==================== design 1
### Wiring by layer, design 1

Scale: 4 px per µm. Only two layers are drawn.
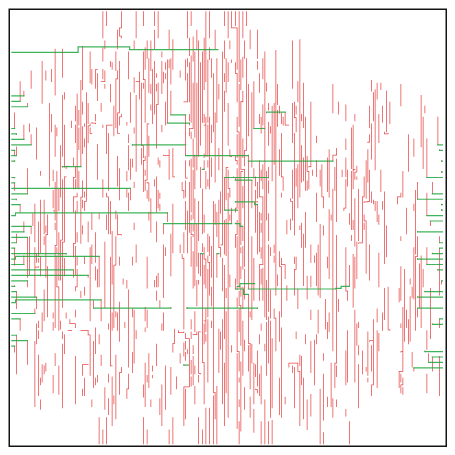
### Cells by drive strength, design 1

Scale: 4 px per µm.
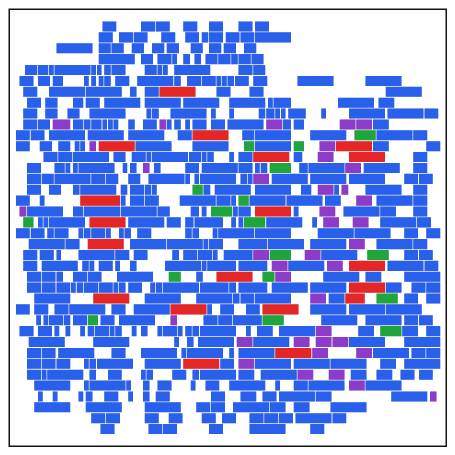
`src/rtl/multicycle_chunk_adder_pkg.sv`:
```
// multicycle_chunk_adder_pkg: shared FSM states and default geometry for the chunked adder
package multicycle_chunk_adder_pkg;
  localparam int DEF_WIDTH = 32;
  localparam int DEF_CHUNK = 8;
  typedef enum logic [1:0] {ST_IDLE = 2'd0, ST_RUN = 2'd1, ST_DONE = 2'd2} state_t;
endpackage

```
`src/rtl/multicycle_chunk_adder_if.sv`:
```
// multicycle_chunk_adder_if: start/busy/done handshake plus operand and result bus
interface multicycle_chunk_adder_if #(parameter int WIDTH = 32);
  logic             start;
  logic [WIDTH-1:0] A;
  logic [WIDTH-1:0] B;
  logic             Cin;
  logic             sub;
  logic             busy;
  logic             done;
  logic [WIDTH-1:0] Sum;
  logic             Carry;
  logic             Overflow;
  modport master(output start, A, B, Cin, sub, input busy, done, Sum, Carry, Overflow);
  modport slave(input start, A, B, Cin, sub, output busy, done, Sum, Carry, Overflow);
endinterface

```
`src/rtl/multicycle_chunk_adder_chunk_adder.sv`:
```
// chunk_adder: combinational CHUNK-bit ripple adder made of full-adder bit cells
module chunk_adder #(parameter int CHUNK = 8) (
  input  logic [CHUNK-1:0] a,
  input  logic [CHUNK-1:0] b,
  input  logic             cin,
  output logic [CHUNK-1:0] s,
  output logic             cout
);
  logic c;
  always_comb begin
    s = '0;
    c = cin;
    for (int i = 0; i < CHUNK; i++) begin
      s[i] = a[i] ^ b[i] ^ c;
      c = (a[i] & b[i]) | (c & (a[i] ^ b[i]));
    end
    cout = c;
  end
endmodule

```
`src/rtl/multicycle_chunk_adder.sv`:
```
// multicycle_chunk_adder: WIDTH-bit add/sub processed CHUNK bits per clock, LSB chunk first
module multicycle_chunk_adder
  import multicycle_chunk_adder_pkg::*;
#(
  parameter int WIDTH = DEF_WIDTH,
  parameter int CHUNK = DEF_CHUNK
) (
  input logic clk,
  input logic reset,
  multicycle_chunk_adder_if.slave bus
);
  localparam int NCHUNK = WIDTH / CHUNK;
  localparam int IW = $clog2(NCHUNK) + 1;
  state_t state, state_nx;
  logic [IW-1:0] idx;
  logic [WIDTH-1:0] a_reg, b_reg, sum_reg, sum_nx, sum_q;
  logic carry_reg, carry_q, ovf_q, cout, last, load;
  logic [CHUNK-1:0] s;
  chunk_adder #(.CHUNK(CHUNK)) u_chunk (
    .a(a_reg[CHUNK-1:0]), .b(b_reg[CHUNK-1:0]), .cin(carry_reg), .s(s), .cout(cout)
  );
  // operands shift right each cycle so the active chunk always sits in the low bits;
  // on the last chunk those low bits hold the original MSBs used for overflow
  assign sum_nx = (sum_reg >> CHUNK) | (WIDTH'(s) << (WIDTH - CHUNK));
  assign last = idx == IW'(NCHUNK - 1);
  assign load = bus.start && state != ST_RUN;
  always_comb begin
    state_nx = (state == ST_RUN) ? (last ? ST_DONE : ST_RUN) : (bus.start ? ST_RUN : ST_IDLE);
  end
  always_ff @(posedge clk or posedge reset) begin
    if (reset) begin
      state <= ST_IDLE;
      idx <= '0;
      a_reg <= '0;
      b_reg <= '0;
      sum_reg <= '0;
      carry_reg <= 1'b0;
      sum_q <= '0;
      carry_q <= 1'b0;
      ovf_q <= 1'b0;
    end else begin
      state <= state_nx;
      if (load) begin
        a_reg <= bus.A;
        b_reg <= bus.sub ? ~bus.B : bus.B;
        carry_reg <= bus.sub | bus.Cin;
        idx <= '0;
      end else if (state == ST_RUN) begin
        a_reg <= a_reg >> CHUNK;
        b_reg <= b_reg >> CHUNK;
        sum_reg <= sum_nx;
        carry_reg <= cout;
        idx <= idx + IW'(1);
        if (last) begin
          sum_q <= sum_nx;
          carry_q <= cout;
          ovf_q <= (a_reg[CHUNK-1] == b_reg[CHUNK-1]) && (s[CHUNK-1] != a_reg[CHUNK-1]);
        end
      end
    end
  end
  assign bus.busy = state == ST_RUN;
  assign bus.done = state == ST_DONE;
  assign bus.Sum = sum_q;
  assign bus.Carry = carry_q;
  assign bus.Overflow = ovf_q;
endmodule

```
`src/flat_wrapper.sv`:
```
// flat-port wrapper written by rule: the top's interface ports become plain ports
module multicycle_chunk_adder_flat import multicycle_chunk_adder_pkg::*;
#(
  parameter int WIDTH = DEF_WIDTH,
  parameter int CHUNK = DEF_CHUNK
)
  (clk, reset, bus_start, bus_A, bus_B, bus_Cin, bus_sub, bus_busy, bus_done, bus_Sum, bus_Carry, bus_Overflow);
  multicycle_chunk_adder_if #(.WIDTH(WIDTH)) bus_i ();
  input logic clk;
  input logic reset;
  input wire logic [$bits(bus_i.start)-1:0] bus_start;
  input wire logic [$bits(bus_i.A)-1:0] bus_A;
  input wire logic [$bits(bus_i.B)-1:0] bus_B;
  input wire logic [$bits(bus_i.Cin)-1:0] bus_Cin;
  input wire logic [$bits(bus_i.sub)-1:0] bus_sub;
  output wire logic [$bits(bus_i.busy)-1:0] bus_busy;
  output wire logic [$bits(bus_i.done)-1:0] bus_done;
  output wire logic [$bits(bus_i.Sum)-1:0] bus_Sum;
  output wire logic [$bits(bus_i.Carry)-1:0] bus_Carry;
  output wire logic [$bits(bus_i.Overflow)-1:0] bus_Overflow;
  assign bus_i.start = bus_start;
  assign bus_i.A = bus_A;
  assign bus_i.B = bus_B;
  assign bus_i.Cin = bus_Cin;
  assign bus_i.sub = bus_sub;
  assign bus_busy = bus_i.busy;
  assign bus_done = bus_i.done;
  assign bus_Sum = bus_i.Sum;
  assign bus_Carry = bus_i.Carry;
  assign bus_Overflow = bus_i.Overflow;
  multicycle_chunk_adder #(.WIDTH(WIDTH), .CHUNK(CHUNK)) u_core (.clk(clk), .reset(reset), .bus(bus_i));
endmodule
```
`config.mk`:
```
export PLATFORM = sky130hd
export DESIGN_NAME = multicycle_chunk_adder_flat
export DESIGN_NICKNAME = d
export VERILOG_FILES = /design/src/rtl/multicycle_chunk_adder_pkg.sv /design/src/rtl/multicycle_chunk_adder_if.sv /design/src/rtl/multicycle_chunk_adder_chunk_adder.sv /design/src/rtl/multicycle_chunk_adder.sv /design/src/flat_wrapper.sv
export SDC_FILE = /design/constraint.sdc
export NUM_CORES = 1
export LEC_CHECK = 0
export ABC_CLOCK_PERIOD_IN_PS = 6000
export CAP_MARGIN = 20
export CORE_MARGIN = 1
export CORE_UTILIZATION = 52
export CTS_CLUSTER_DIAMETER = 30
export DETAILED_ROUTE_END_ITERATION = 6
export PLACE_DENSITY = 0.78
export RECOVER_POWER = 50
export SLEW_MARGIN = 10
export SYNTH_ARGS = -nofsm -noshare
export SYNTH_HDL_FRONTEND = slang
export SYNTH_HIERARCHICAL = 1
export SYNTH_SLANG_ARGS = --single-unit
export TNS_END_PERCENT = 10
```
`constraint.sdc`:
```
create_clock -name clk -period 6 [get_ports clk]
set_input_delay 1.2 -clock clk [delete_from_list [all_inputs] [get_ports clk]]
set_output_delay 1.2 -clock clk [all_outputs]
set_load 0.005 [all_outputs]
```
==> results.txt <==
Physical design

The layout report gives the register share of total cell area as 43.4%. Yosys mapped a number of flops with a built-in enable equal to 0. The total number of yosys warnings stands at 6. The maximum clock insertion buffer count stands at 2. The max-slew violation count stands at 214. The data arrival time reported for the critical path is 3400 ps. The run finished, with violations left. The mean cell area of the mapped netlist stands at 12.7 µm².

In this run the worst setup path terminates at bus_busy. Per the layout area report, the register area comes to 3200 µm². The post-route cell area stands at 7390 µm². The script reports the combined buffer and inverter count of the critical path as 1. The final antenna diode tally reported by the flow is 0. STA classifies the critical path startpoint as a flip-flop.

Per the run summary, max-cap violations total 3. The adder and majority cell fraction of the synthesized area stands at 3.12%. The smallest clock period supported by the final layout is computed as 4600 ps. The cell-mix breakdown from Yosys lists the XOR/XNOR area share as 4.72%. The met1 layer wirelength in the final routing stands at 5050 µm. The combinational cell area excluding buffers and inverters stands at 2360 µm². The width of the chip stands at 109 µm.

The height of the die stands at 109 µm. The STA report counts the stages on the worst setup path as 2. At the end of the flow, the number of nets in the layout was 643. The clock insertion delay at the later pin of the skew report stands at 400 ps.

The share of synthesized area in the top cell type comes to 54.0%. met2 is the most crowded layer. The post-CTS setup buffer count stands at 0. The final reports fail on capacitance limit, slew limit. The root buffer cell chosen for the clock tree is clkbuf_16.

The critical path data required time stands at 4800 ps. Per the detail_route report, vias per standard cell equal 5.22. The global routing usage on met3 stands at 6.04%.
Notes on 'Wiring by layer' of design 1 above:
| colour | layer | wire length |
|---|---|---|
| red | metal 2 | 5930 µm |
| green | metal 3 | 559 µm |

Notes on 'Cells by drive strength' of design 1 above:
| colour | size | cells | share |
|---|---|---|---|
| blue | _0 and _1 cells | 501 | 87% |
| red | _6 and larger | 19 | 3.3% |
| purple | _2 cells | 38 | 6.6% |
| green | _3 and _4 cells | 17 | 3.0% |


==================== design 2
### Cells by drive strength, design 2

Scale: 2 px per µm.
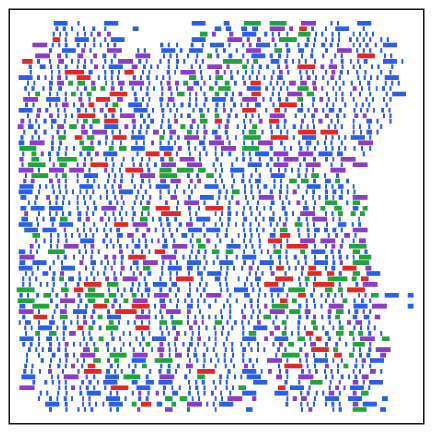
--- src/rtl/key_pkg.sv ---
// Shared definitions for the push-button front-end.
//   key_state_t     : per-channel debounce FSM states
//   KEY_*           : bit index of each board key in the key vectors
//   DEFAULT_*       : default timing for a 12 MHz system clock
package key_pkg;

  typedef enum logic [1:0] {
    StReleased,
    StPressWait,
    StPressed,
    StReleaseWait
  } key_state_t;

  localparam int unsigned KEY_ACTION  = 0;
  localparam int unsigned KEY_REACT   = 1;
  localparam int unsigned KEY_AVERAGE = 2;
  localparam int unsigned KEY_COMPARE = 3;

  // 20 ms debounce and 1 s long-press at 12 MHz
  localparam int unsigned DEFAULT_DEBOUNCE_CYCLES = 240000;
  localparam int unsigned DEFAULT_HOLD_CYCLES     = 12000000;

endpackage

--- src/rtl/key_debounce_channel.sv ---
// Single key channel: 2-FF synchroniser, debounce FSM, hold timer.
//   clk_i     : system clock
//   rst_i     : synchronous reset, active-high
//   key_n_i   : raw asynchronous key, 0 = pressed
//   level_o   : debounced level, 1 = pressed
//   press_o   : one-cycle pulse on accepted press
//   release_o : one-cycle pulse on accepted release
//   hold_o    : one-cycle pulse when held HOLD_CYCLES past acceptance
module key_debounce_channel
  import key_pkg::*;
#(
  parameter int unsigned DEBOUNCE_CYCLES = DEFAULT_DEBOUNCE_CYCLES,
  parameter int unsigned HOLD_CYCLES     = DEFAULT_HOLD_CYCLES
) (
  input  logic clk_i,
  input  logic rst_i,
  input  logic key_n_i,
  output logic level_o,
  output logic press_o,
  output logic release_o,
  output logic hold_o
);

  localparam int unsigned CntW  = $clog2(DEBOUNCE_CYCLES + 1);
  localparam int unsigned HoldW = $clog2(HOLD_CYCLES + 1);

  localparam logic [CntW-1:0]  CntLast  = CntW'(DEBOUNCE_CYCLES - 1);
  localparam logic [HoldW-1:0] HoldMax  = HoldW'(HOLD_CYCLES);
  localparam logic [HoldW-1:0] HoldLast = HoldW'(HOLD_CYCLES - 1);

  logic             sync1_q, sync2_q;
  logic             s;
  key_state_t       state_q, state_d;
  logic [CntW-1:0]  cnt_q, cnt_d;
  logic [HoldW-1:0] hold_cnt_q, hold_cnt_d;
  logic             level_q, level_d;
  logic             press_q, press_d;
  logic             release_q, release_d;
  logic             hold_q, hold_d;

  // Synchronised key, 1 = pressed
  assign s = ~sync2_q;

  always_comb begin
    state_d    = state_q;
    cnt_d      = cnt_q;
    hold_cnt_d = hold_cnt_q;
    level_d    = level_q;
    press_d    = 1'b0;
    release_d  = 1'b0;
    hold_d     = 1'b0;

    // Hold timer runs through release glitches; saturates so it pulses once
    if ((state_q == StPressed) || (state_q == StReleaseWait)) begin
      if (hold_cnt_q != HoldMax) begin
        hold_cnt_d = hold_cnt_q + HoldW'(1);
        hold_d     = (hold_cnt_q == HoldLast);
      end
    end

    unique case (state_q)
      StReleased: begin
        hold_cnt_d = '0;
        if (s) begin
          state_d = StPressWait;
          cnt_d   = CntW'(1);
        end else begin
          cnt_d = '0;
        end
      end
      StPressWait: begin
        if (!s) begin
          state_d = StReleased;
          cnt_d   = '0;
        end else if (cnt_q == CntLast) begin
          state_d    = StPressed;
          cnt_d      = '0;
          hold_cnt_d = '0;
          level_d    = 1'b1;
          press_d    = 1'b1;
        end else begin
          cnt_d = cnt_q + CntW'(1);
        end
      end
      StPressed: begin
        if (!s) begin
          state_d = StReleaseWait;
          cnt_d   = CntW'(1);
        end
      end
      StReleaseWait: begin
        if (s) begin
          state_d = StPressed;
          cnt_d   = '0;
        end else if (cnt_q == CntLast) begin
          state_d    = StReleased;
          cnt_d      = '0;
          hold_cnt_d = '0;
          level_d    = 1'b0;
          release_d  = 1'b1;
          // Release wins over a coinciding hold terminal
          hold_d     = 1'b0;
        end else begin
          cnt_d = cnt_q + CntW'(1);
        end
      end
    endcase
  end

  always_ff @(posedge clk_i) begin
    if (rst_i) begin
      sync1_q    <= 1'b1;
      sync2_q    <= 1'b1;
      state_q    <= StReleased;
      cnt_q      <= '0;
      hold_cnt_q <= '0;
      level_q    <= 1'b0;
      press_q    <= 1'b0;
      release_q  <= 1'b0;
      hold_q     <= 1'b0;
    end else begin
      sync1_q    <= key_n_i;
      sync2_q    <= sync1_q;
      state_q    <= state_d;
      cnt_q      <= cnt_d;
      hold_cnt_q <= hold_cnt_d;
      level_q    <= level_d;
      press_q    <= press_d;
      release_q  <= release_d;
      hold_q     <= hold_d;
    end
  end

  assign level_o   = level_q;
  assign press_o   = press_q;
  assign release_o = release_q;
  assign hold_o    = hold_q;

endmodule

--- src/rtl/key_conditioner.sv ---
// Push-button front-end: synchronises, debounces and edge-detects N_KEYS
// active-low keys into registered level and one-cycle event pulses.
//   clk         : system clock (12 MHz)
//   rst         : synchronous reset, active-high
//   key_n       : raw asynchronous keys, 0 = pressed
//   key_level   : debounced level, 1 = pressed
//   key_press   : one-cycle pulse on accepted press
//   key_release : one-cycle pulse on accepted release
//   key_hold    : one-cycle pulse when held HOLD_CYCLES past acceptance
module key_conditioner
  import key_pkg::*;
#(
  parameter int unsigned N_KEYS          = 4,
  parameter int unsigned DEBOUNCE_CYCLES = DEFAULT_DEBOUNCE_CYCLES,
  parameter int unsigned HOLD_CYCLES     = DEFAULT_HOLD_CYCLES
) (
  input  logic              clk,
  input  logic              rst,
  input  logic [N_KEYS-1:0] key_n,
  output logic [N_KEYS-1:0] key_level,
  output logic [N_KEYS-1:0] key_press,
  output logic [N_KEYS-1:0] key_release,
  output logic [N_KEYS-1:0] key_hold
);

  for (genvar i = 0; i < N_KEYS; i++) begin : g_chan
    key_debounce_channel #(
      .DEBOUNCE_CYCLES(DEBOUNCE_CYCLES),
      .HOLD_CYCLES    (HOLD_CYCLES)
    ) u_chan (
      .clk_i    (clk),
      .rst_i    (rst),
      .key_n_i  (key_n[i]),
      .level_o  (key_level[i]),
      .press_o  (key_press[i]),
      .release_o(key_release[i]),
      .hold_o   (key_hold[i])
    );
  end

endmodule

--- config.mk ---
export PLATFORM = sky130hd
export DESIGN_NAME = key_conditioner
export DESIGN_NICKNAME = d
export VERILOG_FILES = /design/src/rtl/key_pkg.sv /design/src/rtl/key_debounce_channel.sv /design/src/rtl/key_conditioner.sv
export SDC_FILE = /design/constraint.sdc
export NUM_CORES = 1
export LEC_CHECK = 0
export ABC_AREA = 1
export ABC_CLOCK_PERIOD_IN_PS = 1590
export CELL_PAD_IN_SITES_DETAIL_PLACEMENT = 2
export CELL_PAD_IN_SITES_GLOBAL_PLACEMENT = 2
export CORE_MARGIN = 3
export CORE_UTILIZATION = 31
export CTS_CLUSTER_SIZE = 25
export DETAILED_ROUTE_END_ITERATION = 10
export GPL_TIMING_DRIVEN = 0
export PLACE_DENSITY = 0.81
export SLEW_MARGIN = 5
export SYNTH_ARGS = -nofsm -noshare
export SYNTH_HDL_FRONTEND = slang
export SYNTH_HIERARCHICAL = 1
export SYNTH_SLANG_ARGS = --single-unit
export TNS_END_PERCENT = 50
--- constraint.sdc ---
create_clock -name clk -period 1.59 [get_ports clk]
set_input_delay 0.318 -clock clk [delete_from_list [all_inputs] [get_ports clk]]
set_output_delay 0.318 -clock clk [all_outputs]
set_load 0.02 [all_outputs]
==> results.txt <==
Physical design

Excluding fillers, the count of instances in the completed layout stands at 2742. Per the cell usage report, the commonest logic cell in the layout is nand2_1. The path class of the tightest hold or removal check is primary input to flip-flop. The most common cell in the synthesized netlist is nand2_1. The chip occupies 42700 µm². Of all power groups, the one with the highest power is sequential cells.

The post-place instance area stands at 13300 µm². The sequential share of power stands at 49.7%. The flow ran to the end, but the final reports show violations.

The slew at the pin closest to its max-slew limit stands at 703 ps. The final reports fail on setup timing. Clock tree buffers and inverters occupy 3.86% of the routed design's cell area. The fraction of area in multi-input gates stands at 52.3%. Grouping stages by cell kind, the critical path spends the most delay in simple AND/OR/NAND/NOR gates. Per STA, the startpoint of the critical path is g_chan[3].u_chan/cnt_q[0]. The switching component of the power was reported as 0.00243 W.

Per the timing report, the most critical flop-to-flop path finishes at g_chan[3].u_chan/cnt_q[9]. Per the power-grid run, VDD falls by no more than 0.771 mV. Wire segments on met2 add up to 28300 µm in the final route. The post-synthesis xor/xnor area fraction stands at 3.84%.

For this run, the leading register cell type out of synthesis is dfxtp_1. For this run the detailed placement stage logged an HPWL of 32900 µm. The internal power consumption stands at 0.00768 W. The post-placement cell count stands at 2636.

Setup violations remaining at the end of the flow were counted as 98. The clock buffer count in the final layout stands at 19. The least setup slack across all paths after layout stands at -175 ps.

For this run, the script counts the antenna cells in the layout as 0. Wire segments on met3 add up to 1170 µm in the final route. The via count of the first global-routing pass stands at 15100.
About 'Cells by drive strength' of design 2:
| colour | size | cells | share |
|---|---|---|---|
| purple | _2 cells | 284 | 13% |
| blue | _0 and _1 cells | 1702 | 77% |
| red | _6 and larger | 71 | 3.2% |
| green | _3 and _4 cells | 167 | 7.5% |


==================== design 3
### Cells by drive strength, design 3

Scale: 3 px per µm.
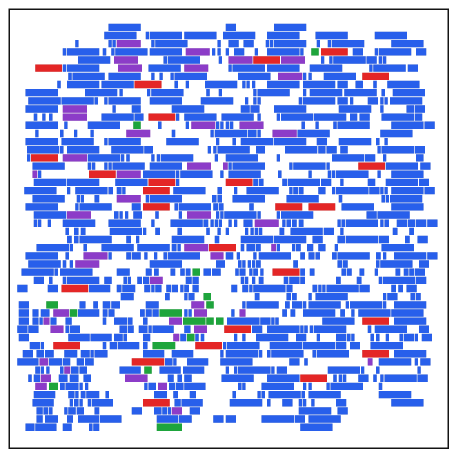
### Pin placement, design 3

Scale: 3 px per µm. Pins as bars across the die edge, other pins in grey.
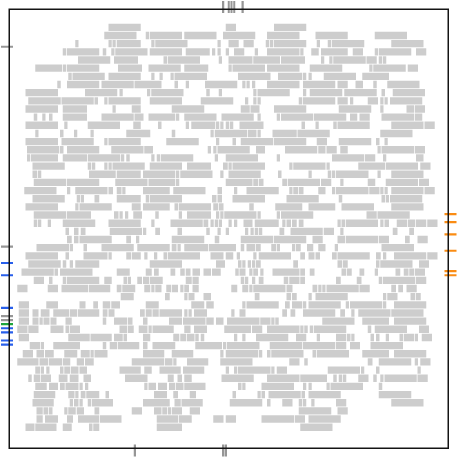
### config.mk
export PLATFORM = sky130hd
export DESIGN_NAME = phys_free_list
export DESIGN_NICKNAME = d
export VERILOG_FILES = /design/src/rtl/rename_pkg.sv /design/src/rtl/circ_fifo_ptr.sv /design/src/rtl/phys_free_list.sv
export SDC_FILE = /design/constraint.sdc
export NUM_CORES = 1
export LEC_CHECK = 0
export CAP_MARGIN = 5
export CORE_MARGIN = 2
export CORE_UTILIZATION = 50
export DETAILED_ROUTE_END_ITERATION = 7
export PLACE_DENSITY_LB_ADDON = 0.08
export SYNTH_ARGS = -nofsm -noshare
export SYNTH_HDL_FRONTEND = slang
export SYNTH_SLANG_ARGS = --single-unit
### constraint.sdc
create_clock -name clk -period 11.99 [get_ports clk]
set_clock_uncertainty 0.1 [all_clocks]
set_input_delay 3.597 -clock clk [delete_from_list [all_inputs] [get_ports clk]]
set_output_delay 3.597 -clock clk [all_outputs]
set_load 0.02 [all_outputs]
### src/rtl/rename_pkg.sv
// Shared rename-stage constants, the physical tag type and the free-list seed pattern.
package rename_pkg;

   localparam int PHYS_REGS = 64;
   localparam int ARCH_REGS = 32;
   localparam int TAG_W     = $clog2(PHYS_REGS);
   localparam int CAP       = PHYS_REGS - ARCH_REGS;
   localparam int PTR_W     = $clog2(CAP);
   localparam int CNT_W     = TAG_W + 1;

   typedef logic [TAG_W-1:0] tag_t;

   // Tags below ARCH_REGS back the identity mapping, so the list starts with the rest.
   function automatic tag_t tag_at_reset(input int unsigned i);
      return tag_t'(ARCH_REGS + i);
   endfunction

endpackage

### src/rtl/circ_fifo_ptr.sv
// Wrapping head/tail/count bookkeeping for a circular queue; storage lives in the parent.
module circ_fifo_ptr #(
   parameter int DEPTH       = 32,
   parameter int PTR_W       = 5,
   parameter int CNT_W       = 7,
   parameter int RESET_COUNT = DEPTH
) (
   input  logic             clk,
   input  logic             reset,
   input  logic             push_req,
   input  logic             pop_req,
   output logic [PTR_W-1:0] head,
   output logic [PTR_W-1:0] tail,
   output logic [CNT_W-1:0] count,
   output logic             empty,
   output logic             full,
   output logic             push_ok,
   output logic             pop_ok
);

   function automatic logic [PTR_W-1:0] wrap_inc(input logic [PTR_W-1:0] p);
      return (p == PTR_W'(DEPTH - 1)) ? '0 : p + 1'b1;
   endfunction

   assign empty   = (count == '0);
   assign full    = (count == CNT_W'(DEPTH));
   assign pop_ok  = pop_req && !empty;
   // A same-cycle pop makes room, so a push into a full queue is still accepted.
   assign push_ok = push_req && (!full || pop_ok);

   always_ff @(posedge clk) begin
      if (!reset) begin
         head  <= '0;
         tail  <= '0;
         count <= CNT_W'(RESET_COUNT);
      end else begin
         if (pop_ok)
            head <= wrap_inc(head);
         if (push_ok)
            tail <= wrap_inc(tail);
         case ({push_ok, pop_ok})
            2'b10:   count <= count + 1'b1;
            2'b01:   count <= count - 1'b1;
            default: count <= count;
         endcase
      end
   end

endmodule

### src/rtl/phys_free_list.sv
// Free list of physical register tags: hands new tags to rename, reclaims superseded tags at commit.
module phys_free_list
   import rename_pkg::*;
(
   input  logic             clk,
   input  logic             reset,
   input  logic             alloc_req,
   output logic             alloc_valid,
   output logic [TAG_W-1:0] alloc_tag,
   input  logic             release_valid,
   input  logic [TAG_W-1:0] release_tag,
   output logic [CNT_W-1:0] free_count,
   output logic             full,
   output logic             overflow_err
);

   tag_t             mem [CAP];
   logic [PTR_W-1:0] head;
   logic [PTR_W-1:0] tail;
   logic             empty;
   logic             push_req;
   logic             push_ok;
   logic             pop_ok;

   // Tag 0 backs x0 and is never remapped, so returning it is a no-op.
   assign push_req = release_valid && (release_tag != '0);

   circ_fifo_ptr #(
      .DEPTH       (CAP),
      .PTR_W       (PTR_W),
      .CNT_W       (CNT_W),
      .RESET_COUNT (CAP)
   ) u_ptr (
      .clk      (clk),
      .reset    (reset),
      .push_req (push_req),
      .pop_req  (alloc_req),
      .head     (head),
      .tail     (tail),
      .count    (free_count),
      .empty    (empty),
      .full     (full),
      .push_ok  (push_ok),
      .pop_ok   (pop_ok)
   );

   assign alloc_valid = !empty;
   assign alloc_tag   = mem[head];

   always_ff @(posedge clk) begin
      if (!reset) begin
         for (int i = 0; i < CAP; i++)
            mem[i] <= tag_at_reset(i);
      end else if (push_ok) begin
         mem[tail] <= release_tag;
      end
   end

   always_ff @(posedge clk) begin
      if (!reset)
         overflow_err <= 1'b0;
      else if (push_req && !push_ok)
         overflow_err <= 1'b1;
   end

endmodule

==> results.txt <==
Physical design

The most common cell in the synthesized netlist is edfxtp_1. The clock buffer count in the final layout stands at 31. The die area stands at 21300 µm². The met1 track demand over resource stands at 33.3%. The timing report attributes the biggest portion of critical-path delay to buffers and inverters.

For the worst-skew pair, the clock arrives at the later sink with an insertion delay of 510 ps. The number of setup violations in the final report stands at 0. Counting flops and latches in the post-synthesis netlist gives 215. After detailed routing, the met2 layer carries 13100 µm of wire.

The HPWL after detailed placement stands at 18400 µm. The register area stands at 6230 µm². Entering global routing, the biggest net connects 70 pins. The repair_antennas step left the layout with diodes totalling 1.

The worst setup path is launched from a flip-flop. The floorplan net count stands at 863. The and-or/or-and share of the synthesized area stands at 6.75%. The synthesized netlist cell count stands at 839.

The run finished with clean final reports. For reference, the top cells by count after synthesis are edfxtp_1 (192), nand2_1 (157), nor2_1 (111). For reference, simple AND, OR, NAND and NOR cells occupy 16.2% of the area reported after synthesis.

The worst setup path is captured at an output pin. The capture point of the worst register-to-register path is recorded as u_ptr.count[5]. In this run the tightest slew margin relative to its limit is 13.5%. After synthesis the cells add up to 10100 µm².

The register with the most flip-flops in the layout has 192 of them. The number of non-clock buffers stands at 35. The via count of the first global-routing pass came to 6747. The detailed router finished its first iteration with 643 violations. By instance count after routing, the leading logic cell type is edfxtp_1.

The total via count after detailed routing stands at 6827. The total detailed-routing wirelength stands at 26500 µm. The H-tree depth stands at 1. The share of the synthesized area in the top cell type stands at 57.3%.

The post-CTS clock slew at the launch and capture registers of the worst setup and hold paths stands at 50 ps. The warning tally printed by Yosys for this design is 0. The post-placement cell area is 10600 µm². The remaining antenna violation count stands at 0. By startpoint and endpoint, the worst setup path is classified as flip-flop to output pin. The net count of the finished layout is 873. The number of I/O pins stands at 26.

The share of final-layout standard cells stronger than drive strength 1 stands at 10.2%.
Notes on 'Cells by drive strength' of design 3 above:
| colour | size | cells | share |
|---|---|---|---|
| red | _6 and larger | 26 | 3.0% |
| purple | _2 cells | 46 | 5.3% |
| blue | _0 and _1 cells | 777 | 90% |
| green | _3 and _4 cells | 16 | 1.8% |

Notes on 'Pin placement' of design 3 above:
| colour | port | pins | direction | edge |
|---|---|---|---|---|
| blue | free_count | 7 | output | west |
| green | full | 1 | output | west |
| orange | alloc_tag | 6 | output | east |
all pins by edge: 12 west, 6 east, 5 north, 3 south


==================== design 4
### config.mk
export PLATFORM = sky130hd
export DESIGN_NAME = m_pcpi_frontend
export DESIGN_NICKNAME = d
export VERILOG_FILES = /design/src/rtl/m_pkg.sv /design/src/rtl/m_decode.sv /design/src/rtl/m_pcpi_frontend.sv
export SDC_FILE = /design/constraint.sdc
export NUM_CORES = 1
export LEC_CHECK = 0
export CAP_MARGIN = 20
export CELL_PAD_IN_SITES_DETAIL_PLACEMENT = 1
export CELL_PAD_IN_SITES_GLOBAL_PLACEMENT = 1
export CORE_AREA = 2 2 141 143
export DETAILED_ROUTE_END_ITERATION = 16
export DIE_AREA = 0 0 143 145
export PLACE_DENSITY_LB_ADDON = 0.08
export SETUP_SLACK_MARGIN = 0.05
export SLEW_MARGIN = 20
export SYNTH_ARGS = -nofsm -noshare
export SYNTH_HDL_FRONTEND = slang
export SYNTH_SLANG_ARGS = --single-unit
### constraint.sdc
create_clock -name clk -period 17.6 [get_ports clk]
set_clock_uncertainty 0.15 [all_clocks]
set_input_delay 4.4 -clock clk [delete_from_list [all_inputs] [get_ports clk]]
set_output_delay 4.4 -clock clk [all_outputs]
set_load 0.01 [all_outputs]
### src/rtl/m_pkg.sv
// Shared definitions for the PCPI front end of the RV32M execution unit:
// FSM state encoding, RV32M decode constants and the default custom opcode.
package m_pkg;

  typedef enum logic [2:0] {
    ST_IDLE  = 3'd0,
    ST_ISSUE = 3'd1,
    ST_WAIT  = 3'd2,
    ST_RESP  = 3'd3,
    ST_HOLD  = 3'd4,
    ST_DRAIN = 3'd5
  } state_t;

  localparam logic [6:0] OPCODE_OP             = 7'b0110011;
  localparam logic [6:0] FUNCT7_MULDIV         = 7'b0000001;
  localparam logic [6:0] CUSTOM_OPCODE_DEFAULT = 7'b0001011;

  // True for any of the eight RV32M register-register operations.
  function automatic logic is_rv32m(input logic [31:0] insn);
    return (insn[6:0] == OPCODE_OP) && (insn[31:25] == FUNCT7_MULDIV);
  endfunction

endpackage

### src/rtl/m_decode.sv
// Instruction filter: flags the instructions this co-processor claims.
// Everything else is left for the core to trap.
module m_decode
  import m_pkg::*;
#(
  parameter logic [6:0] CUSTOM_OPCODE = CUSTOM_OPCODE_DEFAULT
) (
  input  logic [31:0] insn,
  output logic        accepted
);

  // RV32M ops or anything carrying the custom opcode.
  always_comb begin
    accepted = is_rv32m(insn) || (insn[6:0] == CUSTOM_OPCODE);
  end

endmodule

### src/rtl/m_pcpi_frontend.sv
// PCPI front end: accepts RV32M / custom-0 requests from the core, issues
// them to the M execution unit, waits for the result (with a timeout) and
// returns it to the core. Aborted or timed-out operations are drained so
// a late result from the M unit can never leak into a later request.
module m_pcpi_frontend
  import m_pkg::*;
#(
  parameter int         TIMEOUT_CYCLES = 64,
  parameter logic [6:0] CUSTOM_OPCODE  = CUSTOM_OPCODE_DEFAULT
) (
  input  logic        clk,
  input  logic        reset,
  input  logic        pcpi_valid,
  input  logic [31:0] pcpi_insn,
  input  logic [31:0] pcpi_rs1,
  input  logic [31:0] pcpi_rs2,
  output logic        pcpi_wr,
  output logic [31:0] pcpi_rd,
  output logic        pcpi_wait,
  output logic        pcpi_ready,
  output logic        m_valid,
  output logic [31:0] m_instruction,
  output logic [31:0] m_rs1,
  output logic [31:0] m_rs2,
  input  logic        m_wr,
  input  logic [31:0] m_rd,
  input  logic        m_busy,
  input  logic        m_ready,
  output logic        err_timeout,
  output logic [15:0] op_count
);

  localparam int CNT_W = (TIMEOUT_CYCLES > 1) ? $clog2(TIMEOUT_CYCLES) : 1;
  localparam logic [CNT_W-1:0] WAIT_LAST = CNT_W'(TIMEOUT_CYCLES - 1);

  state_t      state_reg, state_next;
  logic [31:0] insn_reg, rs1_reg, rs2_reg;
  logic [31:0] rd_reg;
  logic        wr_pend_reg;
  logic        wait_reg;
  logic        to_resp_reg;
  logic        err_reg;
  logic [15:0] count_reg;
  logic [CNT_W-1:0] wait_cnt_reg;

  logic accepted;
  logic take_result;
  logic timeout_fire;

  m_decode #(
    .CUSTOM_OPCODE(CUSTOM_OPCODE)
  ) u_decode (
    .insn    (pcpi_insn),
    .accepted(accepted)
  );

  // A result is only kept when the core is still waiting for it; m_ready
  // beats a timeout that lands in the same cycle.
  always_comb begin
    take_result  = (state_reg == ST_WAIT) && m_ready && pcpi_valid;
    timeout_fire = (state_reg == ST_WAIT) && pcpi_valid && !m_ready &&
                   (wait_cnt_reg == WAIT_LAST);
  end

  // State register.
  always_ff @(posedge clk or posedge reset) begin
    if (reset) state_reg <= ST_IDLE;
    else       state_reg <= state_next;
  end

  // Next-state logic.
  always_comb begin
    state_next = state_reg;
    case (state_reg)
      ST_IDLE:  if (pcpi_valid && accepted) state_next = ST_ISSUE;
      ST_ISSUE: state_next = pcpi_valid ? ST_WAIT : ST_DRAIN;
      ST_WAIT: begin
        if (!pcpi_valid)       state_next = m_ready ? ST_IDLE : ST_DRAIN;
        else if (m_ready)      state_next = ST_RESP;
        else if (timeout_fire) state_next = ST_DRAIN;
      end
      ST_RESP:  state_next = ST_HOLD;
      ST_HOLD:  if (!pcpi_valid) state_next = ST_IDLE;
      ST_DRAIN: if (m_ready || !m_busy) state_next = pcpi_valid ? ST_HOLD : ST_IDLE;
      default:  state_next = ST_IDLE;
    endcase
  end

  // Output decode; the timeout response reports a zero result.
  always_comb begin
    m_valid       = (state_reg == ST_ISSUE);
    pcpi_ready    = (state_reg == ST_RESP) || to_resp_reg;
    pcpi_wr       = (state_reg == ST_RESP) && wr_pend_reg;
    pcpi_rd       = to_resp_reg ? 32'h0 : rd_reg;
    pcpi_wait     = wait_reg;
    m_instruction = insn_reg;
    m_rs1         = rs1_reg;
    m_rs2         = rs2_reg;
    err_timeout   = err_reg;
    op_count      = count_reg;
  end

  // Holding registers, captured once when a request is accepted.
  always_ff @(posedge clk or posedge reset) begin
    if (reset) begin
      insn_reg <= '0;
      rs1_reg  <= '0;
      rs2_reg  <= '0;
    end else if (state_reg == ST_IDLE && state_next == ST_ISSUE) begin
      insn_reg <= pcpi_insn;
      rs1_reg  <= pcpi_rs1;
      rs2_reg  <= pcpi_rs2;
    end
  end

  // Result capture from the M unit.
  always_ff @(posedge clk or posedge reset) begin
    if (reset) begin
      rd_reg      <= '0;
      wr_pend_reg <= 1'b0;
    end else if (take_result) begin
      rd_reg      <= m_rd;
      wr_pend_reg <= m_wr;
    end
  end

  // WAIT cycle counter, cleared whenever WAIT is entered.
  always_ff @(posedge clk or posedge reset) begin
    if (reset)                                             wait_cnt_reg <= '0;
    else if (state_reg != ST_WAIT && state_next == ST_WAIT) wait_cnt_reg <= '0;
    else if (state_reg == ST_WAIT)                          wait_cnt_reg <= wait_cnt_reg + CNT_W'(1);
  end

  // Registered busy indication and timeout response / sticky error.
  always_ff @(posedge clk or posedge reset) begin
    if (reset) begin
      wait_reg    <= 1'b0;
      to_resp_reg <= 1'b0;
      err_reg     <= 1'b0;
    end else begin
      wait_reg    <= (state_next == ST_ISSUE) || (state_next == ST_WAIT);
      to_resp_reg <= timeout_fire;
      err_reg     <= err_reg | timeout_fire;
    end
  end

  // Completed-operation counter; wraps naturally at 16 bits.
  always_ff @(posedge clk or posedge reset) begin
    if (reset)                   count_reg <= '0;
    else if (state_reg == ST_RESP) count_reg <= count_reg + 16'd1;
  end

endmodule

### Wiring by layer, design 4

Scale: 3 px per µm. Only two layers are drawn.
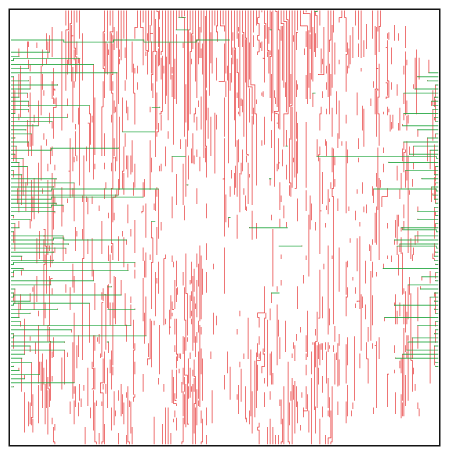
| colour | layer | wire length |
|---|---|---|
| red | metal 2 | 9400 µm |
| green | metal 3 | 1670 µm |

### Cells by drive strength, design 4

Scale: 3 px per µm.
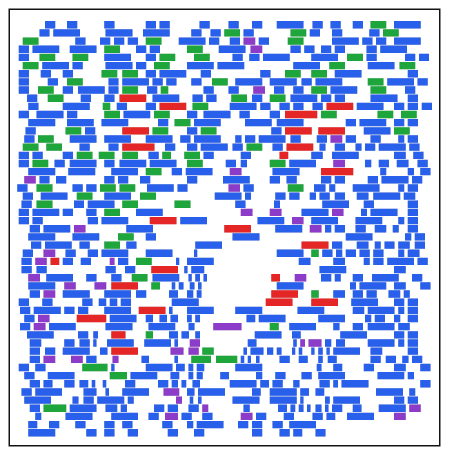
| colour | size | cells | share |
|---|---|---|---|
| green | _3 and _4 cells | 83 | 11% |
| purple | _2 cells | 40 | 5.4% |
| red | _6 and larger | 25 | 3.4% |
| blue | _0 and _1 cells | 593 | 80% |

==> results.txt <==
Physical design

The tap cell instance count stands at 265. Counting the inverters off the clock network in the layout gives 1. Among all cell types in the netlist, the one instantiated most often is dfrtp_1.

The area inside the core boundary stands at 19200 µm². The slew at the pin closest to its max-slew limit stands at 985 ps. The part of the total power dissipated in combinational logic stands at 26.4%.

The run finished with clean final reports. 283 I/O pins were placed. The total detailed-routing wirelength stands at 18800 µm. The global routing usage on met3 stands at 7.39%. The number of multi-input logic gates stands at 267.

Per the OpenROAD power report, switching power amounts to 0.000304 W. The cell-mix breakdown from Yosys lists the adder-cell area share as 0.369%. In the synthesized netlist, the dominant kind of combinational cell is multiplexers.

Registers take 3930 µm². The post-placement cell area is 9760 µm². Of the cells placed in the final design, the portion with a size suffix greater than 1 is 20.0%. The effective utilization at floorplan stands at 35.3%.

Of all cell types, the one taking the most synthesized area is dfrtp_1. Per the GRT log, the top usage layer is met2. By area the synthesized netlist is led by dfrtp_1 (58%), mux2_4 (15%), mux2_2 (4.6%). The post-layout instance count excluding filler cells stands at 1007. The total number of yosys warnings stands at 0.

Summed over all failing endpoints, the final setup total negative slack is 0 ps. The wire length on met3 stands at 1670 µm. The number of rows created at floorplan stands at 51. Once iteration 0 of detailed routing completed, the report listed 134 DRC markers.

==================== design 5
--- src/rtl/apb_regfile_pkg.sv ---
// Shared types and helpers for the apb_regfile APB register bank.
package apb_regfile_pkg;

    typedef enum logic [1:0] {
        IDLE = 2'd0,
        WAIT = 2'd1,
        RESP = 2'd2
    } state_e;

    localparam int BUS_DATA_WIDTH = 32;
    localparam int STRB_WIDTH     = BUS_DATA_WIDTH / 8;
    localparam int CNT_W          = 4;

    // An access fails when it targets an unimplemented index, or when it is an
    // unprivileged write while protection checking is enabled.
    function automatic logic access_err(
        input int unsigned idx,
        input int unsigned count,
        input logic        wr,
        input logic        priv,
        input bit          prot_en
    );
        return (idx >= count) || (prot_en && wr && !priv);
    endfunction

endpackage

--- src/rtl/apb_regfile_cell.sv ---
// One bus/hardware writable register: strobed bus bytes win, remaining bytes
// take hardware data when the hardware write is enabled, otherwise they hold.
module apb_regfile_cell
    import apb_regfile_pkg::*;
#(
    parameter int                    DATA_WIDTH  = BUS_DATA_WIDTH,
    parameter logic [DATA_WIDTH-1:0] RESET_VALUE = '0
) (
    input  logic                    pclk,
    input  logic                    presetn,
    input  logic                    bus_we,
    input  logic [DATA_WIDTH/8-1:0] bus_strb,
    input  logic [DATA_WIDTH-1:0]   bus_wdata,
    input  logic                    hw_we,
    input  logic [DATA_WIDTH-1:0]   hw_wdata,
    output logic [DATA_WIDTH-1:0]   q
);

    localparam int SW = DATA_WIDTH / 8;

    logic [DATA_WIDTH-1:0] d;

    always_comb begin
        d = q;
        for (int b = 0; b < SW; b++) begin
            if (bus_we && bus_strb[b]) begin
                d[b*8 +: 8] = bus_wdata[b*8 +: 8];
            end else if (hw_we) begin
                d[b*8 +: 8] = hw_wdata[b*8 +: 8];
            end
        end
    end

    always_ff @(posedge pclk or negedge presetn) begin
        if (!presetn) begin
            q <= RESET_VALUE;
        end else begin
            q <= d;
        end
    end

endmodule

--- src/rtl/apb_regfile.sv ---
// APB slave register bank with programmable wait states, byte strobes and
// hardware-side ports. Optional write protection check: APB_REGFILE_PROT_EN.
module apb_regfile
    import apb_regfile_pkg::*;
#(
    parameter int                    ADDR_WIDTH  = 4,
    parameter int                    DATA_WIDTH  = BUS_DATA_WIDTH,
    parameter int                    REG_COUNT   = 12,
    parameter int                    WAIT_STATES = 2,
    parameter logic [DATA_WIDTH-1:0] RESET_VALUE = '0
) (
    input  logic                            pclk,
    input  logic                            presetn,
    input  logic [ADDR_WIDTH-1:0]           paddr,
    input  logic [2:0]                      pprot,
    input  logic                            psel,
    input  logic                            penable,
    input  logic                            pwrite,
    input  logic [DATA_WIDTH-1:0]           pwdata,
    input  logic [DATA_WIDTH/8-1:0]         pstrb,
    output logic                            pready,
    output logic [DATA_WIDTH-1:0]           prdata,
    output logic                            pslverr,
    output logic [REG_COUNT*DATA_WIDTH-1:0] reg_q,
    output logic [REG_COUNT-1:0]            wr_pulse,
    input  logic [REG_COUNT-1:0]            hw_wr_en,
    input  logic [REG_COUNT*DATA_WIDTH-1:0] hw_wr_data
);

`ifdef APB_REGFILE_PROT_EN
    localparam bit PROT_EN = 1'b1;
`else
    localparam bit PROT_EN = 1'b0;
`endif

    state_e                state_q, state_d;
    logic [CNT_W-1:0]      cnt_q, cnt_d;
    logic                  access;
    logic                  commit;
    logic                  err;
    logic                  wr_ok;
    logic [REG_COUNT-1:0]  sel;
    logic [DATA_WIDTH-1:0] rd_data;
    logic [DATA_WIDTH-1:0] reg_arr [REG_COUNT];
    logic                  unused_prot_hi;

    assign unused_prot_hi = |pprot[2:1];
    assign access = psel && penable;
    assign err    = access_err(32'(paddr), REG_COUNT, pwrite, pprot[0], PROT_EN);
    assign wr_ok  = commit && pwrite && !err && (|pstrb);

    // commit marks the edge that moves the FSM into RESP; data and response
    // registers are all updated on that same edge.
    always_comb begin
        state_d = state_q;
        cnt_d   = cnt_q;
        commit  = 1'b0;
        case (state_q)
            IDLE: begin
                if (access) begin
                    cnt_d = CNT_W'(WAIT_STATES);
                    if (WAIT_STATES > 0) begin
                        state_d = WAIT;
                    end else begin
                        state_d = RESP;
                        commit  = 1'b1;
                    end
                end
            end
            WAIT: begin
                if (!access) begin
                    state_d = IDLE;
                    cnt_d   = '0;
                end else if (cnt_q <= CNT_W'(1)) begin
                    state_d = RESP;
                    commit  = 1'b1;
                    cnt_d   = '0;
                end else begin
                    cnt_d = cnt_q - CNT_W'(1);
                end
            end
            RESP:    state_d = IDLE;
            default: state_d = IDLE;
        endcase
    end

    always_comb begin
        sel     = '0;
        rd_data = '0;
        for (int n = 0; n < REG_COUNT; n++) begin
            if (paddr == ADDR_WIDTH'(n)) begin
                sel[n]  = 1'b1;
                rd_data = reg_arr[n];
            end
        end
    end

    always_ff @(posedge pclk or negedge presetn) begin
        if (!presetn) begin
            state_q  <= IDLE;
            cnt_q    <= '0;
            pready   <= 1'b0;
            pslverr  <= 1'b0;
            prdata   <= '0;
            wr_pulse <= '0;
        end else begin
            state_q  <= state_d;
            cnt_q    <= cnt_d;
            pready   <= commit;
            pslverr  <= commit && err;
            wr_pulse <= wr_ok ? sel : '0;
            if (commit) begin
                if (err) begin
                    prdata <= '0;
                end else if (!pwrite) begin
                    prdata <= rd_data;
                end
            end
        end
    end

    for (genvar n = 0; n < REG_COUNT; n++) begin : g_cell
        apb_regfile_cell #(
            .DATA_WIDTH  (DATA_WIDTH),
            .RESET_VALUE (RESET_VALUE)
        ) u_cell (
            .pclk      (pclk),
            .presetn   (presetn),
            .bus_we    (wr_ok && sel[n]),
            .bus_strb  (pstrb),
            .bus_wdata (pwdata),
            .hw_we     (hw_wr_en[n]),
            .hw_wdata  (hw_wr_data[n*DATA_WIDTH +: DATA_WIDTH]),
            .q         (reg_arr[n])
        );
        assign reg_q[n*DATA_WIDTH +: DATA_WIDTH] = reg_arr[n];
    end

endmodule

--- config.mk ---
export PLATFORM = sky130hd
export DESIGN_NAME = apb_regfile
export DESIGN_NICKNAME = d
export VERILOG_FILES = /design/src/rtl/apb_regfile_pkg.sv /design/src/rtl/apb_regfile_cell.sv /design/src/rtl/apb_regfile.sv
export SDC_FILE = /design/constraint.sdc
export NUM_CORES = 1
export LEC_CHECK = 0
export ABC_AREA = 0
export CAP_MARGIN = 40
export CORE_AREA = 5 5 339 341
export CTS_CLUSTER_SIZE = 30
export DETAILED_ROUTE_END_ITERATION = 10
export DIE_AREA = 0 0 344 346
export GPL_ROUTABILITY_DRIVEN = 0
export PLACE_DENSITY = 0.44
export RECOVER_POWER = 100
export SLEW_MARGIN = 20
export SYNTH_ARGS = -nofsm -noshare
export SYNTH_HDL_FRONTEND = slang
export SYNTH_SLANG_ARGS = --single-unit
--- constraint.sdc ---
create_clock -name pclk -period 3.15 [get_ports pclk]
set_input_delay 0.4725 -clock pclk [delete_from_list [all_inputs] [get_ports pclk]]
set_output_delay 0.4725 -clock pclk [all_outputs]
set_load 0.02 [all_outputs]
==> results.txt <==
Physical design

Grouping stages by cell kind, the critical path spends the most delay in simple AND/OR/NAND/NOR gates. Entering global routing, the biggest net connects 75 pins. The instance count on the critical path stands at 8. The clock buffer count in the final layout stands at 79. The final reports fail on capacitance limit, slew limit.

The synthesized design spends more area on one cell type than any other, namely dfrtp_1. The fraction of met2 tracks used by global routing stands at 41.0%. The vertical die dimension reported for this design is 346 µm.

The floorplan net count stands at 2735. The synthesized chip area reported by yosys stands at 24100 µm². Summed over all nets, the switching power comes to 0.00617 W. The max-slew violation count stands at 63. After global routing, the most crowded layer is met2.

The clock tree has to reach 436 sinks. The critical path in the final layout is reported with a setup slack of 172 ps. Per the run report, area growth between synthesis and finish was 54.7%. The run finished, with violations left. In this run the maximum-capacitance check reported violations numbering 1.

Along the worst hold path, the cell count comes to 3. The group that draws the most power in this run is clock. The register-to-register path setup slack stands at 170 ps. Synthesis inferred 436 register bits. The post-synth count of flops with an enable pin is 0.

The worst path buffer plus inverter count stands at 3. The total met2 wirelength after detailed routing stands at 72500 µm. Per the timing report, the most critical flop-to-flop path originates at cnt_q[0].

The detailed router used layers up to and including met5. Setup repair after global routing left no endpoint under its margin.
### Wiring by layer, design 5

Scale: 1.5 px per µm. Only two layers are drawn.
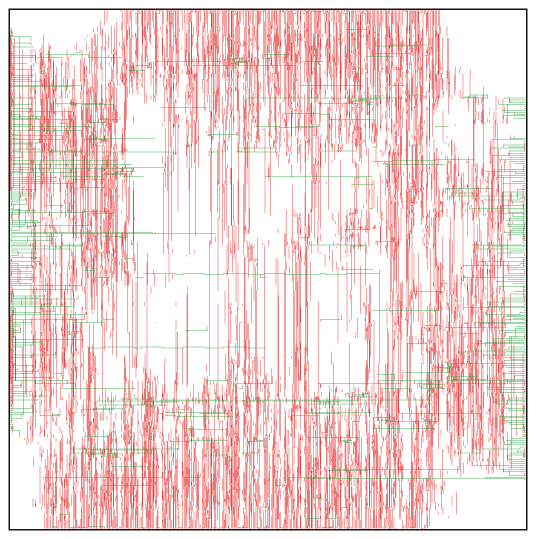
| colour | layer | wire length |
|---|---|---|
| red | metal 2 | 72.5 mm |
| green | metal 3 | 9920 µm |

### Placed standard cells, design 5

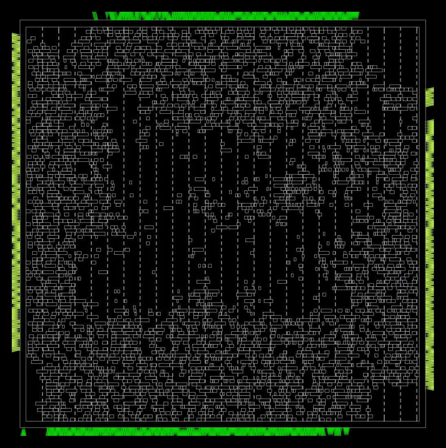
filler instances: 11500
filler-free cell count of the finished design: 4773
tap cell instance count: 1500
number of flip-flops and latches: 436

### Port wiring, design 5

Scale: 1 px per µm.
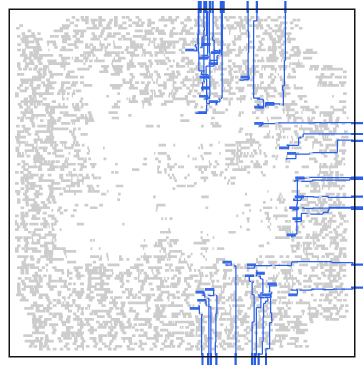
| colour | port | bits | direction | edge | end cells | buffers | wire |
|---|---|---|---|---|---|---|---|
| blue | prdata | 32 | output | 13 north, 10 east, 9 south | 32 | 32 | 2610 µm |


==================== design 6
### Wiring by layer, design 6

Scale: 4 px per µm. Only two layers are drawn.
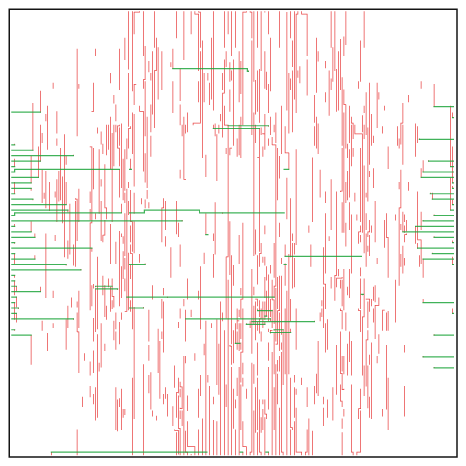
### Placed standard cells, design 6

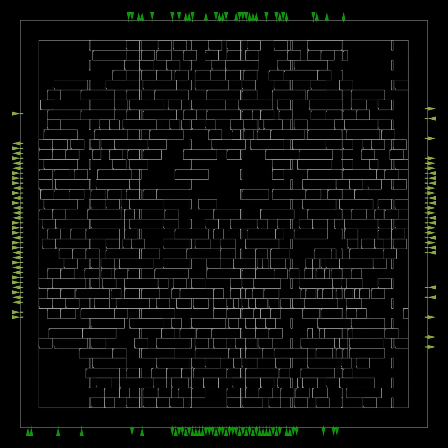
### Port wiring, design 6

Scale: 2 px per µm.
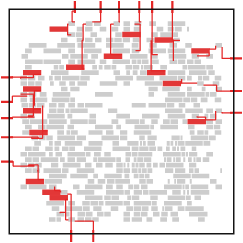
[src/rtl/elc3_mem_ctrl_if.sv]
// Datapath-side handshake bundle of the eLC-3 memory/IO controller.
// The control FSM drives the master side; the controller implements the slave side.
interface elc3_mem_ctrl_if #(
  parameter int DATA_W = 16,
  parameter int ADDR_W = 16
);
  logic              MIO_EN;
  logic              R_W;
  logic [ADDR_W-1:0] MAR;
  logic [DATA_W-1:0] MDR_wr;
  logic [DATA_W-1:0] MDR_rd;
  logic              R;
  logic              Busy;

  modport master (
    output MIO_EN, R_W, MAR, MDR_wr,
    input  MDR_rd, R, Busy
  );

  modport slave (
    input  MIO_EN, R_W, MAR, MDR_wr,
    output MDR_rd, R, Busy
  );
endinterface

[src/rtl/elc3_mem_ctrl.sv]
// eLC-3 memory/IO access controller: multi-cycle SRAM handshake with wait states,
// plus memory-mapped switches (synchronised) and an LED register above IO_BASE.
module elc3_mem_ctrl #(
  parameter int                DATA_W      = 16,
  parameter int                ADDR_W      = 16,
  parameter int                WAIT_CYCLES = 2,
  parameter logic [ADDR_W-1:0] IO_BASE     = 16'hFE00,
  parameter int                NUM_SW      = 18,
  parameter int                NUM_LED     = 18
) (
  input  logic               Clk,
  input  logic               Reset_n,
  elc3_mem_ctrl_if.slave     cpu,
  output logic [ADDR_W-1:0]  Mem_addr,
  output logic [DATA_W-1:0]  Mem_wdata,
  input  logic [DATA_W-1:0]  Mem_rdata,
  output logic               Mem_CE_n,
  output logic               Mem_OE_n,
  output logic               Mem_WE_n,
  input  logic [NUM_SW-1:0]  SW,
  output logic [NUM_LED-1:0] LEDR
);

  typedef enum logic [1:0] {
    S_IDLE  = 2'd0,
    S_SETUP = 2'd1,
    S_WAIT  = 2'd2,
    S_DONE  = 2'd3
  } state_t;

  localparam int CNT_W = (WAIT_CYCLES > 0) ? $clog2(WAIT_CYCLES + 1) : 1;
  localparam logic [CNT_W-1:0] WAIT_LOAD = CNT_W'((WAIT_CYCLES > 0) ? WAIT_CYCLES - 1 : 0);

  state_t             state_q, state_d;
  logic [CNT_W-1:0]   cnt_q, cnt_d;
  logic               rw_q, rw_d;
  logic [ADDR_W-1:0]  addr_q, addr_d;
  logic [DATA_W-1:0]  wdata_q, wdata_d;
  logic [DATA_W-1:0]  mdr_q, mdr_d;
  logic [NUM_LED-1:0] led_q, led_d;
  logic [NUM_SW-1:0]  sw_s1_q, sw_s2_q;
  logic               r_q, r_d;
  logic               busy_q, busy_d;
  logic               ce_n_q, ce_n_d;
  logic               oe_n_q, oe_n_d;
  logic               we_n_q, we_n_d;

  logic               is_io_s;
  logic [ADDR_W-1:0]  io_off_s;
  logic [DATA_W-1:0]  io_rdata_s;
  logic               strobe_s;
  logic               unused_sw_s;

  assign is_io_s  = (cpu.MAR >= IO_BASE);
  assign io_off_s = cpu.MAR - IO_BASE;

  // Upper switch bits are dropped when NUM_SW exceeds DATA_W.
  assign unused_sw_s = ^sw_s2_q;

  // IO read mux: offset 0 switches, offset 1 LED register, anything else reads zero.
  always_comb begin
    io_rdata_s = {DATA_W{1'b0}};
    if (io_off_s == {ADDR_W{1'b0}}) begin
      io_rdata_s = DATA_W'(sw_s2_q);
    end else if (io_off_s == ADDR_W'(1)) begin
      io_rdata_s = DATA_W'(led_q);
    end else begin
      io_rdata_s = {DATA_W{1'b0}};
    end
  end

  // Access FSM next-state, latched request fields and registered-output next values.
  always_comb begin
    state_d = state_q;
    cnt_d   = cnt_q;
    rw_d    = rw_q;
    addr_d  = addr_q;
    wdata_d = wdata_q;
    mdr_d   = mdr_q;
    led_d   = led_q;

    case (state_q)
      S_IDLE: begin
        if (cpu.MIO_EN) begin
          rw_d = cpu.R_W;
          if (is_io_s) begin
            state_d = S_DONE;
            if (cpu.R_W) begin
              if (io_off_s == ADDR_W'(1)) begin
                led_d = NUM_LED'(cpu.MDR_wr);
              end else begin
                led_d = led_q;
              end
            end else begin
              mdr_d = io_rdata_s;
            end
          end else begin
            state_d = S_SETUP;
            addr_d  = cpu.MAR;
            wdata_d = cpu.MDR_wr;
          end
        end else begin
          state_d = S_IDLE;
        end
      end
      S_SETUP: begin
        if (WAIT_CYCLES == 0) begin
          state_d = S_DONE;
          if (!rw_q) begin
            mdr_d = Mem_rdata;
          end else begin
            mdr_d = mdr_q;
          end
        end else begin
          state_d = S_WAIT;
          cnt_d   = WAIT_LOAD;
        end
      end
      S_WAIT: begin
        // Read data is sampled on the edge that leaves the last strobed cycle.
        if (cnt_q == {CNT_W{1'b0}}) begin
          state_d = S_DONE;
          if (!rw_q) begin
            mdr_d = Mem_rdata;
          end else begin
            mdr_d = mdr_q;
          end
        end else begin
          cnt_d = cnt_q - CNT_W'(1);
        end
      end
      S_DONE: begin
        state_d = S_IDLE;
      end
      default: begin
        state_d = S_IDLE;
      end
    endcase

    strobe_s = (state_d == S_SETUP) || (state_d == S_WAIT);
    ce_n_d   = !strobe_s;
    oe_n_d   = !(strobe_s && !rw_d);
    we_n_d   = !(strobe_s && rw_d);
    r_d      = (state_d == S_DONE);
    busy_d   = (state_d != S_IDLE);
  end

  // State, datapath registers, registered strobes and the switch synchroniser.
  always_ff @(posedge Clk or negedge Reset_n) begin
    if (!Reset_n) begin
      state_q <= S_IDLE;
      cnt_q   <= {CNT_W{1'b0}};
      rw_q    <= 1'b0;
      addr_q  <= {ADDR_W{1'b0}};
      wdata_q <= {DATA_W{1'b0}};
      mdr_q   <= {DATA_W{1'b0}};
      led_q   <= {NUM_LED{1'b0}};
      sw_s1_q <= {NUM_SW{1'b0}};
      sw_s2_q <= {NUM_SW{1'b0}};
      r_q     <= 1'b0;
      busy_q  <= 1'b0;
      ce_n_q  <= 1'b1;
      oe_n_q  <= 1'b1;
      we_n_q  <= 1'b1;
    end else begin
      state_q <= state_d;
      cnt_q   <= cnt_d;
      rw_q    <= rw_d;
      addr_q  <= addr_d;
      wdata_q <= wdata_d;
      mdr_q   <= mdr_d;
      led_q   <= led_d;
      sw_s1_q <= SW;
      sw_s2_q <= sw_s1_q;
      r_q     <= r_d;
      busy_q  <= busy_d;
      ce_n_q  <= ce_n_d;
      oe_n_q  <= oe_n_d;
      we_n_q  <= we_n_d;
    end
  end

  assign cpu.MDR_rd = mdr_q;
  assign cpu.R      = r_q;
  assign cpu.Busy   = busy_q;
  assign Mem_addr   = addr_q;
  assign Mem_wdata  = wdata_q;
  assign Mem_CE_n   = ce_n_q;
  assign Mem_OE_n   = oe_n_q;
  assign Mem_WE_n   = we_n_q;
  assign LEDR       = led_q;

endmodule

[src/flat_wrapper.sv]
// flat-port wrapper written by rule: the top's interface ports become plain ports
module elc3_mem_ctrl_flat 
#(
  parameter int                DATA_W      = 16,
  parameter int                ADDR_W      = 16,
  parameter int                WAIT_CYCLES = 2,
  parameter logic [ADDR_W-1:0] IO_BASE     = 16'hFE00,
  parameter int                NUM_SW      = 18,
  parameter int                NUM_LED     = 18
)
  (Clk, Reset_n, Mem_addr, Mem_wdata, Mem_rdata, Mem_CE_n, Mem_OE_n, Mem_WE_n, SW, LEDR, cpu_MIO_EN, cpu_R_W, cpu_MAR, cpu_MDR_wr, cpu_MDR_rd, cpu_R, cpu_Busy);
  elc3_mem_ctrl_if #(.DATA_W(DATA_W), .ADDR_W(ADDR_W)) cpu_i ();
  input  logic Clk;
  input  logic Reset_n;
  output logic [ADDR_W-1:0] Mem_addr;
  output logic [DATA_W-1:0] Mem_wdata;
  input  logic [DATA_W-1:0] Mem_rdata;
  output logic Mem_CE_n;
  output logic Mem_OE_n;
  output logic Mem_WE_n;
  input  logic [NUM_SW-1:0] SW;
  output logic [NUM_LED-1:0] LEDR;
  input wire logic [$bits(cpu_i.MIO_EN)-1:0] cpu_MIO_EN;
  input wire logic [$bits(cpu_i.R_W)-1:0] cpu_R_W;
  input wire logic [$bits(cpu_i.MAR)-1:0] cpu_MAR;
  input wire logic [$bits(cpu_i.MDR_wr)-1:0] cpu_MDR_wr;
  output wire logic [$bits(cpu_i.MDR_rd)-1:0] cpu_MDR_rd;
  output wire logic [$bits(cpu_i.R)-1:0] cpu_R;
  output wire logic [$bits(cpu_i.Busy)-1:0] cpu_Busy;
  assign cpu_i.MIO_EN = cpu_MIO_EN;
  assign cpu_i.R_W = cpu_R_W;
  assign cpu_i.MAR = cpu_MAR;
  assign cpu_i.MDR_wr = cpu_MDR_wr;
  assign cpu_MDR_rd = cpu_i.MDR_rd;
  assign cpu_R = cpu_i.R;
  assign cpu_Busy = cpu_i.Busy;
  elc3_mem_ctrl #(.DATA_W(DATA_W), .ADDR_W(ADDR_W), .WAIT_CYCLES(WAIT_CYCLES), .IO_BASE(IO_BASE), .NUM_SW(NUM_SW), .NUM_LED(NUM_LED)) u_core (.Clk(Clk), .Reset_n(Reset_n), .cpu(cpu_i), .Mem_addr(Mem_addr), .Mem_wdata(Mem_wdata), .Mem_rdata(Mem_rdata), .Mem_CE_n(Mem_CE_n), .Mem_OE_n(Mem_OE_n), .Mem_WE_n(Mem_WE_n), .SW(SW), .LEDR(LEDR));
endmodule
[config.mk]
export PLATFORM = sky130hd
export DESIGN_NAME = elc3_mem_ctrl_flat
export DESIGN_NICKNAME = d
export VERILOG_FILES = /design/src/rtl/elc3_mem_ctrl_if.sv /design/src/rtl/elc3_mem_ctrl.sv /design/src/flat_wrapper.sv
export SDC_FILE = /design/constraint.sdc
export NUM_CORES = 1
export LEC_CHECK = 0
export ABC_CLOCK_PERIOD_IN_PS = 2000
export CORE_MARGIN = 5
export CORE_UTILIZATION = 41
export DETAILED_ROUTE_END_ITERATION = 10
export HOLD_SLACK_MARGIN = 0.06
export PLACE_DENSITY = 0.72
export SYNTH_ARGS = -nofsm -noshare
export SYNTH_HDL_FRONTEND = slang
export SYNTH_SLANG_ARGS = --single-unit
[constraint.sdc]
create_clock -name Clk -period 2 [get_ports Clk]
set_input_delay 0.2 -clock Clk [delete_from_list [all_inputs] [get_ports Clk]]
set_output_delay 0.2 -clock Clk [all_outputs]
set_load 0.005 [all_outputs]
==> results.txt <==
Physical design

The flow ran to the end, and the final reports show no timing, DRC or antenna violations. The maximum cell stage delay along the critical path stands at 430 ps. In the power breakdown, the biggest contributor is sequential cells. The number of multi-input logic gates stands at 162. The total via count after detailed routing stands at 2913.

The post-place instance area stands at 5980 µm². After detailed routing, the wire length on met1 is 4420 µm. The CTS sink count stands at 106.

The number of failing hold endpoints at the final stage stands at 0. Buffers inserted during clock tree synthesis total 9. Per STA, the worst path is made up of inv_2, ha_4, nand2_1, buf_4, nor4_4, buf_4, buf_6, mux2_2. After Yosys synthesis, XOR and XNOR cells account for 0.621% of the synthesized area. The static leakage stands at 2.85 nW. The sequential share of power stands at 45.2%.

The share of the synthesized area in the top cell type stands at 60.9%. RePlAce ended its routability-driven mode at a weighted congestion of 0.784. Net switching is 27.8% of the power. In the synthesized netlist, the number of instances is 292. The least setup slack across all paths after layout stands at 84.1 ps. The adder and majority cell fraction of the synthesized area stands at 2.07%. In this run the maximum-capacitance check reported violations numbering 0. The reported combinational group power stands at 0.00223 W. The switching power of the nets stands at 0.00176 W. The register area stands at 2660 µm². Sorting the synthesis cell report by count puts at the top dfrtp_1.
Notes on 'Wiring by layer' of design 6 above:
| colour | layer | wire length |
|---|---|---|
| red | metal 2 | 5140 µm |
| green | metal 3 | 674 µm |

Notes on 'Placed standard cells' of design 6 above:
final cell utilization of the core: 61.4%
number of flip-flops and latches: 106
filler instances: 812

Notes on 'Port wiring' of design 6 above:
| colour | port | bits | direction | edge | end cells | buffers | wire |
|---|---|---|---|---|---|---|---|
| red | Mem_wdata | 16 | output | 6 north, 5 west, 3 east, 2 south | 16 | 16 | 456 µm |


==================== design 7
### Port wiring, design 7

Scale: 6 px per µm.
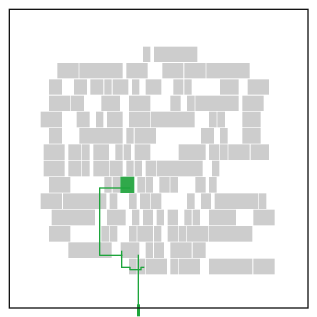
--- config.mk ---
export PLATFORM = sky130hd
export DESIGN_NAME = parking_slot_sequencer
export DESIGN_NICKNAME = d
export VERILOG_FILES = /design/src/rtl/parking_slot_sequencer.sv
export SDC_FILE = /design/constraint.sdc
export NUM_CORES = 1
export LEC_CHECK = 0
export ABC_AREA = 1
export CAP_MARGIN = 20
export CORE_MARGIN = 5
export CORE_UTILIZATION = 44
export CTS_CLUSTER_SIZE = 25
export DETAILED_ROUTE_END_ITERATION = 7
export HOLD_SLACK_MARGIN = 0.05
export PLACE_DENSITY = 0.82
export SETUP_SLACK_MARGIN = 0.02
export SLEW_MARGIN = 20
export SYNTH_ARGS = -nofsm -noshare
export SYNTH_HDL_FRONTEND = slang
export SYNTH_SLANG_ARGS = --single-unit
--- constraint.sdc ---
create_clock -name clk -period 1.71 [get_ports clk]
set_input_delay 0.342 -clock clk [delete_from_list [all_inputs] [get_ports clk]]
set_output_delay 0.342 -clock clk [all_outputs]
set_load 0.01 [all_outputs]
--- src/rtl/parking_slot_sequencer.sv ---
// Parking lot occupancy controller.
// Arbitrates entry/exit gate requests for one shared external 4-bit adder.
// It commits the adder result into the occupancy count and answers each
// request with a one-cycle ack or deny pulse.
module parking_slot_sequencer #(
  parameter int unsigned CAPACITY = 15
) (
  input  logic       clk,
  input  logic       reset,
  input  logic       entry_req,
  input  logic       exit_req,
  input  logic [3:0] add_sum,
  input  logic       add_cout,
  output logic [3:0] add_a,
  output logic [3:0] add_b,
  output logic       add_cin,
  output logic [3:0] count,
  output logic       full,
  output logic       empty,
  output logic       entry_ack,
  output logic       exit_ack,
  output logic       entry_deny,
  output logic       exit_deny,
  output logic       err
);

  localparam logic [3:0] CAP = 4'(CAPACITY);

  typedef enum logic [2:0] {IDLE, ADD_IN, ADD_OUT, DONE, DENY} state_t;
  typedef enum logic {SIDE_ENTRY, SIDE_EXIT} side_t;

  state_t state;
  side_t  last_served;
  logic   entry_ok;
  logic   exit_ok;

  assign full    = (count == CAP);
  assign empty   = (count == '0);
  assign add_a   = count;
  assign add_cin = 1'b0;

  // A side is grantable only when the commit cannot overflow or underflow.
  always_comb begin
    entry_ok = entry_req && !full;
    exit_ok  = exit_req && !empty;
  end

  // Adder operand b: +1 while admitting a car, -1 (two's complement) while releasing one.
  always_comb begin
    add_b = '0;
    case (state)
      ADD_IN:  add_b = 4'b0001;
      ADD_OUT: add_b = 4'b1111;
      default: add_b = '0;
    endcase
  end

  // Sequencer: grant/deny in IDLE, commit in ADD_*, pulse ack/deny in DONE/DENY.
  always_ff @(posedge clk) begin
    if (reset) begin
      state       <= IDLE;
      last_served <= SIDE_EXIT;
      count       <= '0;
      err         <= 1'b0;
      entry_ack   <= 1'b0;
      exit_ack    <= 1'b0;
      entry_deny  <= 1'b0;
      exit_deny   <= 1'b0;
    end else begin
      entry_ack  <= 1'b0;
      exit_ack   <= 1'b0;
      entry_deny <= 1'b0;
      exit_deny  <= 1'b0;
      case (state)
        IDLE: begin
          if (entry_ok && exit_ok) begin
            // Round-robin only on a genuine tie; single grants leave the pointer alone.
            if (last_served == SIDE_EXIT) begin
              state       <= ADD_IN;
              last_served <= SIDE_ENTRY;
            end else begin
              state       <= ADD_OUT;
              last_served <= SIDE_EXIT;
            end
          end else if (entry_ok) begin
            state <= ADD_IN;
          end else if (exit_ok) begin
            state <= ADD_OUT;
          end else if (entry_req || exit_req) begin
            // The deny flags are registered here, so they pulse during the DENY cycle.
            state      <= DENY;
            entry_deny <= entry_req && full;
            exit_deny  <= exit_req && empty;
          end
        end
        ADD_IN: begin
          if (!add_cout) count <= add_sum;
          else           err   <= 1'b1;
          entry_ack <= 1'b1;
          state     <= DONE;
        end
        ADD_OUT: begin
          if (add_cout) count <= add_sum;
          else          err   <= 1'b1;
          exit_ack <= 1'b1;
          state    <= DONE;
        end
        DONE:    state <= IDLE;
        DENY:    state <= IDLE;
        default: state <= IDLE;
      endcase
    end
  end

endmodule

==> results.txt <==
Physical design

The run finished with clean final reports. The number of port buffers stands at 27. The number of non-clock buffers stands at 27. The share of the core filled with cells in the final layout stands at 63.4%. By instance count after routing, the leading logic cell type is clkdlybuf4s50_1. For reference, the critical path is captured by add_a[2]. The critical path starts at add_a[2].

The area inside the core boundary stands at 1490 µm². Per STA, the highest per-stage delay on the worst path measures 570 ps. The worst path buffer plus inverter count stands at 1. The internal power consumption stands at 0.000925 W. In this run the critical register-to-register path is captured at last_served. The total track usage stands at 12.8%. The first global-routing pass estimated 2490 µm of wire. The final critical path time including I/O delays and setup stands at 1590 ps.

The number of flip-flops under the largest register name stands at 4. The synthesized netlist cell count stands at 95. The reported combinational group power stands at 0.000909 W.

The post-route fraction of the period consumed by the critical path stands at 93.0%. The synthesized netlist devotes 2.91% of its cell area to compound gates. In this run the core area contains 14 standard-cell rows. The DRC violation total left in the routed layout is recorded as 0. The peak supply drop stands at 0.935 mV. After detailed routing, the wire length on met1 is 572 µm.

Summed over all instances, the cell type with the most area after synthesis is dfxtp_1. After synthesis, the netlist uses 16 different library cells. Of the total synthesized cell area, the portion taken by XOR and XNOR cells is 0%. Looking at the clock tree report, the H-tree level count equals 1. After synthesis, flip-flops and latches occupy 37.8% of the total area. Endpoints with negative setup slack in the final report add up to 0. The fraction of met2 tracks used by global routing stands at 22.0%. met2 is the most crowded layer. The detailed router reports a met3 wire length of 165 µm. The number of optimization iterations in the first detailed-route pass stands at 2. The part of the total power dissipated in combinational logic stands at 57.3%. The register fraction of the total cell area stands at 27.7%. The maximum number of pins on one net before global-route repair stands at 9.

In the final layout, the fill cell count is 140. The synthesis run shows the most used standard cells to be nand2_1 (15), dfxtp_1 (13), inv_1 (11). CTS added clock buffers totalling 3.

Per the detail_route report, vias per standard cell equal 4.86.
## Picture notes: 'Port wiring' of design 7
| colour | port | bits | direction | edge | end cells | buffers | wire |
|---|---|---|---|---|---|---|---|
| green | full | 1 | output | south | 1 | 1 | 35.4 µm |


==================== design 8
### Port wiring, design 8

Scale: 4 px per µm.
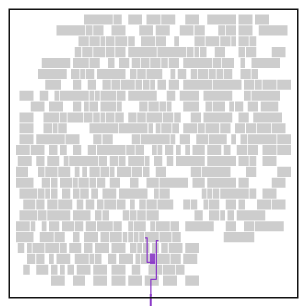
### Wiring by layer, design 8

Scale: 6 px per µm. Only two layers are drawn.
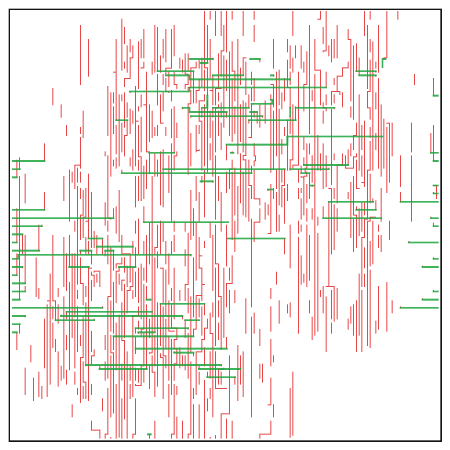
==> src/rtl/mc_pkg.sv <==
// Shared constants for the multi-cycle controller: opcode, funct,
// ALU control and FSM state encodings, plus the ALU-op selector type.
package mc_pkg;

    localparam logic [5:0] OP_R    = 6'b000000;
    localparam logic [5:0] OP_LW   = 6'b100011;
    localparam logic [5:0] OP_SW   = 6'b101011;
    localparam logic [5:0] OP_BEQ  = 6'b000100;
    localparam logic [5:0] OP_BNE  = 6'b000101;
    localparam logic [5:0] OP_J    = 6'b000010;
    localparam logic [5:0] OP_ADDI = 6'b001000;
    localparam logic [5:0] OP_ANDI = 6'b001100;
    localparam logic [5:0] OP_ORI  = 6'b001101;
    localparam logic [5:0] OP_SLTI = 6'b001010;
    localparam logic [5:0] OP_LUI  = 6'b001111;

    localparam logic [5:0] FN_ADD = 6'b100000;
    localparam logic [5:0] FN_SUB = 6'b100010;
    localparam logic [5:0] FN_AND = 6'b100100;
    localparam logic [5:0] FN_OR  = 6'b100101;
    localparam logic [5:0] FN_SLT = 6'b101010;

    localparam logic [2:0] ALU_AND = 3'b000;
    localparam logic [2:0] ALU_OR  = 3'b001;
    localparam logic [2:0] ALU_ADD = 3'b010;
    localparam logic [2:0] ALU_SUB = 3'b110;
    localparam logic [2:0] ALU_SLT = 3'b111;

    typedef enum logic [3:0] {
        S_IF   = 4'd0,
        S_ID   = 4'd1,
        S_EXR  = 4'd2,
        S_EXI  = 4'd3,
        S_MADR = 4'd4,
        S_MRD  = 4'd5,
        S_MWR  = 4'd6,
        S_WBR  = 4'd7,
        S_WBI  = 4'd8,
        S_WBL  = 4'd9,
        S_BR   = 4'd10,
        S_JMP  = 4'd11,
        S_LUI  = 4'd12
    } state_t;

    // What the FSM asks of the ALU decoder in a given state.
    typedef enum logic [2:0] {
        AOP_NONE,
        AOP_ADD,
        AOP_SUB,
        AOP_FUNCT,
        AOP_IMM
    } alu_op_t;

endpackage

==> src/rtl/multi_ctrl_if.sv <==
// Control bundle between the multi-cycle controller and its datapath.
// master: controller (drives strobes/selects); slave: datapath/memory.
interface multi_ctrl_if;

    logic [5:0]  op;
    logic [5:0]  funct;
    logic        zero;
    logic        mem_ready;
    logic        pc_we;
    logic        iord;
    logic        mem_rd;
    logic        mem_wr;
    logic        ir_we;
    logic [1:0]  mem2reg;
    logic        reg_dst;
    logic        reg_we;
    logic        alu_srca;
    logic [1:0]  alu_srcb;
    logic [2:0]  alu_ctrl;
    logic [1:0]  pc_src;
    logic [3:0]  state;
    logic        illegal;
    logic [31:0] instr_cnt;

    modport master (
        input  op, funct, zero, mem_ready,
        output pc_we, iord, mem_rd, mem_wr, ir_we,
        output mem2reg, reg_dst, reg_we,
        output alu_srca, alu_srcb, alu_ctrl,
        output pc_src, state, illegal, instr_cnt
    );

    modport slave (
        output op, funct, zero, mem_ready,
        input  pc_we, iord, mem_rd, mem_wr, ir_we,
        input  mem2reg, reg_dst, reg_we,
        input  alu_srca, alu_srcb, alu_ctrl,
        input  pc_src, state, illegal, instr_cnt
    );

endinterface

==> src/rtl/multi_ctrl_alu_dec.sv <==
// ALU control decoder: maps the FSM's ALU request plus op/funct to
// alu_ctrl_o. Ports: aop_i, op_i, funct_i -> alu_ctrl_o, funct_ok_o.
module alu_dec
    import mc_pkg::*;
(
    input  alu_op_t    aop_i,
    input  logic [5:0] op_i,
    input  logic [5:0] funct_i,
    output logic [2:0] alu_ctrl_o,
    output logic       funct_ok_o
);

    always_comb begin
        alu_ctrl_o = ALU_AND;
        funct_ok_o = 1'b1;
        unique case (aop_i)
            AOP_ADD: alu_ctrl_o = ALU_ADD;
            AOP_SUB: alu_ctrl_o = ALU_SUB;
            AOP_FUNCT: begin
                case (funct_i)
                    FN_ADD:  alu_ctrl_o = ALU_ADD;
                    FN_SUB:  alu_ctrl_o = ALU_SUB;
                    FN_AND:  alu_ctrl_o = ALU_AND;
                    FN_OR:   alu_ctrl_o = ALU_OR;
                    FN_SLT:  alu_ctrl_o = ALU_SLT;
                    default: funct_ok_o = 1'b0;
                endcase
            end
            AOP_IMM: begin
                case (op_i)
                    OP_ANDI: alu_ctrl_o = ALU_AND;
                    OP_ORI:  alu_ctrl_o = ALU_OR;
                    OP_SLTI: alu_ctrl_o = ALU_SLT;
                    default: alu_ctrl_o = ALU_ADD;
                endcase
            end
            default: alu_ctrl_o = ALU_AND;
        endcase
    end

endmodule

==> src/rtl/multi_ctrl.sv <==
// Multi-cycle MIPS-style controller FSM with retired-instruction count.
// Ports: clk, rst (sync, active-high), bus (multi_ctrl_if.master).
module multi_ctrl
    import mc_pkg::*;
(
    input  logic               clk,
    input  logic               rst,
    multi_ctrl_if.master       bus
);

    state_t      state_q, state_d;
    logic [31:0] cnt_q;
    logic [31:0] cnt_d;
    alu_op_t     aop;
    logic        funct_ok;
    logic        retire;

    logic        pc_we_c, iord_c, mem_rd_c, mem_wr_c;
    logic        ir_we_c, reg_dst_c, reg_we_c;
    logic        alu_srca_c, illegal_c;
    logic [1:0]  mem2reg_c, alu_srcb_c, pc_src_c;
    logic [2:0]  alu_ctrl_c;

    alu_dec u_alu_dec (
        .aop_i      (aop),
        .op_i       (bus.op),
        .funct_i    (bus.funct),
        .alu_ctrl_o (alu_ctrl_c),
        .funct_ok_o (funct_ok)
    );

    always_ff @(posedge clk) begin
        if (rst) begin
            state_q <= S_IF;
            cnt_q   <= '0;
        end else begin
            state_q <= state_d;
            cnt_q   <= cnt_d;
        end
    end

    // Wraps naturally at 2^32.
    assign cnt_d = retire ? cnt_q + 32'd1 : cnt_q;

    always_comb begin
        state_d    = state_q;
        retire     = 1'b0;
        aop        = AOP_NONE;
        pc_we_c    = 1'b0;
        iord_c     = 1'b0;
        mem_rd_c   = 1'b0;
        mem_wr_c   = 1'b0;
        ir_we_c    = 1'b0;
        mem2reg_c  = 2'b00;
        reg_dst_c  = 1'b0;
        reg_we_c   = 1'b0;
        alu_srca_c = 1'b0;
        alu_srcb_c = 2'b00;
        pc_src_c   = 2'b00;
        illegal_c  = 1'b0;
        case (state_q)
            S_IF: begin
                mem_rd_c   = 1'b1;
                alu_srcb_c = 2'b01;
                aop        = AOP_ADD;
                ir_we_c    = bus.mem_ready;
                pc_we_c    = bus.mem_ready;
                if (bus.mem_ready) state_d = S_ID;
            end
            S_ID: begin
                alu_srcb_c = 2'b11;
                aop        = AOP_ADD;
                case (bus.op)
                    OP_R:           state_d = S_EXR;
                    OP_LW, OP_SW:   state_d = S_MADR;
                    OP_BEQ, OP_BNE: state_d = S_BR;
                    OP_J:           state_d = S_JMP;
                    OP_LUI:         state_d = S_LUI;
                    OP_ADDI, OP_ANDI,
                    OP_ORI, OP_SLTI: state_d = S_EXI;
                    default: begin
                        illegal_c = 1'b1;
                        state_d   = S_IF;
                    end
                endcase
            end
            S_EXR: begin
                alu_srca_c = 1'b1;
                aop        = AOP_FUNCT;
                if (funct_ok) begin
                    state_d = S_WBR;
                end else begin
                    illegal_c = 1'b1;
                    state_d   = S_IF;
                end
            end
            S_EXI: begin
                alu_srca_c = 1'b1;
                alu_srcb_c = 2'b10;
                aop        = AOP_IMM;
                state_d    = S_WBI;
            end
            S_MADR: begin
                alu_srca_c = 1'b1;
                alu_srcb_c = 2'b10;
                aop        = AOP_ADD;
                state_d    = (bus.op == OP_SW) ? S_MWR : S_MRD;
            end
            S_MRD: begin
                iord_c   = 1'b1;
                mem_rd_c = 1'b1;
                if (bus.mem_ready) state_d = S_WBL;
            end
            S_MWR: begin
                iord_c   = 1'b1;
                mem_wr_c = 1'b1;
                if (bus.mem_ready) begin
                    state_d = S_IF;
                    retire  = 1'b1;
                end
            end
            S_WBR: begin
                reg_we_c  = 1'b1;
                reg_dst_c = 1'b1;
                state_d   = S_IF;
                retire    = 1'b1;
            end
            S_WBI: begin
                reg_we_c = 1'b1;
                state_d  = S_IF;
                retire   = 1'b1;
            end
            S_WBL: begin
                reg_we_c  = 1'b1;
                mem2reg_c = 2'b01;
                state_d   = S_IF;
                retire    = 1'b1;
            end
            S_BR: begin
                alu_srca_c = 1'b1;
                aop        = AOP_SUB;
                pc_src_c   = 2'b01;
                pc_we_c    = (bus.op == OP_BNE) ? ~bus.zero
                                                : bus.zero;
                state_d    = S_IF;
                retire     = 1'b1;
            end
            S_JMP: begin
                pc_src_c = 2'b10;
                pc_we_c  = 1'b1;
                state_d  = S_IF;
                retire   = 1'b1;
            end
            S_LUI: begin
                reg_we_c  = 1'b1;
                mem2reg_c = 2'b10;
                state_d   = S_IF;
                retire    = 1'b1;
            end
            default: state_d = S_IF;
        endcase
    end

    // Everything is held quiet while rst is high, even when the
    // state register already reads IF.
    assign bus.pc_we     = ~rst & pc_we_c;
    assign bus.iord      = ~rst & iord_c;
    assign bus.mem_rd    = ~rst & mem_rd_c;
    assign bus.mem_wr    = ~rst & mem_wr_c;
    assign bus.ir_we     = ~rst & ir_we_c;
    assign bus.mem2reg   = rst ? 2'b00 : mem2reg_c;
    assign bus.reg_dst   = ~rst & reg_dst_c;
    assign bus.reg_we    = ~rst & reg_we_c;
    assign bus.alu_srca  = ~rst & alu_srca_c;
    assign bus.alu_srcb  = rst ? 2'b00 : alu_srcb_c;
    assign bus.alu_ctrl  = rst ? 3'b000 : alu_ctrl_c;
    assign bus.pc_src    = rst ? 2'b00 : pc_src_c;
    assign bus.illegal   = ~rst & illegal_c;
    assign bus.state     = state_q;
    assign bus.instr_cnt = cnt_q;

endmodule

==> src/flat_wrapper.sv <==
// flat-port wrapper written by rule: the top's interface ports become plain ports
module multi_ctrl_flat import mc_pkg::*;
  (clk, rst, bus_op, bus_funct, bus_zero, bus_mem_ready, bus_pc_we, bus_iord, bus_mem_rd, bus_mem_wr, bus_ir_we, bus_mem2reg, bus_reg_dst, bus_reg_we, bus_alu_srca, bus_alu_srcb, bus_alu_ctrl, bus_pc_src, bus_state, bus_illegal, bus_instr_cnt);
  multi_ctrl_if bus_i ();
  input  logic clk;
  input  logic rst;
  input wire logic [$bits(bus_i.op)-1:0] bus_op;
  input wire logic [$bits(bus_i.funct)-1:0] bus_funct;
  input wire logic [$bits(bus_i.zero)-1:0] bus_zero;
  input wire logic [$bits(bus_i.mem_ready)-1:0] bus_mem_ready;
  output wire logic [$bits(bus_i.pc_we)-1:0] bus_pc_we;
  output wire logic [$bits(bus_i.iord)-1:0] bus_iord;
  output wire logic [$bits(bus_i.mem_rd)-1:0] bus_mem_rd;
  output wire logic [$bits(bus_i.mem_wr)-1:0] bus_mem_wr;
  output wire logic [$bits(bus_i.ir_we)-1:0] bus_ir_we;
  output wire logic [$bits(bus_i.mem2reg)-1:0] bus_mem2reg;
  output wire logic [$bits(bus_i.reg_dst)-1:0] bus_reg_dst;
  output wire logic [$bits(bus_i.reg_we)-1:0] bus_reg_we;
  output wire logic [$bits(bus_i.alu_srca)-1:0] bus_alu_srca;
  output wire logic [$bits(bus_i.alu_srcb)-1:0] bus_alu_srcb;
  output wire logic [$bits(bus_i.alu_ctrl)-1:0] bus_alu_ctrl;
  output wire logic [$bits(bus_i.pc_src)-1:0] bus_pc_src;
  output wire logic [$bits(bus_i.state)-1:0] bus_state;
  output wire logic [$bits(bus_i.illegal)-1:0] bus_illegal;
  output wire logic [$bits(bus_i.instr_cnt)-1:0] bus_instr_cnt;
  assign bus_i.op = bus_op;
  assign bus_i.funct = bus_funct;
  assign bus_i.zero = bus_zero;
  assign bus_i.mem_ready = bus_mem_ready;
  assign bus_pc_we = bus_i.pc_we;
  assign bus_iord = bus_i.iord;
  assign bus_mem_rd = bus_i.mem_rd;
  assign bus_mem_wr = bus_i.mem_wr;
  assign bus_ir_we = bus_i.ir_we;
  assign bus_mem2reg = bus_i.mem2reg;
  assign bus_reg_dst = bus_i.reg_dst;
  assign bus_reg_we = bus_i.reg_we;
  assign bus_alu_srca = bus_i.alu_srca;
  assign bus_alu_srcb = bus_i.alu_srcb;
  assign bus_alu_ctrl = bus_i.alu_ctrl;
  assign bus_pc_src = bus_i.pc_src;
  assign bus_state = bus_i.state;
  assign bus_illegal = bus_i.illegal;
  assign bus_instr_cnt = bus_i.instr_cnt;
  multi_ctrl u_core (.clk(clk), .rst(rst), .bus(bus_i));
endmodule
==> config.mk <==
export PLATFORM = sky130hd
export DESIGN_NAME = multi_ctrl_flat
export DESIGN_NICKNAME = d
export VERILOG_FILES = /design/src/rtl/mc_pkg.sv /design/src/rtl/multi_ctrl_if.sv /design/src/rtl/multi_ctrl_alu_dec.sv /design/src/rtl/multi_ctrl.sv /design/src/flat_wrapper.sv
export SDC_FILE = /design/constraint.sdc
export NUM_CORES = 1
export LEC_CHECK = 0
export CORE_UTILIZATION = 54
export CTS_BUF_LIST = sky130_fd_sc_hd__clkbuf_4
export CTS_CLUSTER_SIZE = 8
export DETAILED_ROUTE_END_ITERATION = 6
export PLACE_DENSITY = 0.95
export SETUP_SLACK_MARGIN = 0.5
export SYNTH_ARGS = -nofsm -noshare
export SYNTH_HDL_FRONTEND = slang
export SYNTH_SLANG_ARGS = --single-unit
==> constraint.sdc <==
create_clock -name clk -period 6.3 [get_ports clk]
set_input_delay 1.89 -clock clk [delete_from_list [all_inputs] [get_ports clk]]
set_output_delay 1.89 -clock clk [all_outputs]
set_load 0.01 [all_outputs]
==> results.txt <==
Physical design

Switching power as a fraction of the total was reported as 27.9%. By instance count after routing, the leading logic cell type is clkdlybuf4s50_1. Yosys stat counts 341 cells in the synthesized netlist. The number of OpenROAD warnings stands at 27. The power report lists the combinational group at 0.0000606 W. Per the skew report, the later register of the worst-skew pair sees a clock latency of 350 ps.

In the placement report, post-DP HPWL is listed as 4930 µm. Per the GRT log, the top usage layer is met2. By area, multi-input combinational cells come first.

The power report lists the clock group at 0.000116 W. The share of cell area taken by muxes after synthesis stands at 5.86%. The floorplan net count stands at 358. After layout, the design draws a total of 0.000410 W. The part of the total power dissipated in combinational logic stands at 14.8%.

The report lists the number of cells resized after CTS as 3. The run finished with clean final reports. In the post-synthesis netlist, the cell with the most instances is dfxtp_1.
Notes on 'Port wiring' of design 8 above:
| colour | port | bits | direction | edge | end cells | buffers | wire |
|---|---|---|---|---|---|---|---|
| purple | bus_reg_we | 1 | output | south | 1 | 1 | 24.5 µm |

Notes on 'Wiring by layer' of design 8 above:
| colour | layer | wire length |
|---|---|---|
| green | metal 3 | 549 µm |
| red | metal 2 | 3410 µm |


==================== design 9
### Placed standard cells, design 9

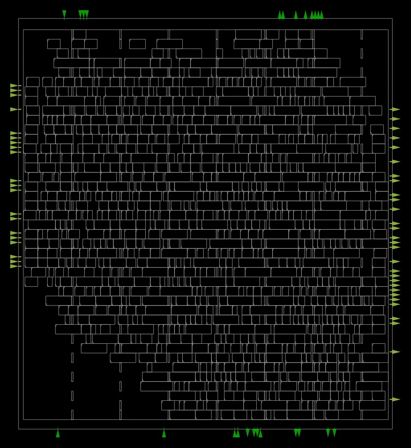
### Cells by drive strength, design 9

Scale: 4 px per µm.
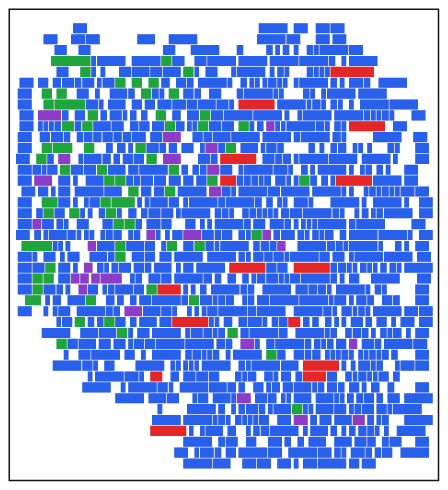
[src/rtl/pn_cag_ctrl.sv]
`default_nettype none
// ============================================================================
// Module  : pn_cag_ctrl
// Brief   : Gain-loop controller. Measures windowed mean magnitude and steps
//           the gain word toward a target band (ACQ/TRACK/HOLD phases).
// Rev     : 1.0  initial release
// ============================================================================
module pn_cag_ctrl #(
    parameter int            DW        = 24,
    parameter int            GW        = 16,
    parameter int            WIN_LOG2  = 8,
    parameter logic [DW-1:0] TARGET    = DW'(24'h200000),
    parameter logic [DW-1:0] HYST      = DW'(24'h010000),
    parameter int            STEP_FAST = 256,
    parameter int            STEP_SLOW = 16,
    parameter int            LOCK_CNT  = 4,
    parameter int            LOSS_CNT  = 2,
    parameter logic [GW-1:0] GAIN_INIT = GW'(16'h4000)
) (
    input  logic          Clk,
    input  logic          Rst,
    input  logic          En,
    input  logic          Freeze,
    input  logic [DW-1:0] Din,
    input  logic          DinValid,
    output logic [GW-1:0] Gain,
    output logic          Locked,
    output logic [DW-1:0] Level,
    output logic          LevelValid,
    output logic [1:0]    State
);

    typedef enum logic [1:0] {
        S_IDLE  = 2'd0,
        S_ACQ   = 2'd1,
        S_TRACK = 2'd2,
        S_HOLD  = 2'd3
    } state_t;

    localparam int            c_aw       = DW + WIN_LOG2;
    localparam int            c_cw       = $clog2(((LOCK_CNT > LOSS_CNT) ? LOCK_CNT : LOSS_CNT) + 1);
    localparam logic [DW-1:0] c_most_neg = {1'b1, {(DW-1){1'b0}}};
    localparam logic [DW-1:0] c_max_pos  = {1'b0, {(DW-1){1'b1}}};
    localparam logic [DW:0]   c_hi       = {1'b0, TARGET} + {1'b0, HYST};
    localparam logic [GW:0]   c_step_f   = (GW+1)'(STEP_FAST);
    localparam logic [GW:0]   c_step_s   = (GW+1)'(STEP_SLOW);
    localparam logic [c_cw-1:0] c_lock   = c_cw'(LOCK_CNT);
    localparam logic [c_cw-1:0] c_loss   = c_cw'(LOSS_CNT);

    state_t              r_state, w_state_nxt;
    logic [GW-1:0]       r_gain, w_gain_nxt;
    logic                r_locked;
    logic [DW-1:0]       r_level, w_level_nxt;
    logic                r_lv, w_lv_nxt;
    logic [c_aw-1:0]     r_acc, w_acc_nxt;
    logic [WIN_LOG2-1:0] r_cnt, w_cnt_nxt;
    logic [c_cw-1:0]     r_in_cnt, w_in_nxt;
    logic [c_cw-1:0]     r_out_cnt, w_out_nxt;
    logic                r_wend, w_wend_nxt;
    logic [DW-1:0]       r_pend, w_pend_nxt;

    logic [DW-1:0]       w_mag;
    logic [c_aw-1:0]     w_sum;
    logic                w_low, w_high;
    logic [GW:0]         w_step, w_gain_up;
    logic [GW-1:0]       w_gain_stepped;
    logic [c_cw-1:0]     w_in_inc, w_out_inc;

    // Most-negative input has no positive twin; clamp it.
    assign w_mag = Din[DW-1] ? ((Din == c_most_neg) ? c_max_pos : -Din) : Din;
    assign w_sum = r_acc + c_aw'(w_mag);

    // Compare with HYST moved to the mean side so TARGET-HYST can never wrap.
    assign w_low  = ({1'b0, r_pend} + {1'b0, HYST}) < {1'b0, TARGET};
    assign w_high = {1'b0, r_pend} > c_hi;

    assign w_step    = (r_state == S_ACQ) ? c_step_f : c_step_s;
    assign w_gain_up = {1'b0, r_gain} + w_step;

    always_comb begin
        w_gain_stepped = r_gain;
        if (w_low) begin
            w_gain_stepped = w_gain_up[GW] ? {GW{1'b1}} : w_gain_up[GW-1:0];
        end else if (w_high) begin
            w_gain_stepped = ({1'b0, r_gain} < w_step) ? '0 : (r_gain - w_step[GW-1:0]);
        end
    end

    assign w_in_inc  = r_in_cnt + c_cw'(1);
    assign w_out_inc = r_out_cnt + c_cw'(1);

    always_comb begin
        w_state_nxt = r_state;
        w_gain_nxt  = r_gain;
        w_level_nxt = r_level;
        w_lv_nxt    = 1'b0;
        w_acc_nxt   = r_acc;
        w_cnt_nxt   = r_cnt;
        w_in_nxt    = r_in_cnt;
        w_out_nxt   = r_out_cnt;
        w_wend_nxt  = 1'b0;
        w_pend_nxt  = r_pend;

        if (!En) begin
            w_state_nxt = S_IDLE;
            w_gain_nxt  = GAIN_INIT;
            w_acc_nxt   = '0;
            w_cnt_nxt   = '0;
            w_in_nxt    = '0;
            w_out_nxt   = '0;
        end else begin
            case (r_state)
                S_IDLE: begin
                    w_state_nxt = S_ACQ;
                    w_gain_nxt  = GAIN_INIT;
                    w_acc_nxt   = '0;
                    w_cnt_nxt   = '0;
                    w_in_nxt    = '0;
                    w_out_nxt   = '0;
                end
                S_HOLD: begin
                    w_acc_nxt = '0;
                    w_cnt_nxt = '0;
                    w_in_nxt  = '0;
                    w_out_nxt = '0;
                    if (!Freeze) begin
                        w_state_nxt = S_ACQ;
                    end
                end
                default: begin
                    if (Freeze) begin
                        w_state_nxt = S_HOLD;
                        w_acc_nxt   = '0;
                        w_cnt_nxt   = '0;
                        w_in_nxt    = '0;
                        w_out_nxt   = '0;
                    end else begin
                        if (DinValid) begin
                            if (r_cnt == {WIN_LOG2{1'b1}}) begin
                                w_acc_nxt  = '0;
                                w_cnt_nxt  = '0;
                                w_wend_nxt = 1'b1;
                                w_pend_nxt = w_sum[c_aw-1:WIN_LOG2];
                            end else begin
                                w_acc_nxt = w_sum;
                                w_cnt_nxt = r_cnt + WIN_LOG2'(1);
                            end
                        end
                        // Window mean captured last edge is acted on here.
                        if (r_wend) begin
                            w_level_nxt = r_pend;
                            w_lv_nxt    = 1'b1;
                            w_gain_nxt  = w_gain_stepped;
                            if (r_state == S_ACQ) begin
                                if (!w_low && !w_high) begin
                                    if (w_in_inc == c_lock) begin
                                        w_state_nxt = S_TRACK;
                                        w_in_nxt    = '0;
                                        w_out_nxt   = '0;
                                    end else begin
                                        w_in_nxt = w_in_inc;
                                    end
                                end else begin
                                    w_in_nxt = '0;
                                end
                            end else begin
                                if (w_low || w_high) begin
                                    if (w_out_inc == c_loss) begin
                                        w_state_nxt = S_ACQ;
                                        w_in_nxt    = '0;
                                        w_out_nxt   = '0;
                                    end else begin
                                        w_out_nxt = w_out_inc;
                                    end
                                end else begin
                                    w_out_nxt = '0;
                                end
                            end
                        end
                    end
                end
            endcase
        end
    end

    always_ff @(posedge Clk) begin
        if (Rst) begin
            r_state   <= S_IDLE;
            r_gain    <= GAIN_INIT;
            r_locked  <= 1'b0;
            r_level   <= '0;
            r_lv      <= 1'b0;
            r_acc     <= '0;
            r_cnt     <= '0;
            r_in_cnt  <= '0;
            r_out_cnt <= '0;
            r_wend    <= 1'b0;
            r_pend    <= '0;
        end else begin
            r_state   <= w_state_nxt;
            r_gain    <= w_gain_nxt;
            r_locked  <= (w_state_nxt == S_TRACK);
            r_level   <= w_level_nxt;
            r_lv      <= w_lv_nxt;
            r_acc     <= w_acc_nxt;
            r_cnt     <= w_cnt_nxt;
            r_in_cnt  <= w_in_nxt;
            r_out_cnt <= w_out_nxt;
            r_wend    <= w_wend_nxt;
            r_pend    <= w_pend_nxt;
        end
    end

    assign Gain       = r_gain;
    assign Locked     = r_locked;
    assign Level      = r_level;
    assign LevelValid = r_lv;
    assign State      = r_state;

endmodule
`default_nettype wire

[config.mk]
export PLATFORM = sky130hd
export DESIGN_NAME = pn_cag_ctrl
export DESIGN_NICKNAME = d
export VERILOG_FILES = /design/src/rtl/pn_cag_ctrl.sv
export SDC_FILE = /design/constraint.sdc
export NUM_CORES = 1
export LEC_CHECK = 0
export ABC_CLOCK_PERIOD_IN_PS = 6000
export CAP_MARGIN = 20
export CORE_ASPECT_RATIO = 1.1
export CORE_UTILIZATION = 58
export DETAILED_ROUTE_END_ITERATION = 10
export PLACE_DENSITY = 0.93
export SYNTH_ARGS = -nofsm -noshare
export SYNTH_HDL_FRONTEND = slang
export SYNTH_SLANG_ARGS = --single-unit
[constraint.sdc]
create_clock -name Clk -period 6 [get_ports Clk]
set_input_delay 1.8 -clock Clk [delete_from_list [all_inputs] [get_ports Clk]]
set_output_delay 1.8 -clock Clk [all_outputs]
set_load 0.05 [all_outputs]
==> results.txt <==
Physical design

The flow ran to the end, and the final reports show no timing, DRC or antenna violations. Per the CTS log, the root buffer master is clkbuf_16. The die area stands at 12600 µm².

Among cell families on the critical path, the largest total delay comes from simple AND/OR/NAND/NOR gates. When the netlist entered floorplanning its net count stood at 981. The aggregate negative setup slack stands at 0 ps.

The met1 layer wirelength in the final routing stands at 7130 µm. met1 track demand over resource after global routing is 34.6%. The library cells used most frequently in the layout, excluding fill and tap cells, are nand2_1 (155), dfxtp_1 (112), a21oi_1 (83), nor2_1 (76), clkdlybuf4s50_1 (72). The number of remaining DRC errors stands at 0. The CTS sink count stands at 112. The least setup slack across all paths after layout stands at 249 ps. Global routing used 26.8% of the available tracks across all layers. Hold analysis shows the worst path with a depth of 2. The distinct cell type count after synthesis stands at 77. Across all stage logs, warnings added up to 34. Per the synth stats, the proportion of register bits with asynchronous set or reset is 0%. The placer's final routability congestion estimate stands at 0.934.

The transition time recorded at the tightest slew-check pin is 903 ps. The sequential power reported by the tool is 0.000747 W. The post-synthesis xor/xnor area fraction stands at 7.10%. The synthesized netlist handed to floorplanning was reported with a cell count of 910. Max-slew check failures listed in the final report amount to 0. The internal power consumption stands at 0.00119 W. The number of flip-flops under the largest register name stands at 32.

The overflow left after global routing stands at 0.
About 'Placed standard cells' of design 9:
filler-free cell count of the finished design: 1153
final cell utilization of the core: 72.9%
number of flip-flops and latches: 112
floorplan core area: 11600 µm²

About 'Cells by drive strength' of design 9:
| colour | size | cells | share |
|---|---|---|---|
| blue | _0 and _1 cells | 895 | 89% |
| red | _6 and larger | 15 | 1.5% |
| purple | _2 cells | 27 | 2.7% |
| green | _3 and _4 cells | 66 | 6.6% |


==================== design 10
## config.mk

```make
export PLATFORM = sky130hd
export DESIGN_NAME = calc_alu_sequencer
export DESIGN_NICKNAME = d
export VERILOG_FILES = /design/src/rtl/calc_alu_sequencer.sv
export SDC_FILE = /design/constraint.sdc
export NUM_CORES = 1
export LEC_CHECK = 0
export CAP_MARGIN = 40
export CORE_MARGIN = 1
export CORE_UTILIZATION = 34
export CTS_CLUSTER_DIAMETER = 30
export DETAILED_ROUTE_END_ITERATION = 6
export GPL_TIMING_DRIVEN = 0
export HOLD_SLACK_MARGIN = 0.06
export PLACE_DENSITY = 0.73
export SLEW_MARGIN = 40
export SYNTH_ARGS = -nofsm -noshare
export SYNTH_HDL_FRONTEND = slang
export SYNTH_SLANG_ARGS = --single-unit
```

## constraint.sdc

```tcl
create_clock -name i_clk -period 1.6 [get_ports i_clk]
set_input_delay 0.4 -clock i_clk [delete_from_list [all_inputs] [get_ports i_clk]]
set_output_delay 0.4 -clock i_clk [all_outputs]
set_load 0.005 [all_outputs]
```

## src/rtl/calc_alu_sequencer.sv

```systemverilog
// calc_alu_sequencer: sequences the shared sign-magnitude add/sub datapath and keeps a chaining accumulator.
// Optional feature: define CALC_OVF_DETECT_EN to enable overflow detection (o_ovf), else o_ovf is tied 0.
// Ports:
//   i_clk, i_rst_n        clock (rising edge), asynchronous active-low reset
//   i_start, i_op         request pulse (IDLE only); 00 ADD, 01 SUB, 10 ACC_ADD, 11 ACC_SUB
//   i_a, i_b, i_sign_*    operand magnitudes and signs (1 = negative)
//   i_clr                 clear accumulator (IDLE only, applied before a same-cycle Start)
//   i_ack                 result accepted (DONE only)
//   o_busy, o_done        request in progress / result valid until ack
//   o_result, o_result_sign, o_ovf   sign-magnitude result and overflow flag
//   o_dp_a, o_dp_b, o_dp_sign_*, o_dp_rst   datapath operand drive and hold
//   i_dp_diff             datapath two's-complement difference (A - B)
module calc_alu_sequencer #(
   parameter int W      = 8,
   parameter int DP_LAT = 1
) (
   input  logic         i_clk,
   input  logic         i_rst_n,
   input  logic         i_start,
   input  logic [1:0]   i_op,
   input  logic [W-1:0] i_a,
   input  logic [W-1:0] i_b,
   input  logic         i_sign_a,
   input  logic         i_sign_b,
   input  logic         i_clr,
   input  logic         i_ack,
   output logic         o_busy,
   output logic         o_done,
   output logic [W-1:0] o_result,
   output logic         o_result_sign,
   output logic         o_ovf,
   output logic [W-1:0] o_dp_a,
   output logic [W-1:0] o_dp_b,
   output logic         o_dp_sign_a,
   output logic         o_dp_sign_b,
   output logic         o_dp_rst,
   input  logic [W-1:0] i_dp_diff
);
   localparam int CW = (DP_LAT > 0) ? $clog2(DP_LAT + 1) : 1;
   typedef enum logic [2:0] {S_IDLE, S_ISSUE, S_WAIT, S_CONV, S_DONE} state_t;
   state_t r_state, w_next;
   logic [CW-1:0] r_cnt;
   logic [W-1:0]  r_dp_a, r_dp_b, r_diff, r_result, r_acc_mag;
   logic          r_dp_sign_a, r_dp_sign_b, r_result_sign, r_acc_sign;
   logic          w_acc_op, w_acc_sign, w_neg, w_sign;
   logic [W-1:0]  w_acc_mag, w_mag;
   // a Clr coinciding with Start must already be visible to an ACC op
   assign w_acc_op   = i_op[1];
   assign w_acc_mag  = i_clr ? '0 : r_acc_mag;
   assign w_acc_sign = i_clr ? 1'b0 : r_acc_sign;
   assign w_neg      = r_diff[W-1];
   assign w_mag      = w_neg ? W'(-r_diff) : r_diff;
   // negating a nonzero value never yields zero, so the sign is simply the MSB
   assign w_sign     = w_neg;
   always_comb begin
      w_next = r_state;
      case (r_state)
         S_IDLE:  w_next = i_start ? S_ISSUE : S_IDLE;
         S_ISSUE: w_next = S_WAIT;
         S_WAIT:  w_next = (r_cnt == CW'(DP_LAT)) ? S_CONV : S_WAIT;
         S_CONV:  w_next = S_DONE;
         S_DONE:  w_next = i_ack ? S_IDLE : S_DONE;
         default: w_next = S_IDLE;
      endcase
   end
   always_ff @(posedge i_clk or negedge i_rst_n) begin
      if (!i_rst_n) begin
         r_state       <= S_IDLE;
         r_cnt         <= '0;
         r_dp_a        <= '0;
         r_dp_b        <= '0;
         r_dp_sign_a   <= 1'b0;
         r_dp_sign_b   <= 1'b0;
         r_diff        <= '0;
         r_result      <= '0;
         r_result_sign <= 1'b0;
         r_acc_mag     <= '0;
         r_acc_sign    <= 1'b0;
      end else begin
         r_state <= w_next;
         r_cnt   <= (r_state == S_WAIT) ? r_cnt + 1'b1 : '0;
         if (r_state == S_IDLE && i_clr) begin
            r_acc_mag  <= '0;
            r_acc_sign <= 1'b0;
         end
         if (r_state == S_IDLE && i_start) begin
            r_dp_a      <= w_acc_op ? w_acc_mag : i_a;
            r_dp_sign_a <= w_acc_op ? w_acc_sign : i_sign_a;
            r_dp_b      <= i_b;
            // the datapath subtracts, so an add flips the sign of B
            r_dp_sign_b <= i_op[0] ? i_sign_b : ~i_sign_b;
         end
         if (r_state == S_WAIT && w_next == S_CONV)
            r_diff <= i_dp_diff;
         if (r_state == S_CONV) begin
            r_result      <= w_mag;
            r_result_sign <= w_sign;
            r_acc_mag     <= w_mag;
            r_acc_sign    <= w_sign;
         end
      end
   end
`ifdef CALC_OVF_DETECT_EN
   logic r_ovf, w_eff_a, w_eff_b, w_ovf;
   // a zero magnitude carries no sign for overflow purposes
   assign w_eff_a = r_dp_sign_a && (r_dp_a != '0);
   assign w_eff_b = r_dp_sign_b && (r_dp_b != '0);
   assign w_ovf   = (w_eff_a != w_eff_b) && (r_diff[W-1] != w_eff_a);
   always_ff @(posedge i_clk or negedge i_rst_n) begin
      if (!i_rst_n)
         r_ovf <= 1'b0;
      else if (r_state == S_CONV)
         r_ovf <= w_ovf;
      else if (r_state == S_DONE && i_ack)
         r_ovf <= 1'b0;
   end
   assign o_ovf = r_ovf;
`else
   assign o_ovf = 1'b0;
`endif
   assign o_busy        = (r_state != S_IDLE);
   assign o_done        = (r_state == S_DONE);
   assign o_dp_rst      = (r_state == S_IDLE) || (r_state == S_DONE);
   assign o_result      = r_result;
   assign o_result_sign = r_result_sign;
   assign o_dp_a        = r_dp_a;
   assign o_dp_b        = r_dp_b;
   assign o_dp_sign_a   = r_dp_sign_a;
   assign o_dp_sign_b   = r_dp_sign_b;
endmodule
```

### Placed standard cells, design 10

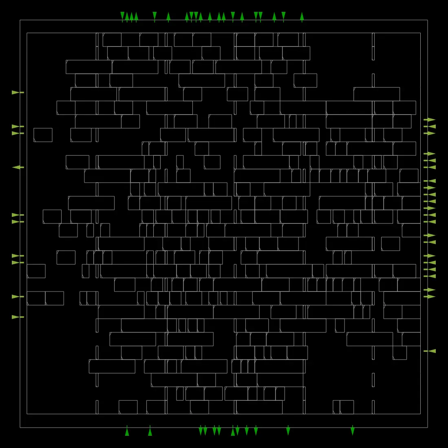
row cnt: 28
tap cell instance count: 75
floorplan core area: 5990 µm²

### Cells by drive strength, design 10

Scale: 6 px per µm.
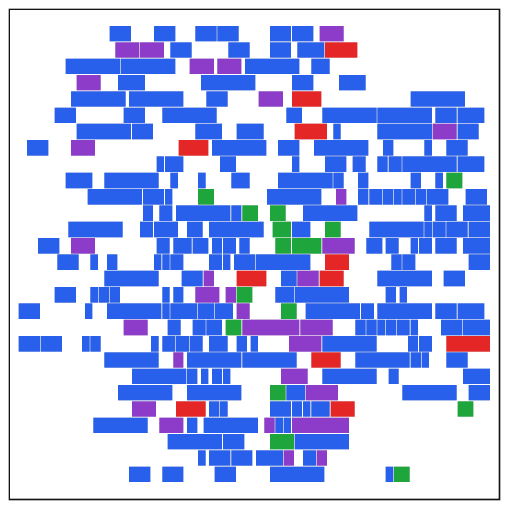
| colour | size | cells | share |
|---|---|---|---|
| purple | _2 cells | 30 | 11% |
| blue | _0 and _1 cells | 217 | 79% |
| green | _3 and _4 cells | 15 | 5.5% |
| red | _6 and larger | 11 | 4.0% |

==> results.txt <==
Physical design

The switching power of the nets stands at 0.00183 W. After Yosys synthesis, full adders, half adders and majority gates account for 0.583% of the synthesized area. The post-place instance area stands at 2880 µm². The least setup slack across all paths after layout stands at -69.2 ps. In the final report, the number of pins over their slew limit comes to 0.

The post-synthesis xor/xnor area fraction stands at 1.63%. Hold analysis lists the worst path endpoint as r_cnt. For reference, the mux area share after synthesis is 8.22%. Non-clock buffers make up 27.0% of the layout cell area. The height of the die stands at 81.5 µm.

The largest fanout on the critical path stands at 7. According to the hold report, the worst path is of the flip-flop to flip-flop type. Averaged over all synthesized cells, the footprint is 11.0 µm². TritonCTS built the clock tree. The checks that failed: setup timing. Cells with a size suffix above 1 make up 20.5% of the layout. The flow ran to the end, but the final reports show violations. For reference, simple AND, OR, NAND and NOR cells occupy 17.0% of the area reported after synthesis. The number of setup violations in the final report stands at 7.

Clock tree synthesis selected as its root buffer the cell clkbuf_8. The count of nets left with antenna violations once routing finished came out at 0. The biggest area contributor in the post-synthesis netlist is dfrtp_1. The overflow left after global routing stands at 0.

STA classifies the critical path startpoint as a flip-flop. The commonest cells after synthesis are dfrtp_1 (48), a21oi_1 (16), nor2_1 (14). After synthesis, the largest family of logic cells by area is simple AND/OR/NAND/NOR gates.

The layout sequential cell count stands at 48. The register area stands at 1200 µm². For the completed layout, the total cell area is recorded as 3110 µm². The most critical hold endpoint after final layout shows a slack of 449 ps. The largest part of the power goes to combinational cells. The maximum number of pins on one net before global-route repair stands at 31.

==================== design 11
File: config.mk
export PLATFORM = sky130hd
export DESIGN_NAME = memwrite_exp_table
export DESIGN_NICKNAME = d
export VERILOG_FILES = /design/src/rtl/memwrite_checker_pkg.sv /design/src/rtl/memwrite_exp_table.sv
export SDC_FILE = /design/constraint.sdc
export NUM_CORES = 1
export LEC_CHECK = 0
export CAP_MARGIN = 40
export CORE_MARGIN = 10
export CORE_UTILIZATION = 55
export DETAILED_ROUTE_END_ITERATION = 16
export PLACE_DENSITY = 0.82
export SLEW_MARGIN = 10
export SYNTH_ARGS = -nofsm -noshare
export SYNTH_HDL_FRONTEND = slang
export SYNTH_SLANG_ARGS = --single-unit
File: constraint.sdc
create_clock -name clk -period 2.4 [get_ports clk]
set_clock_uncertainty 0.1 [all_clocks]
set_input_delay 0.36 -clock clk [delete_from_list [all_inputs] [get_ports clk]]
set_output_delay 0.36 -clock clk [all_outputs]
set_load 0.01 [all_outputs]
File: src/rtl/memwrite_checker_pkg.sv
// memwrite_checker_pkg: state encoding, default widths and index-width helper shared by the write checker.
package memwrite_checker_pkg;
  typedef enum logic [2:0] {
    IDLE    = 3'd0,
    RUN     = 3'd1,
    PASS    = 3'd2,
    FAIL    = 3'd3,
    TIMEOUT = 3'd4
  } state_t;
  localparam int DEF_DATA_W  = 32;
  localparam int DEF_ADDR_W  = 32;
  localparam int DEF_NUM_EXP = 4;
  localparam int DEF_CNT_W   = 16;
  function automatic int idx_w(input int n);
    return n > 1 ? $clog2(n) : 1;
  endfunction
endpackage

File: src/rtl/memwrite_exp_table.sv
// memwrite_exp_table: expected (address, data) register file; compares the bus write against the entries
// selected by sel and returns the lowest-index hit as a one-hot vector.
import memwrite_checker_pkg::*;

module memwrite_exp_table #(
  parameter int DATA_W  = DEF_DATA_W,
  parameter int ADDR_W  = DEF_ADDR_W,
  parameter int NUM_EXP = DEF_NUM_EXP
) (
  input  logic                       clk,
  input  logic                       reset,
  input  logic                       we,
  input  logic [idx_w(NUM_EXP)-1:0]  idx,
  input  logic [ADDR_W-1:0]          wr_addr,
  input  logic [DATA_W-1:0]          wr_data,
  input  logic [ADDR_W-1:0]          adr,
  input  logic [DATA_W-1:0]          wdata,
  input  logic [NUM_EXP-1:0]         sel,
  output logic [NUM_EXP-1:0]         first
);
  logic [ADDR_W-1:0]  addr_q [NUM_EXP];
  logic [DATA_W-1:0]  data_q [NUM_EXP];
  logic [NUM_EXP-1:0] cand;
  always_ff @(posedge clk or negedge reset) begin
    if (!reset) begin
      for (int i = 0; i < NUM_EXP; i++) begin
        addr_q[i] <= '0;
        data_q[i] <= '0;
      end
    end else if (we && int'(idx) < NUM_EXP) begin
      addr_q[idx] <= wr_addr;
      data_q[idx] <= wr_data;
    end
  end
  for (genvar g = 0; g < NUM_EXP; g++) begin : g_cmp
    assign cand[g] = sel[g] && addr_q[g] == adr && data_q[g] == wdata;
  end
  // two's-complement trick isolates the lowest set bit
  assign first = cand & (~cand + NUM_EXP'(1));
endmodule

### Port wiring, design 11

Scale: 1.5 px per µm.
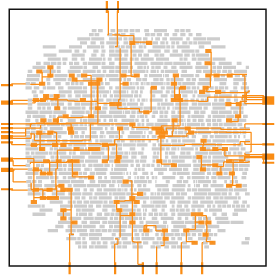
| colour | port | bits | direction | edge | end cells | buffers | wire |
|---|---|---|---|---|---|---|---|
| orange | wr_data | 32 | input | 14 west, 10 east, 6 south, 2 north | 128 | 32 | 2400 µm |

### Placed standard cells, design 11

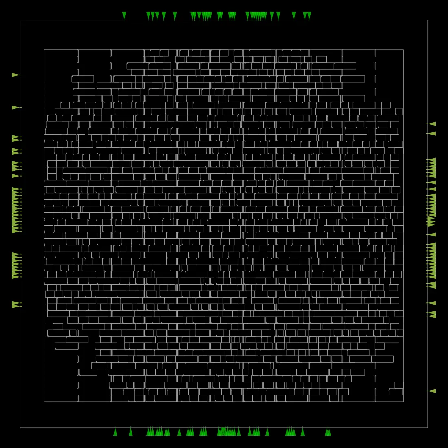
filler-free cell count of the finished design: 1508
filler instances: 1380
floorplan core area: 22000 µm²

==> results.txt <==
Physical design

The share of final layout cell area taken by non-clock buffers stands at 16.0%. The initialized floorplan defines 54 standard-cell rows. In the Yosys stats the netlist draws on 38 distinct library cells. The count of hold-fix buffers inserted at cts stands at 1. The least setup slack across all paths after layout stands at -810 ps. The post-placement cell count stands at 1458. The effective utilization at floorplan stands at 56.3%. In the final report, the number of endpoints failing setup comes to 4.

The top cell type by area accounts for 51.6% of the synthesized area. Dividing total power by cell area gives a power density of 813 nW/µm². The total track usage stands at 26.4%. The checks that failed: setup timing.

The fraction of met2 tracks used by global routing stands at 41.4%. The run finished, with violations left. Multiplexer cells account for 22.9% of the synthesized area.

The synthesized chip area reported by yosys stands at 12400 µm². The register fraction of the total cell area stands at 38.8%. The max-slew violation count stands at 0.

==================== design 12
## src/rtl/mem_arbiter.sv

```systemverilog
// mem_arbiter: shares one single-ported memory between the fetch (read-only) and data ports.
// Latency: req in IDLE cycle T -> one-cycle ack in T+MEM_LATENCY+1; one access per MEM_LATENCY+2 cycles.
// Backpressure: a losing req waits, no ack, until the next IDLE; MEM_ARBITER_ROUND_ROBIN_EN alternates ties.
module mem_arbiter #(
    parameter int  MEM_WIDTH   = 32,
    parameter int  MEM_SIZE    = 256,
    parameter int  MEM_LATENCY = 1,
    localparam int AW          = $clog2(MEM_SIZE)
) (
    input  logic                 clk,
    input  logic                 reset,
    input  logic                 if_req,
    input  logic [AW-1:0]        if_addr,
    output logic                 if_ack,
    output logic [MEM_WIDTH-1:0] if_rdata,
    input  logic                 d_req,
    input  logic                 d_we,
    input  logic [AW-1:0]        d_addr,
    input  logic [MEM_WIDTH-1:0] d_wdata,
    output logic                 d_ack,
    output logic [MEM_WIDTH-1:0] d_rdata,
    output logic [AW-1:0]        mem_addr,
    output logic                 mem_read_en,
    output logic                 mem_write_en,
    output logic [MEM_WIDTH-1:0] mem_write_val,
    input  logic [MEM_WIDTH-1:0] mem_read_val,
    output logic                 busy
);
    typedef enum logic [1:0] {IDLE, ACCESS, RESP} state_t;

    localparam logic [3:0] LAST_CNT = 4'(MEM_LATENCY - 1);

    state_t     state;
    logic [3:0] cnt;
    logic       owner_d;    // 1: data port owns the current access
    logic       we_q;
    logic       grant_d;

`ifdef MEM_ARBITER_ROUND_ROBIN_EN
    // On a tie the port that did not win last goes; reset value favours data first.
    logic last_d;

    always_comb grant_d = d_req && (!if_req || !last_d);

    always_ff @(posedge clk) begin
        if (reset)
            last_d <= 1'b0;
        else if (state == IDLE && (d_req || if_req))
            last_d <= grant_d;
    end
`else
    always_comb grant_d = d_req;
`endif

    always_ff @(posedge clk) begin
        if (reset) begin
            state         <= IDLE;
            cnt           <= 4'd0;
            owner_d       <= 1'b0;
            we_q          <= 1'b0;
            if_ack        <= 1'b0;
            d_ack         <= 1'b0;
            if_rdata      <= '0;
            d_rdata       <= '0;
            mem_addr      <= '0;
            mem_read_en   <= 1'b0;
            mem_write_en  <= 1'b0;
            mem_write_val <= '0;
            busy          <= 1'b0;
        end else begin
            if_ack <= 1'b0;
            d_ack  <= 1'b0;
            case (state)
                IDLE: begin
                    if (d_req || if_req) begin
                        state        <= ACCESS;
                        cnt          <= 4'd0;
                        busy         <= 1'b1;
                        owner_d      <= grant_d;
                        we_q         <= grant_d & d_we;
                        mem_addr     <= grant_d ? d_addr : if_addr;
                        mem_read_en  <= ~(grant_d & d_we);
                        mem_write_en <= grant_d & d_we;
                        if (grant_d)
                            mem_write_val <= d_wdata;
                    end
                end
                ACCESS: begin
                    if (cnt == LAST_CNT) begin
                        state        <= RESP;
                        cnt          <= 4'd0;
                        mem_read_en  <= 1'b0;
                        mem_write_en <= 1'b0;
                        if (owner_d) begin
                            d_ack <= 1'b1;
                            if (!we_q)
                                d_rdata <= mem_read_val;
                        end else begin
                            if_ack   <= 1'b1;
                            if_rdata <= mem_read_val;
                        end
                    end else begin
                        cnt <= cnt + 4'd1;
                    end
                end
                RESP: begin
                    state <= IDLE;
                    busy  <= 1'b0;
                end
                default: begin
                    state <= IDLE;
                    busy  <= 1'b0;
                end
            endcase
        end
    end
endmodule

```

## config.mk

```make
export PLATFORM = sky130hd
export DESIGN_NAME = mem_arbiter
export DESIGN_NICKNAME = d
export VERILOG_FILES = /design/src/rtl/mem_arbiter.sv
export SDC_FILE = /design/constraint.sdc
export NUM_CORES = 1
export LEC_CHECK = 0
export CORE_UTILIZATION = 46
export DETAILED_ROUTE_END_ITERATION = 10
export GPL_ROUTABILITY_DRIVEN = 1
export GPL_TIMING_DRIVEN = 0
export PLACE_DENSITY_LB_ADDON = 0.25
export SYNTH_ARGS = -nofsm -noshare
export SYNTH_HDL_FRONTEND = slang
export SYNTH_SLANG_ARGS = --single-unit
```

## constraint.sdc

```tcl
create_clock -name clk -period 3.2 [get_ports clk]
set_clock_uncertainty 0.15 [all_clocks]
set_input_delay 0.64 -clock clk [delete_from_list [all_inputs] [get_ports clk]]
set_output_delay 0.64 -clock clk [all_outputs]
set_load 0.01 [all_outputs]
```

### Wiring by layer, design 12

Scale: 4 px per µm. Only two layers are drawn.
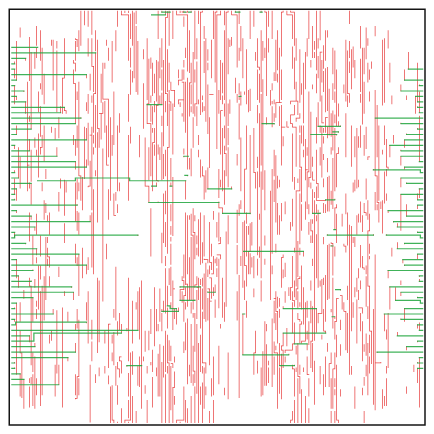
| colour | layer | wire length |
|---|---|---|
| green | metal 3 | 961 µm |
| red | metal 2 | 6610 µm |

==> results.txt <==
Physical design

The overflow left after global routing stands at 0. Looking at the gate-level netlist, the highest instance count belongs to dfxtp_1. The fraction of met2 tracks used by global routing stands at 43.7%.

The number of violations reported at the end of detailed-routing iteration 0 stands at 177. The global routing usage on met3 stands at 7.93%. After detailed placement, the design holds a cell count of 823.

The synthesized flop and latch total stands at 117. The layout report lists the combined flip-flop and latch area as 2340 µm². The part of the total power dissipated in combinational logic stands at 15.4%. The launch point of the worst min-delay path is recorded as if_rdata[29]. The vertical die dimension reported for this design is 104 µm. The count of hold-fix buffers inserted at cts stands at 0. The mean number of vias per cell stands at 5.28. The run finished with clean final reports. The number of standard cells reported by yosys stands at 499. For this design, the sink count on the clock tree is 117. The peak supply drop stands at 0.392 mV.

Together, buffers and inverters on the worst path number 2. STA lists the endpoint of the worst register-to-register path as d_rdata[13]. Ranked by total cell area, the synthesized netlist is headed by dfxtp_1 (49%), mux2i_1 (15%), nand2b_1 (8.8%).

The width of the chip stands at 104 µm. Per the post-place timing report, worst setup slack is 851 ps. The die area stands at 10700 µm². Wire segments on met3 add up to 961 µm in the final route.

Sequential power for this build is 0.00160 W. Global routing put the most usage on met2. After layout the signal buffers, clock cells excluded, come to 28.5% of cell area.

The stat command in Yosys gives a chip area of 4740 µm². The met1 layer wirelength in the final routing stands at 5680 µm. The number of OpenROAD warnings stands at 27.

The report lists the number of cells resized after CTS as 0. The commonest register cell is dfxtp_1. The report lists the cells along the critical path as inv_1, ha_1, nor3b_1, clkbuf_1, nand4_1, a21oi_1. STA classifies the critical path endpoint as a flip-flop. The mean cell area of the mapped netlist stands at 9.51 µm². The distinct cell type count after synthesis stands at 31.

The internal power consumption stands at 0.00319 W.
### Pin placement, design 12

Scale: 4 px per µm. Pins as bars across the die edge, other pins in grey.
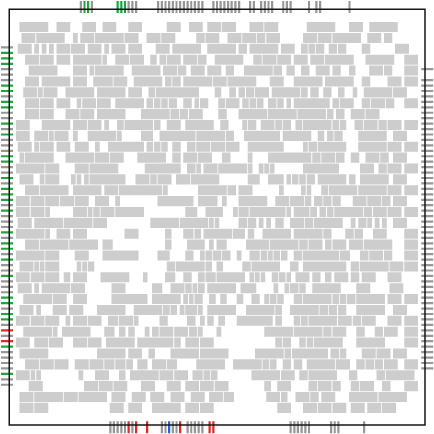
| colour | port | pins | direction | edge |
|---|---|---|---|---|
| green | d_wdata | 32 | input | 27 west, 5 north |
| red | mem_addr | 8 | output | 6 south, 2 west |
| blue | busy | 1 | output | south |



==> layout pictures side by side <==
Pin placement.
Plate I
Scale: 2 px per µm. Pins as bars across the die edge, other pins in grey.
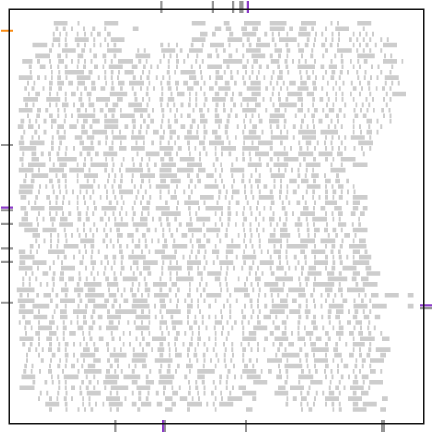
Plate II
Scale: 10 px per µm. Pins as bars across the die edge, other pins in grey.
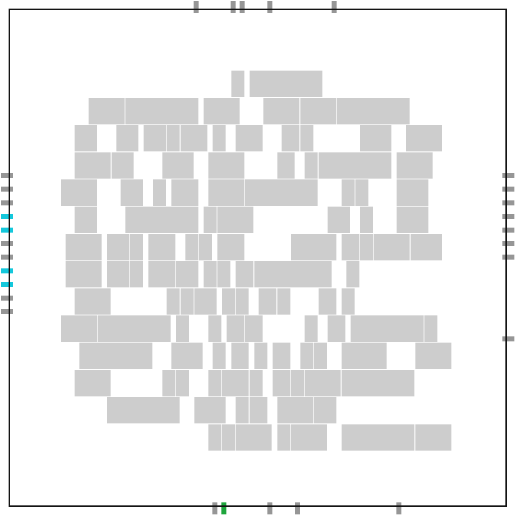
Plate III
Scale: 3 px per µm. Pins as bars across the die edge, other pins in grey.
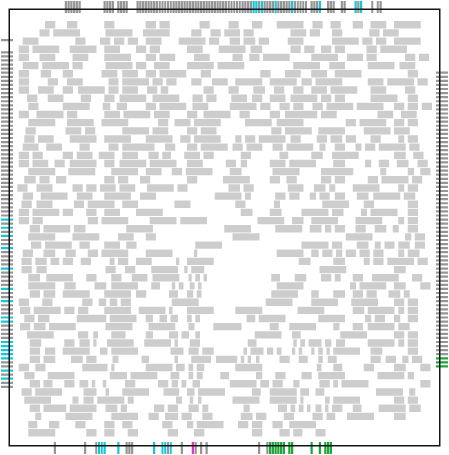
Plate IV
Scale: 4 px per µm. Pins as bars across the die edge, other pins in grey.
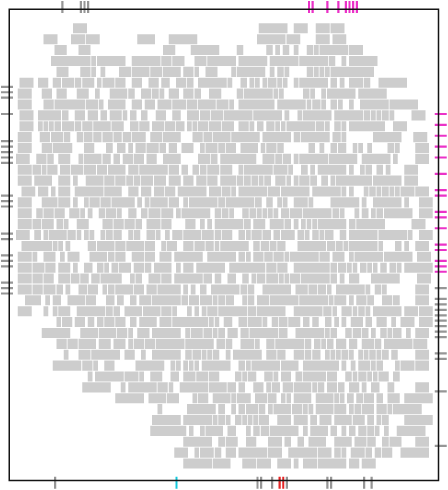
Plate V
Scale: 4 px per µm. Pins as bars across the die edge, other pins in grey.
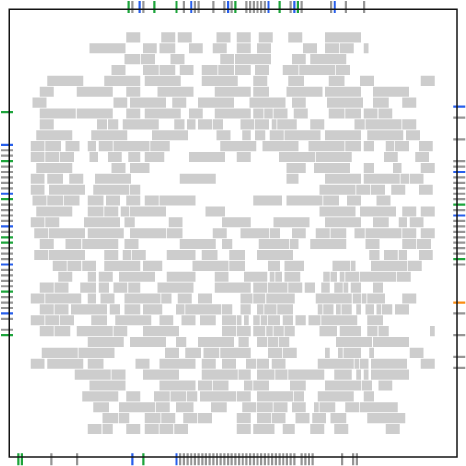
Plate VI
Scale: 4 px per µm. Pins as bars across the die edge, other pins in grey.
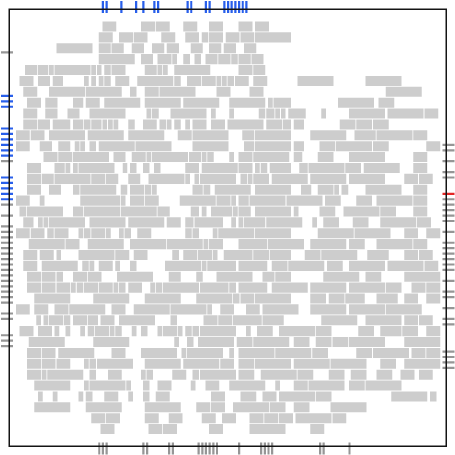
The one with the smallest die is Plate II.
The one with the largest die is Plate I.
Plate IV is design 9.
Plate III is design 4.
Plate I is design 2.
Plate VI is design 1.
Plate V is design 6.
Plate II is design 7.


==> screenshots <==
Wiring by layer.
panel A
Scale: 4 px per µm. Only two layers are drawn.
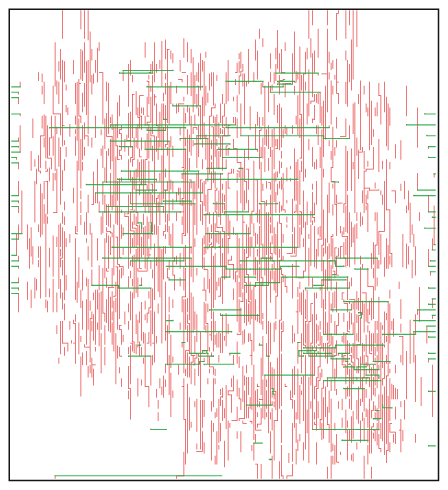
panel B
Scale: 3 px per µm. Only two layers are drawn.
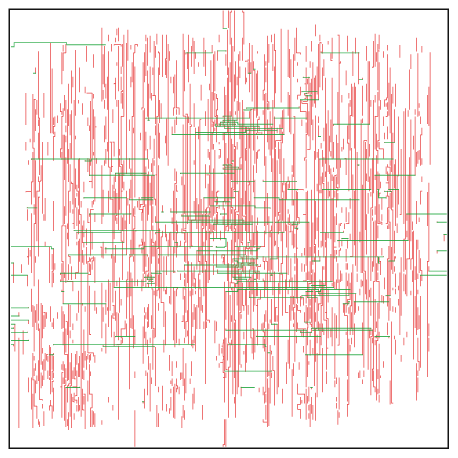
panel C
Scale: 2 px per µm. Only two layers are drawn.
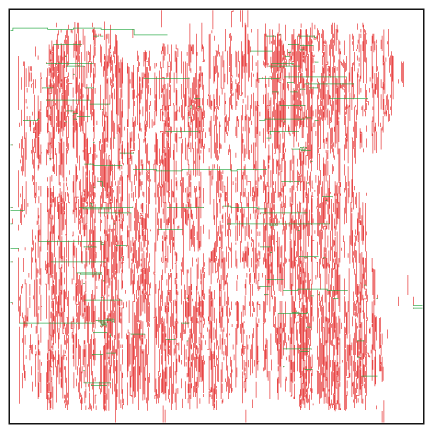
panel D
Scale: 6 px per µm. Only two layers are drawn.
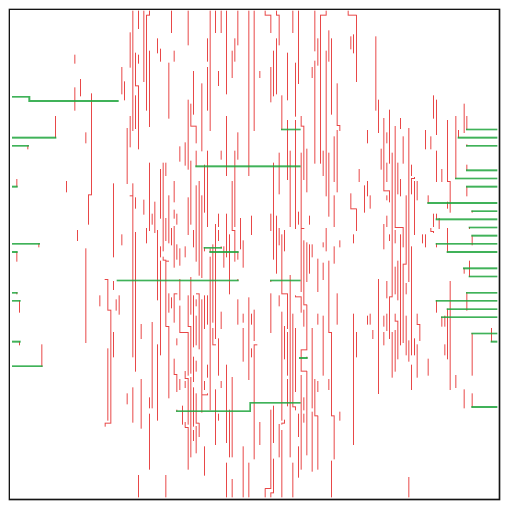
panel E
Scale: 3 px per µm. Only two layers are drawn.
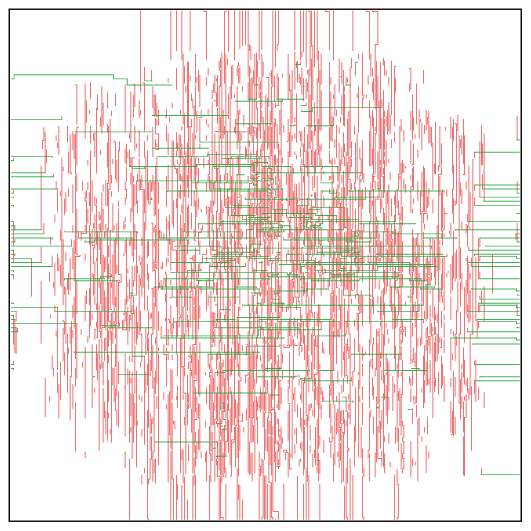
panel F
Scale: 10 px per µm. Only two layers are drawn.
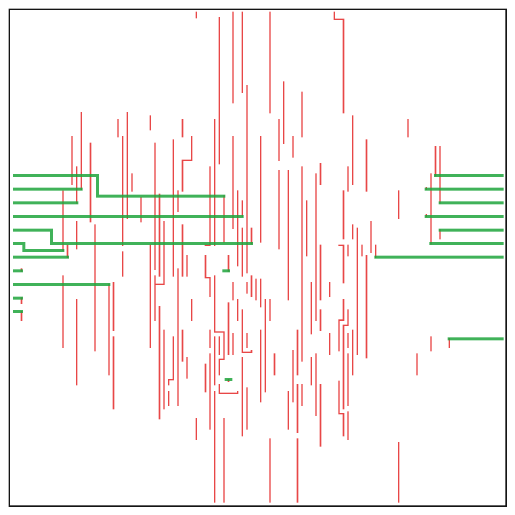
| picture | from |
|---|---|
| panel B | design 3 |
| panel D | design 10 |
| panel F | design 7 |
| panel E | design 11 |
| panel C | design 2 |
| panel A | design 9 |

Key to panel E:
| colour | layer | wire length |
|---|---|---|
| green | metal 3 | 3350 µm |
| red | metal 2 | 17900 µm |

Power figures rest on the tool's default switching activity, not on a simulated workload.
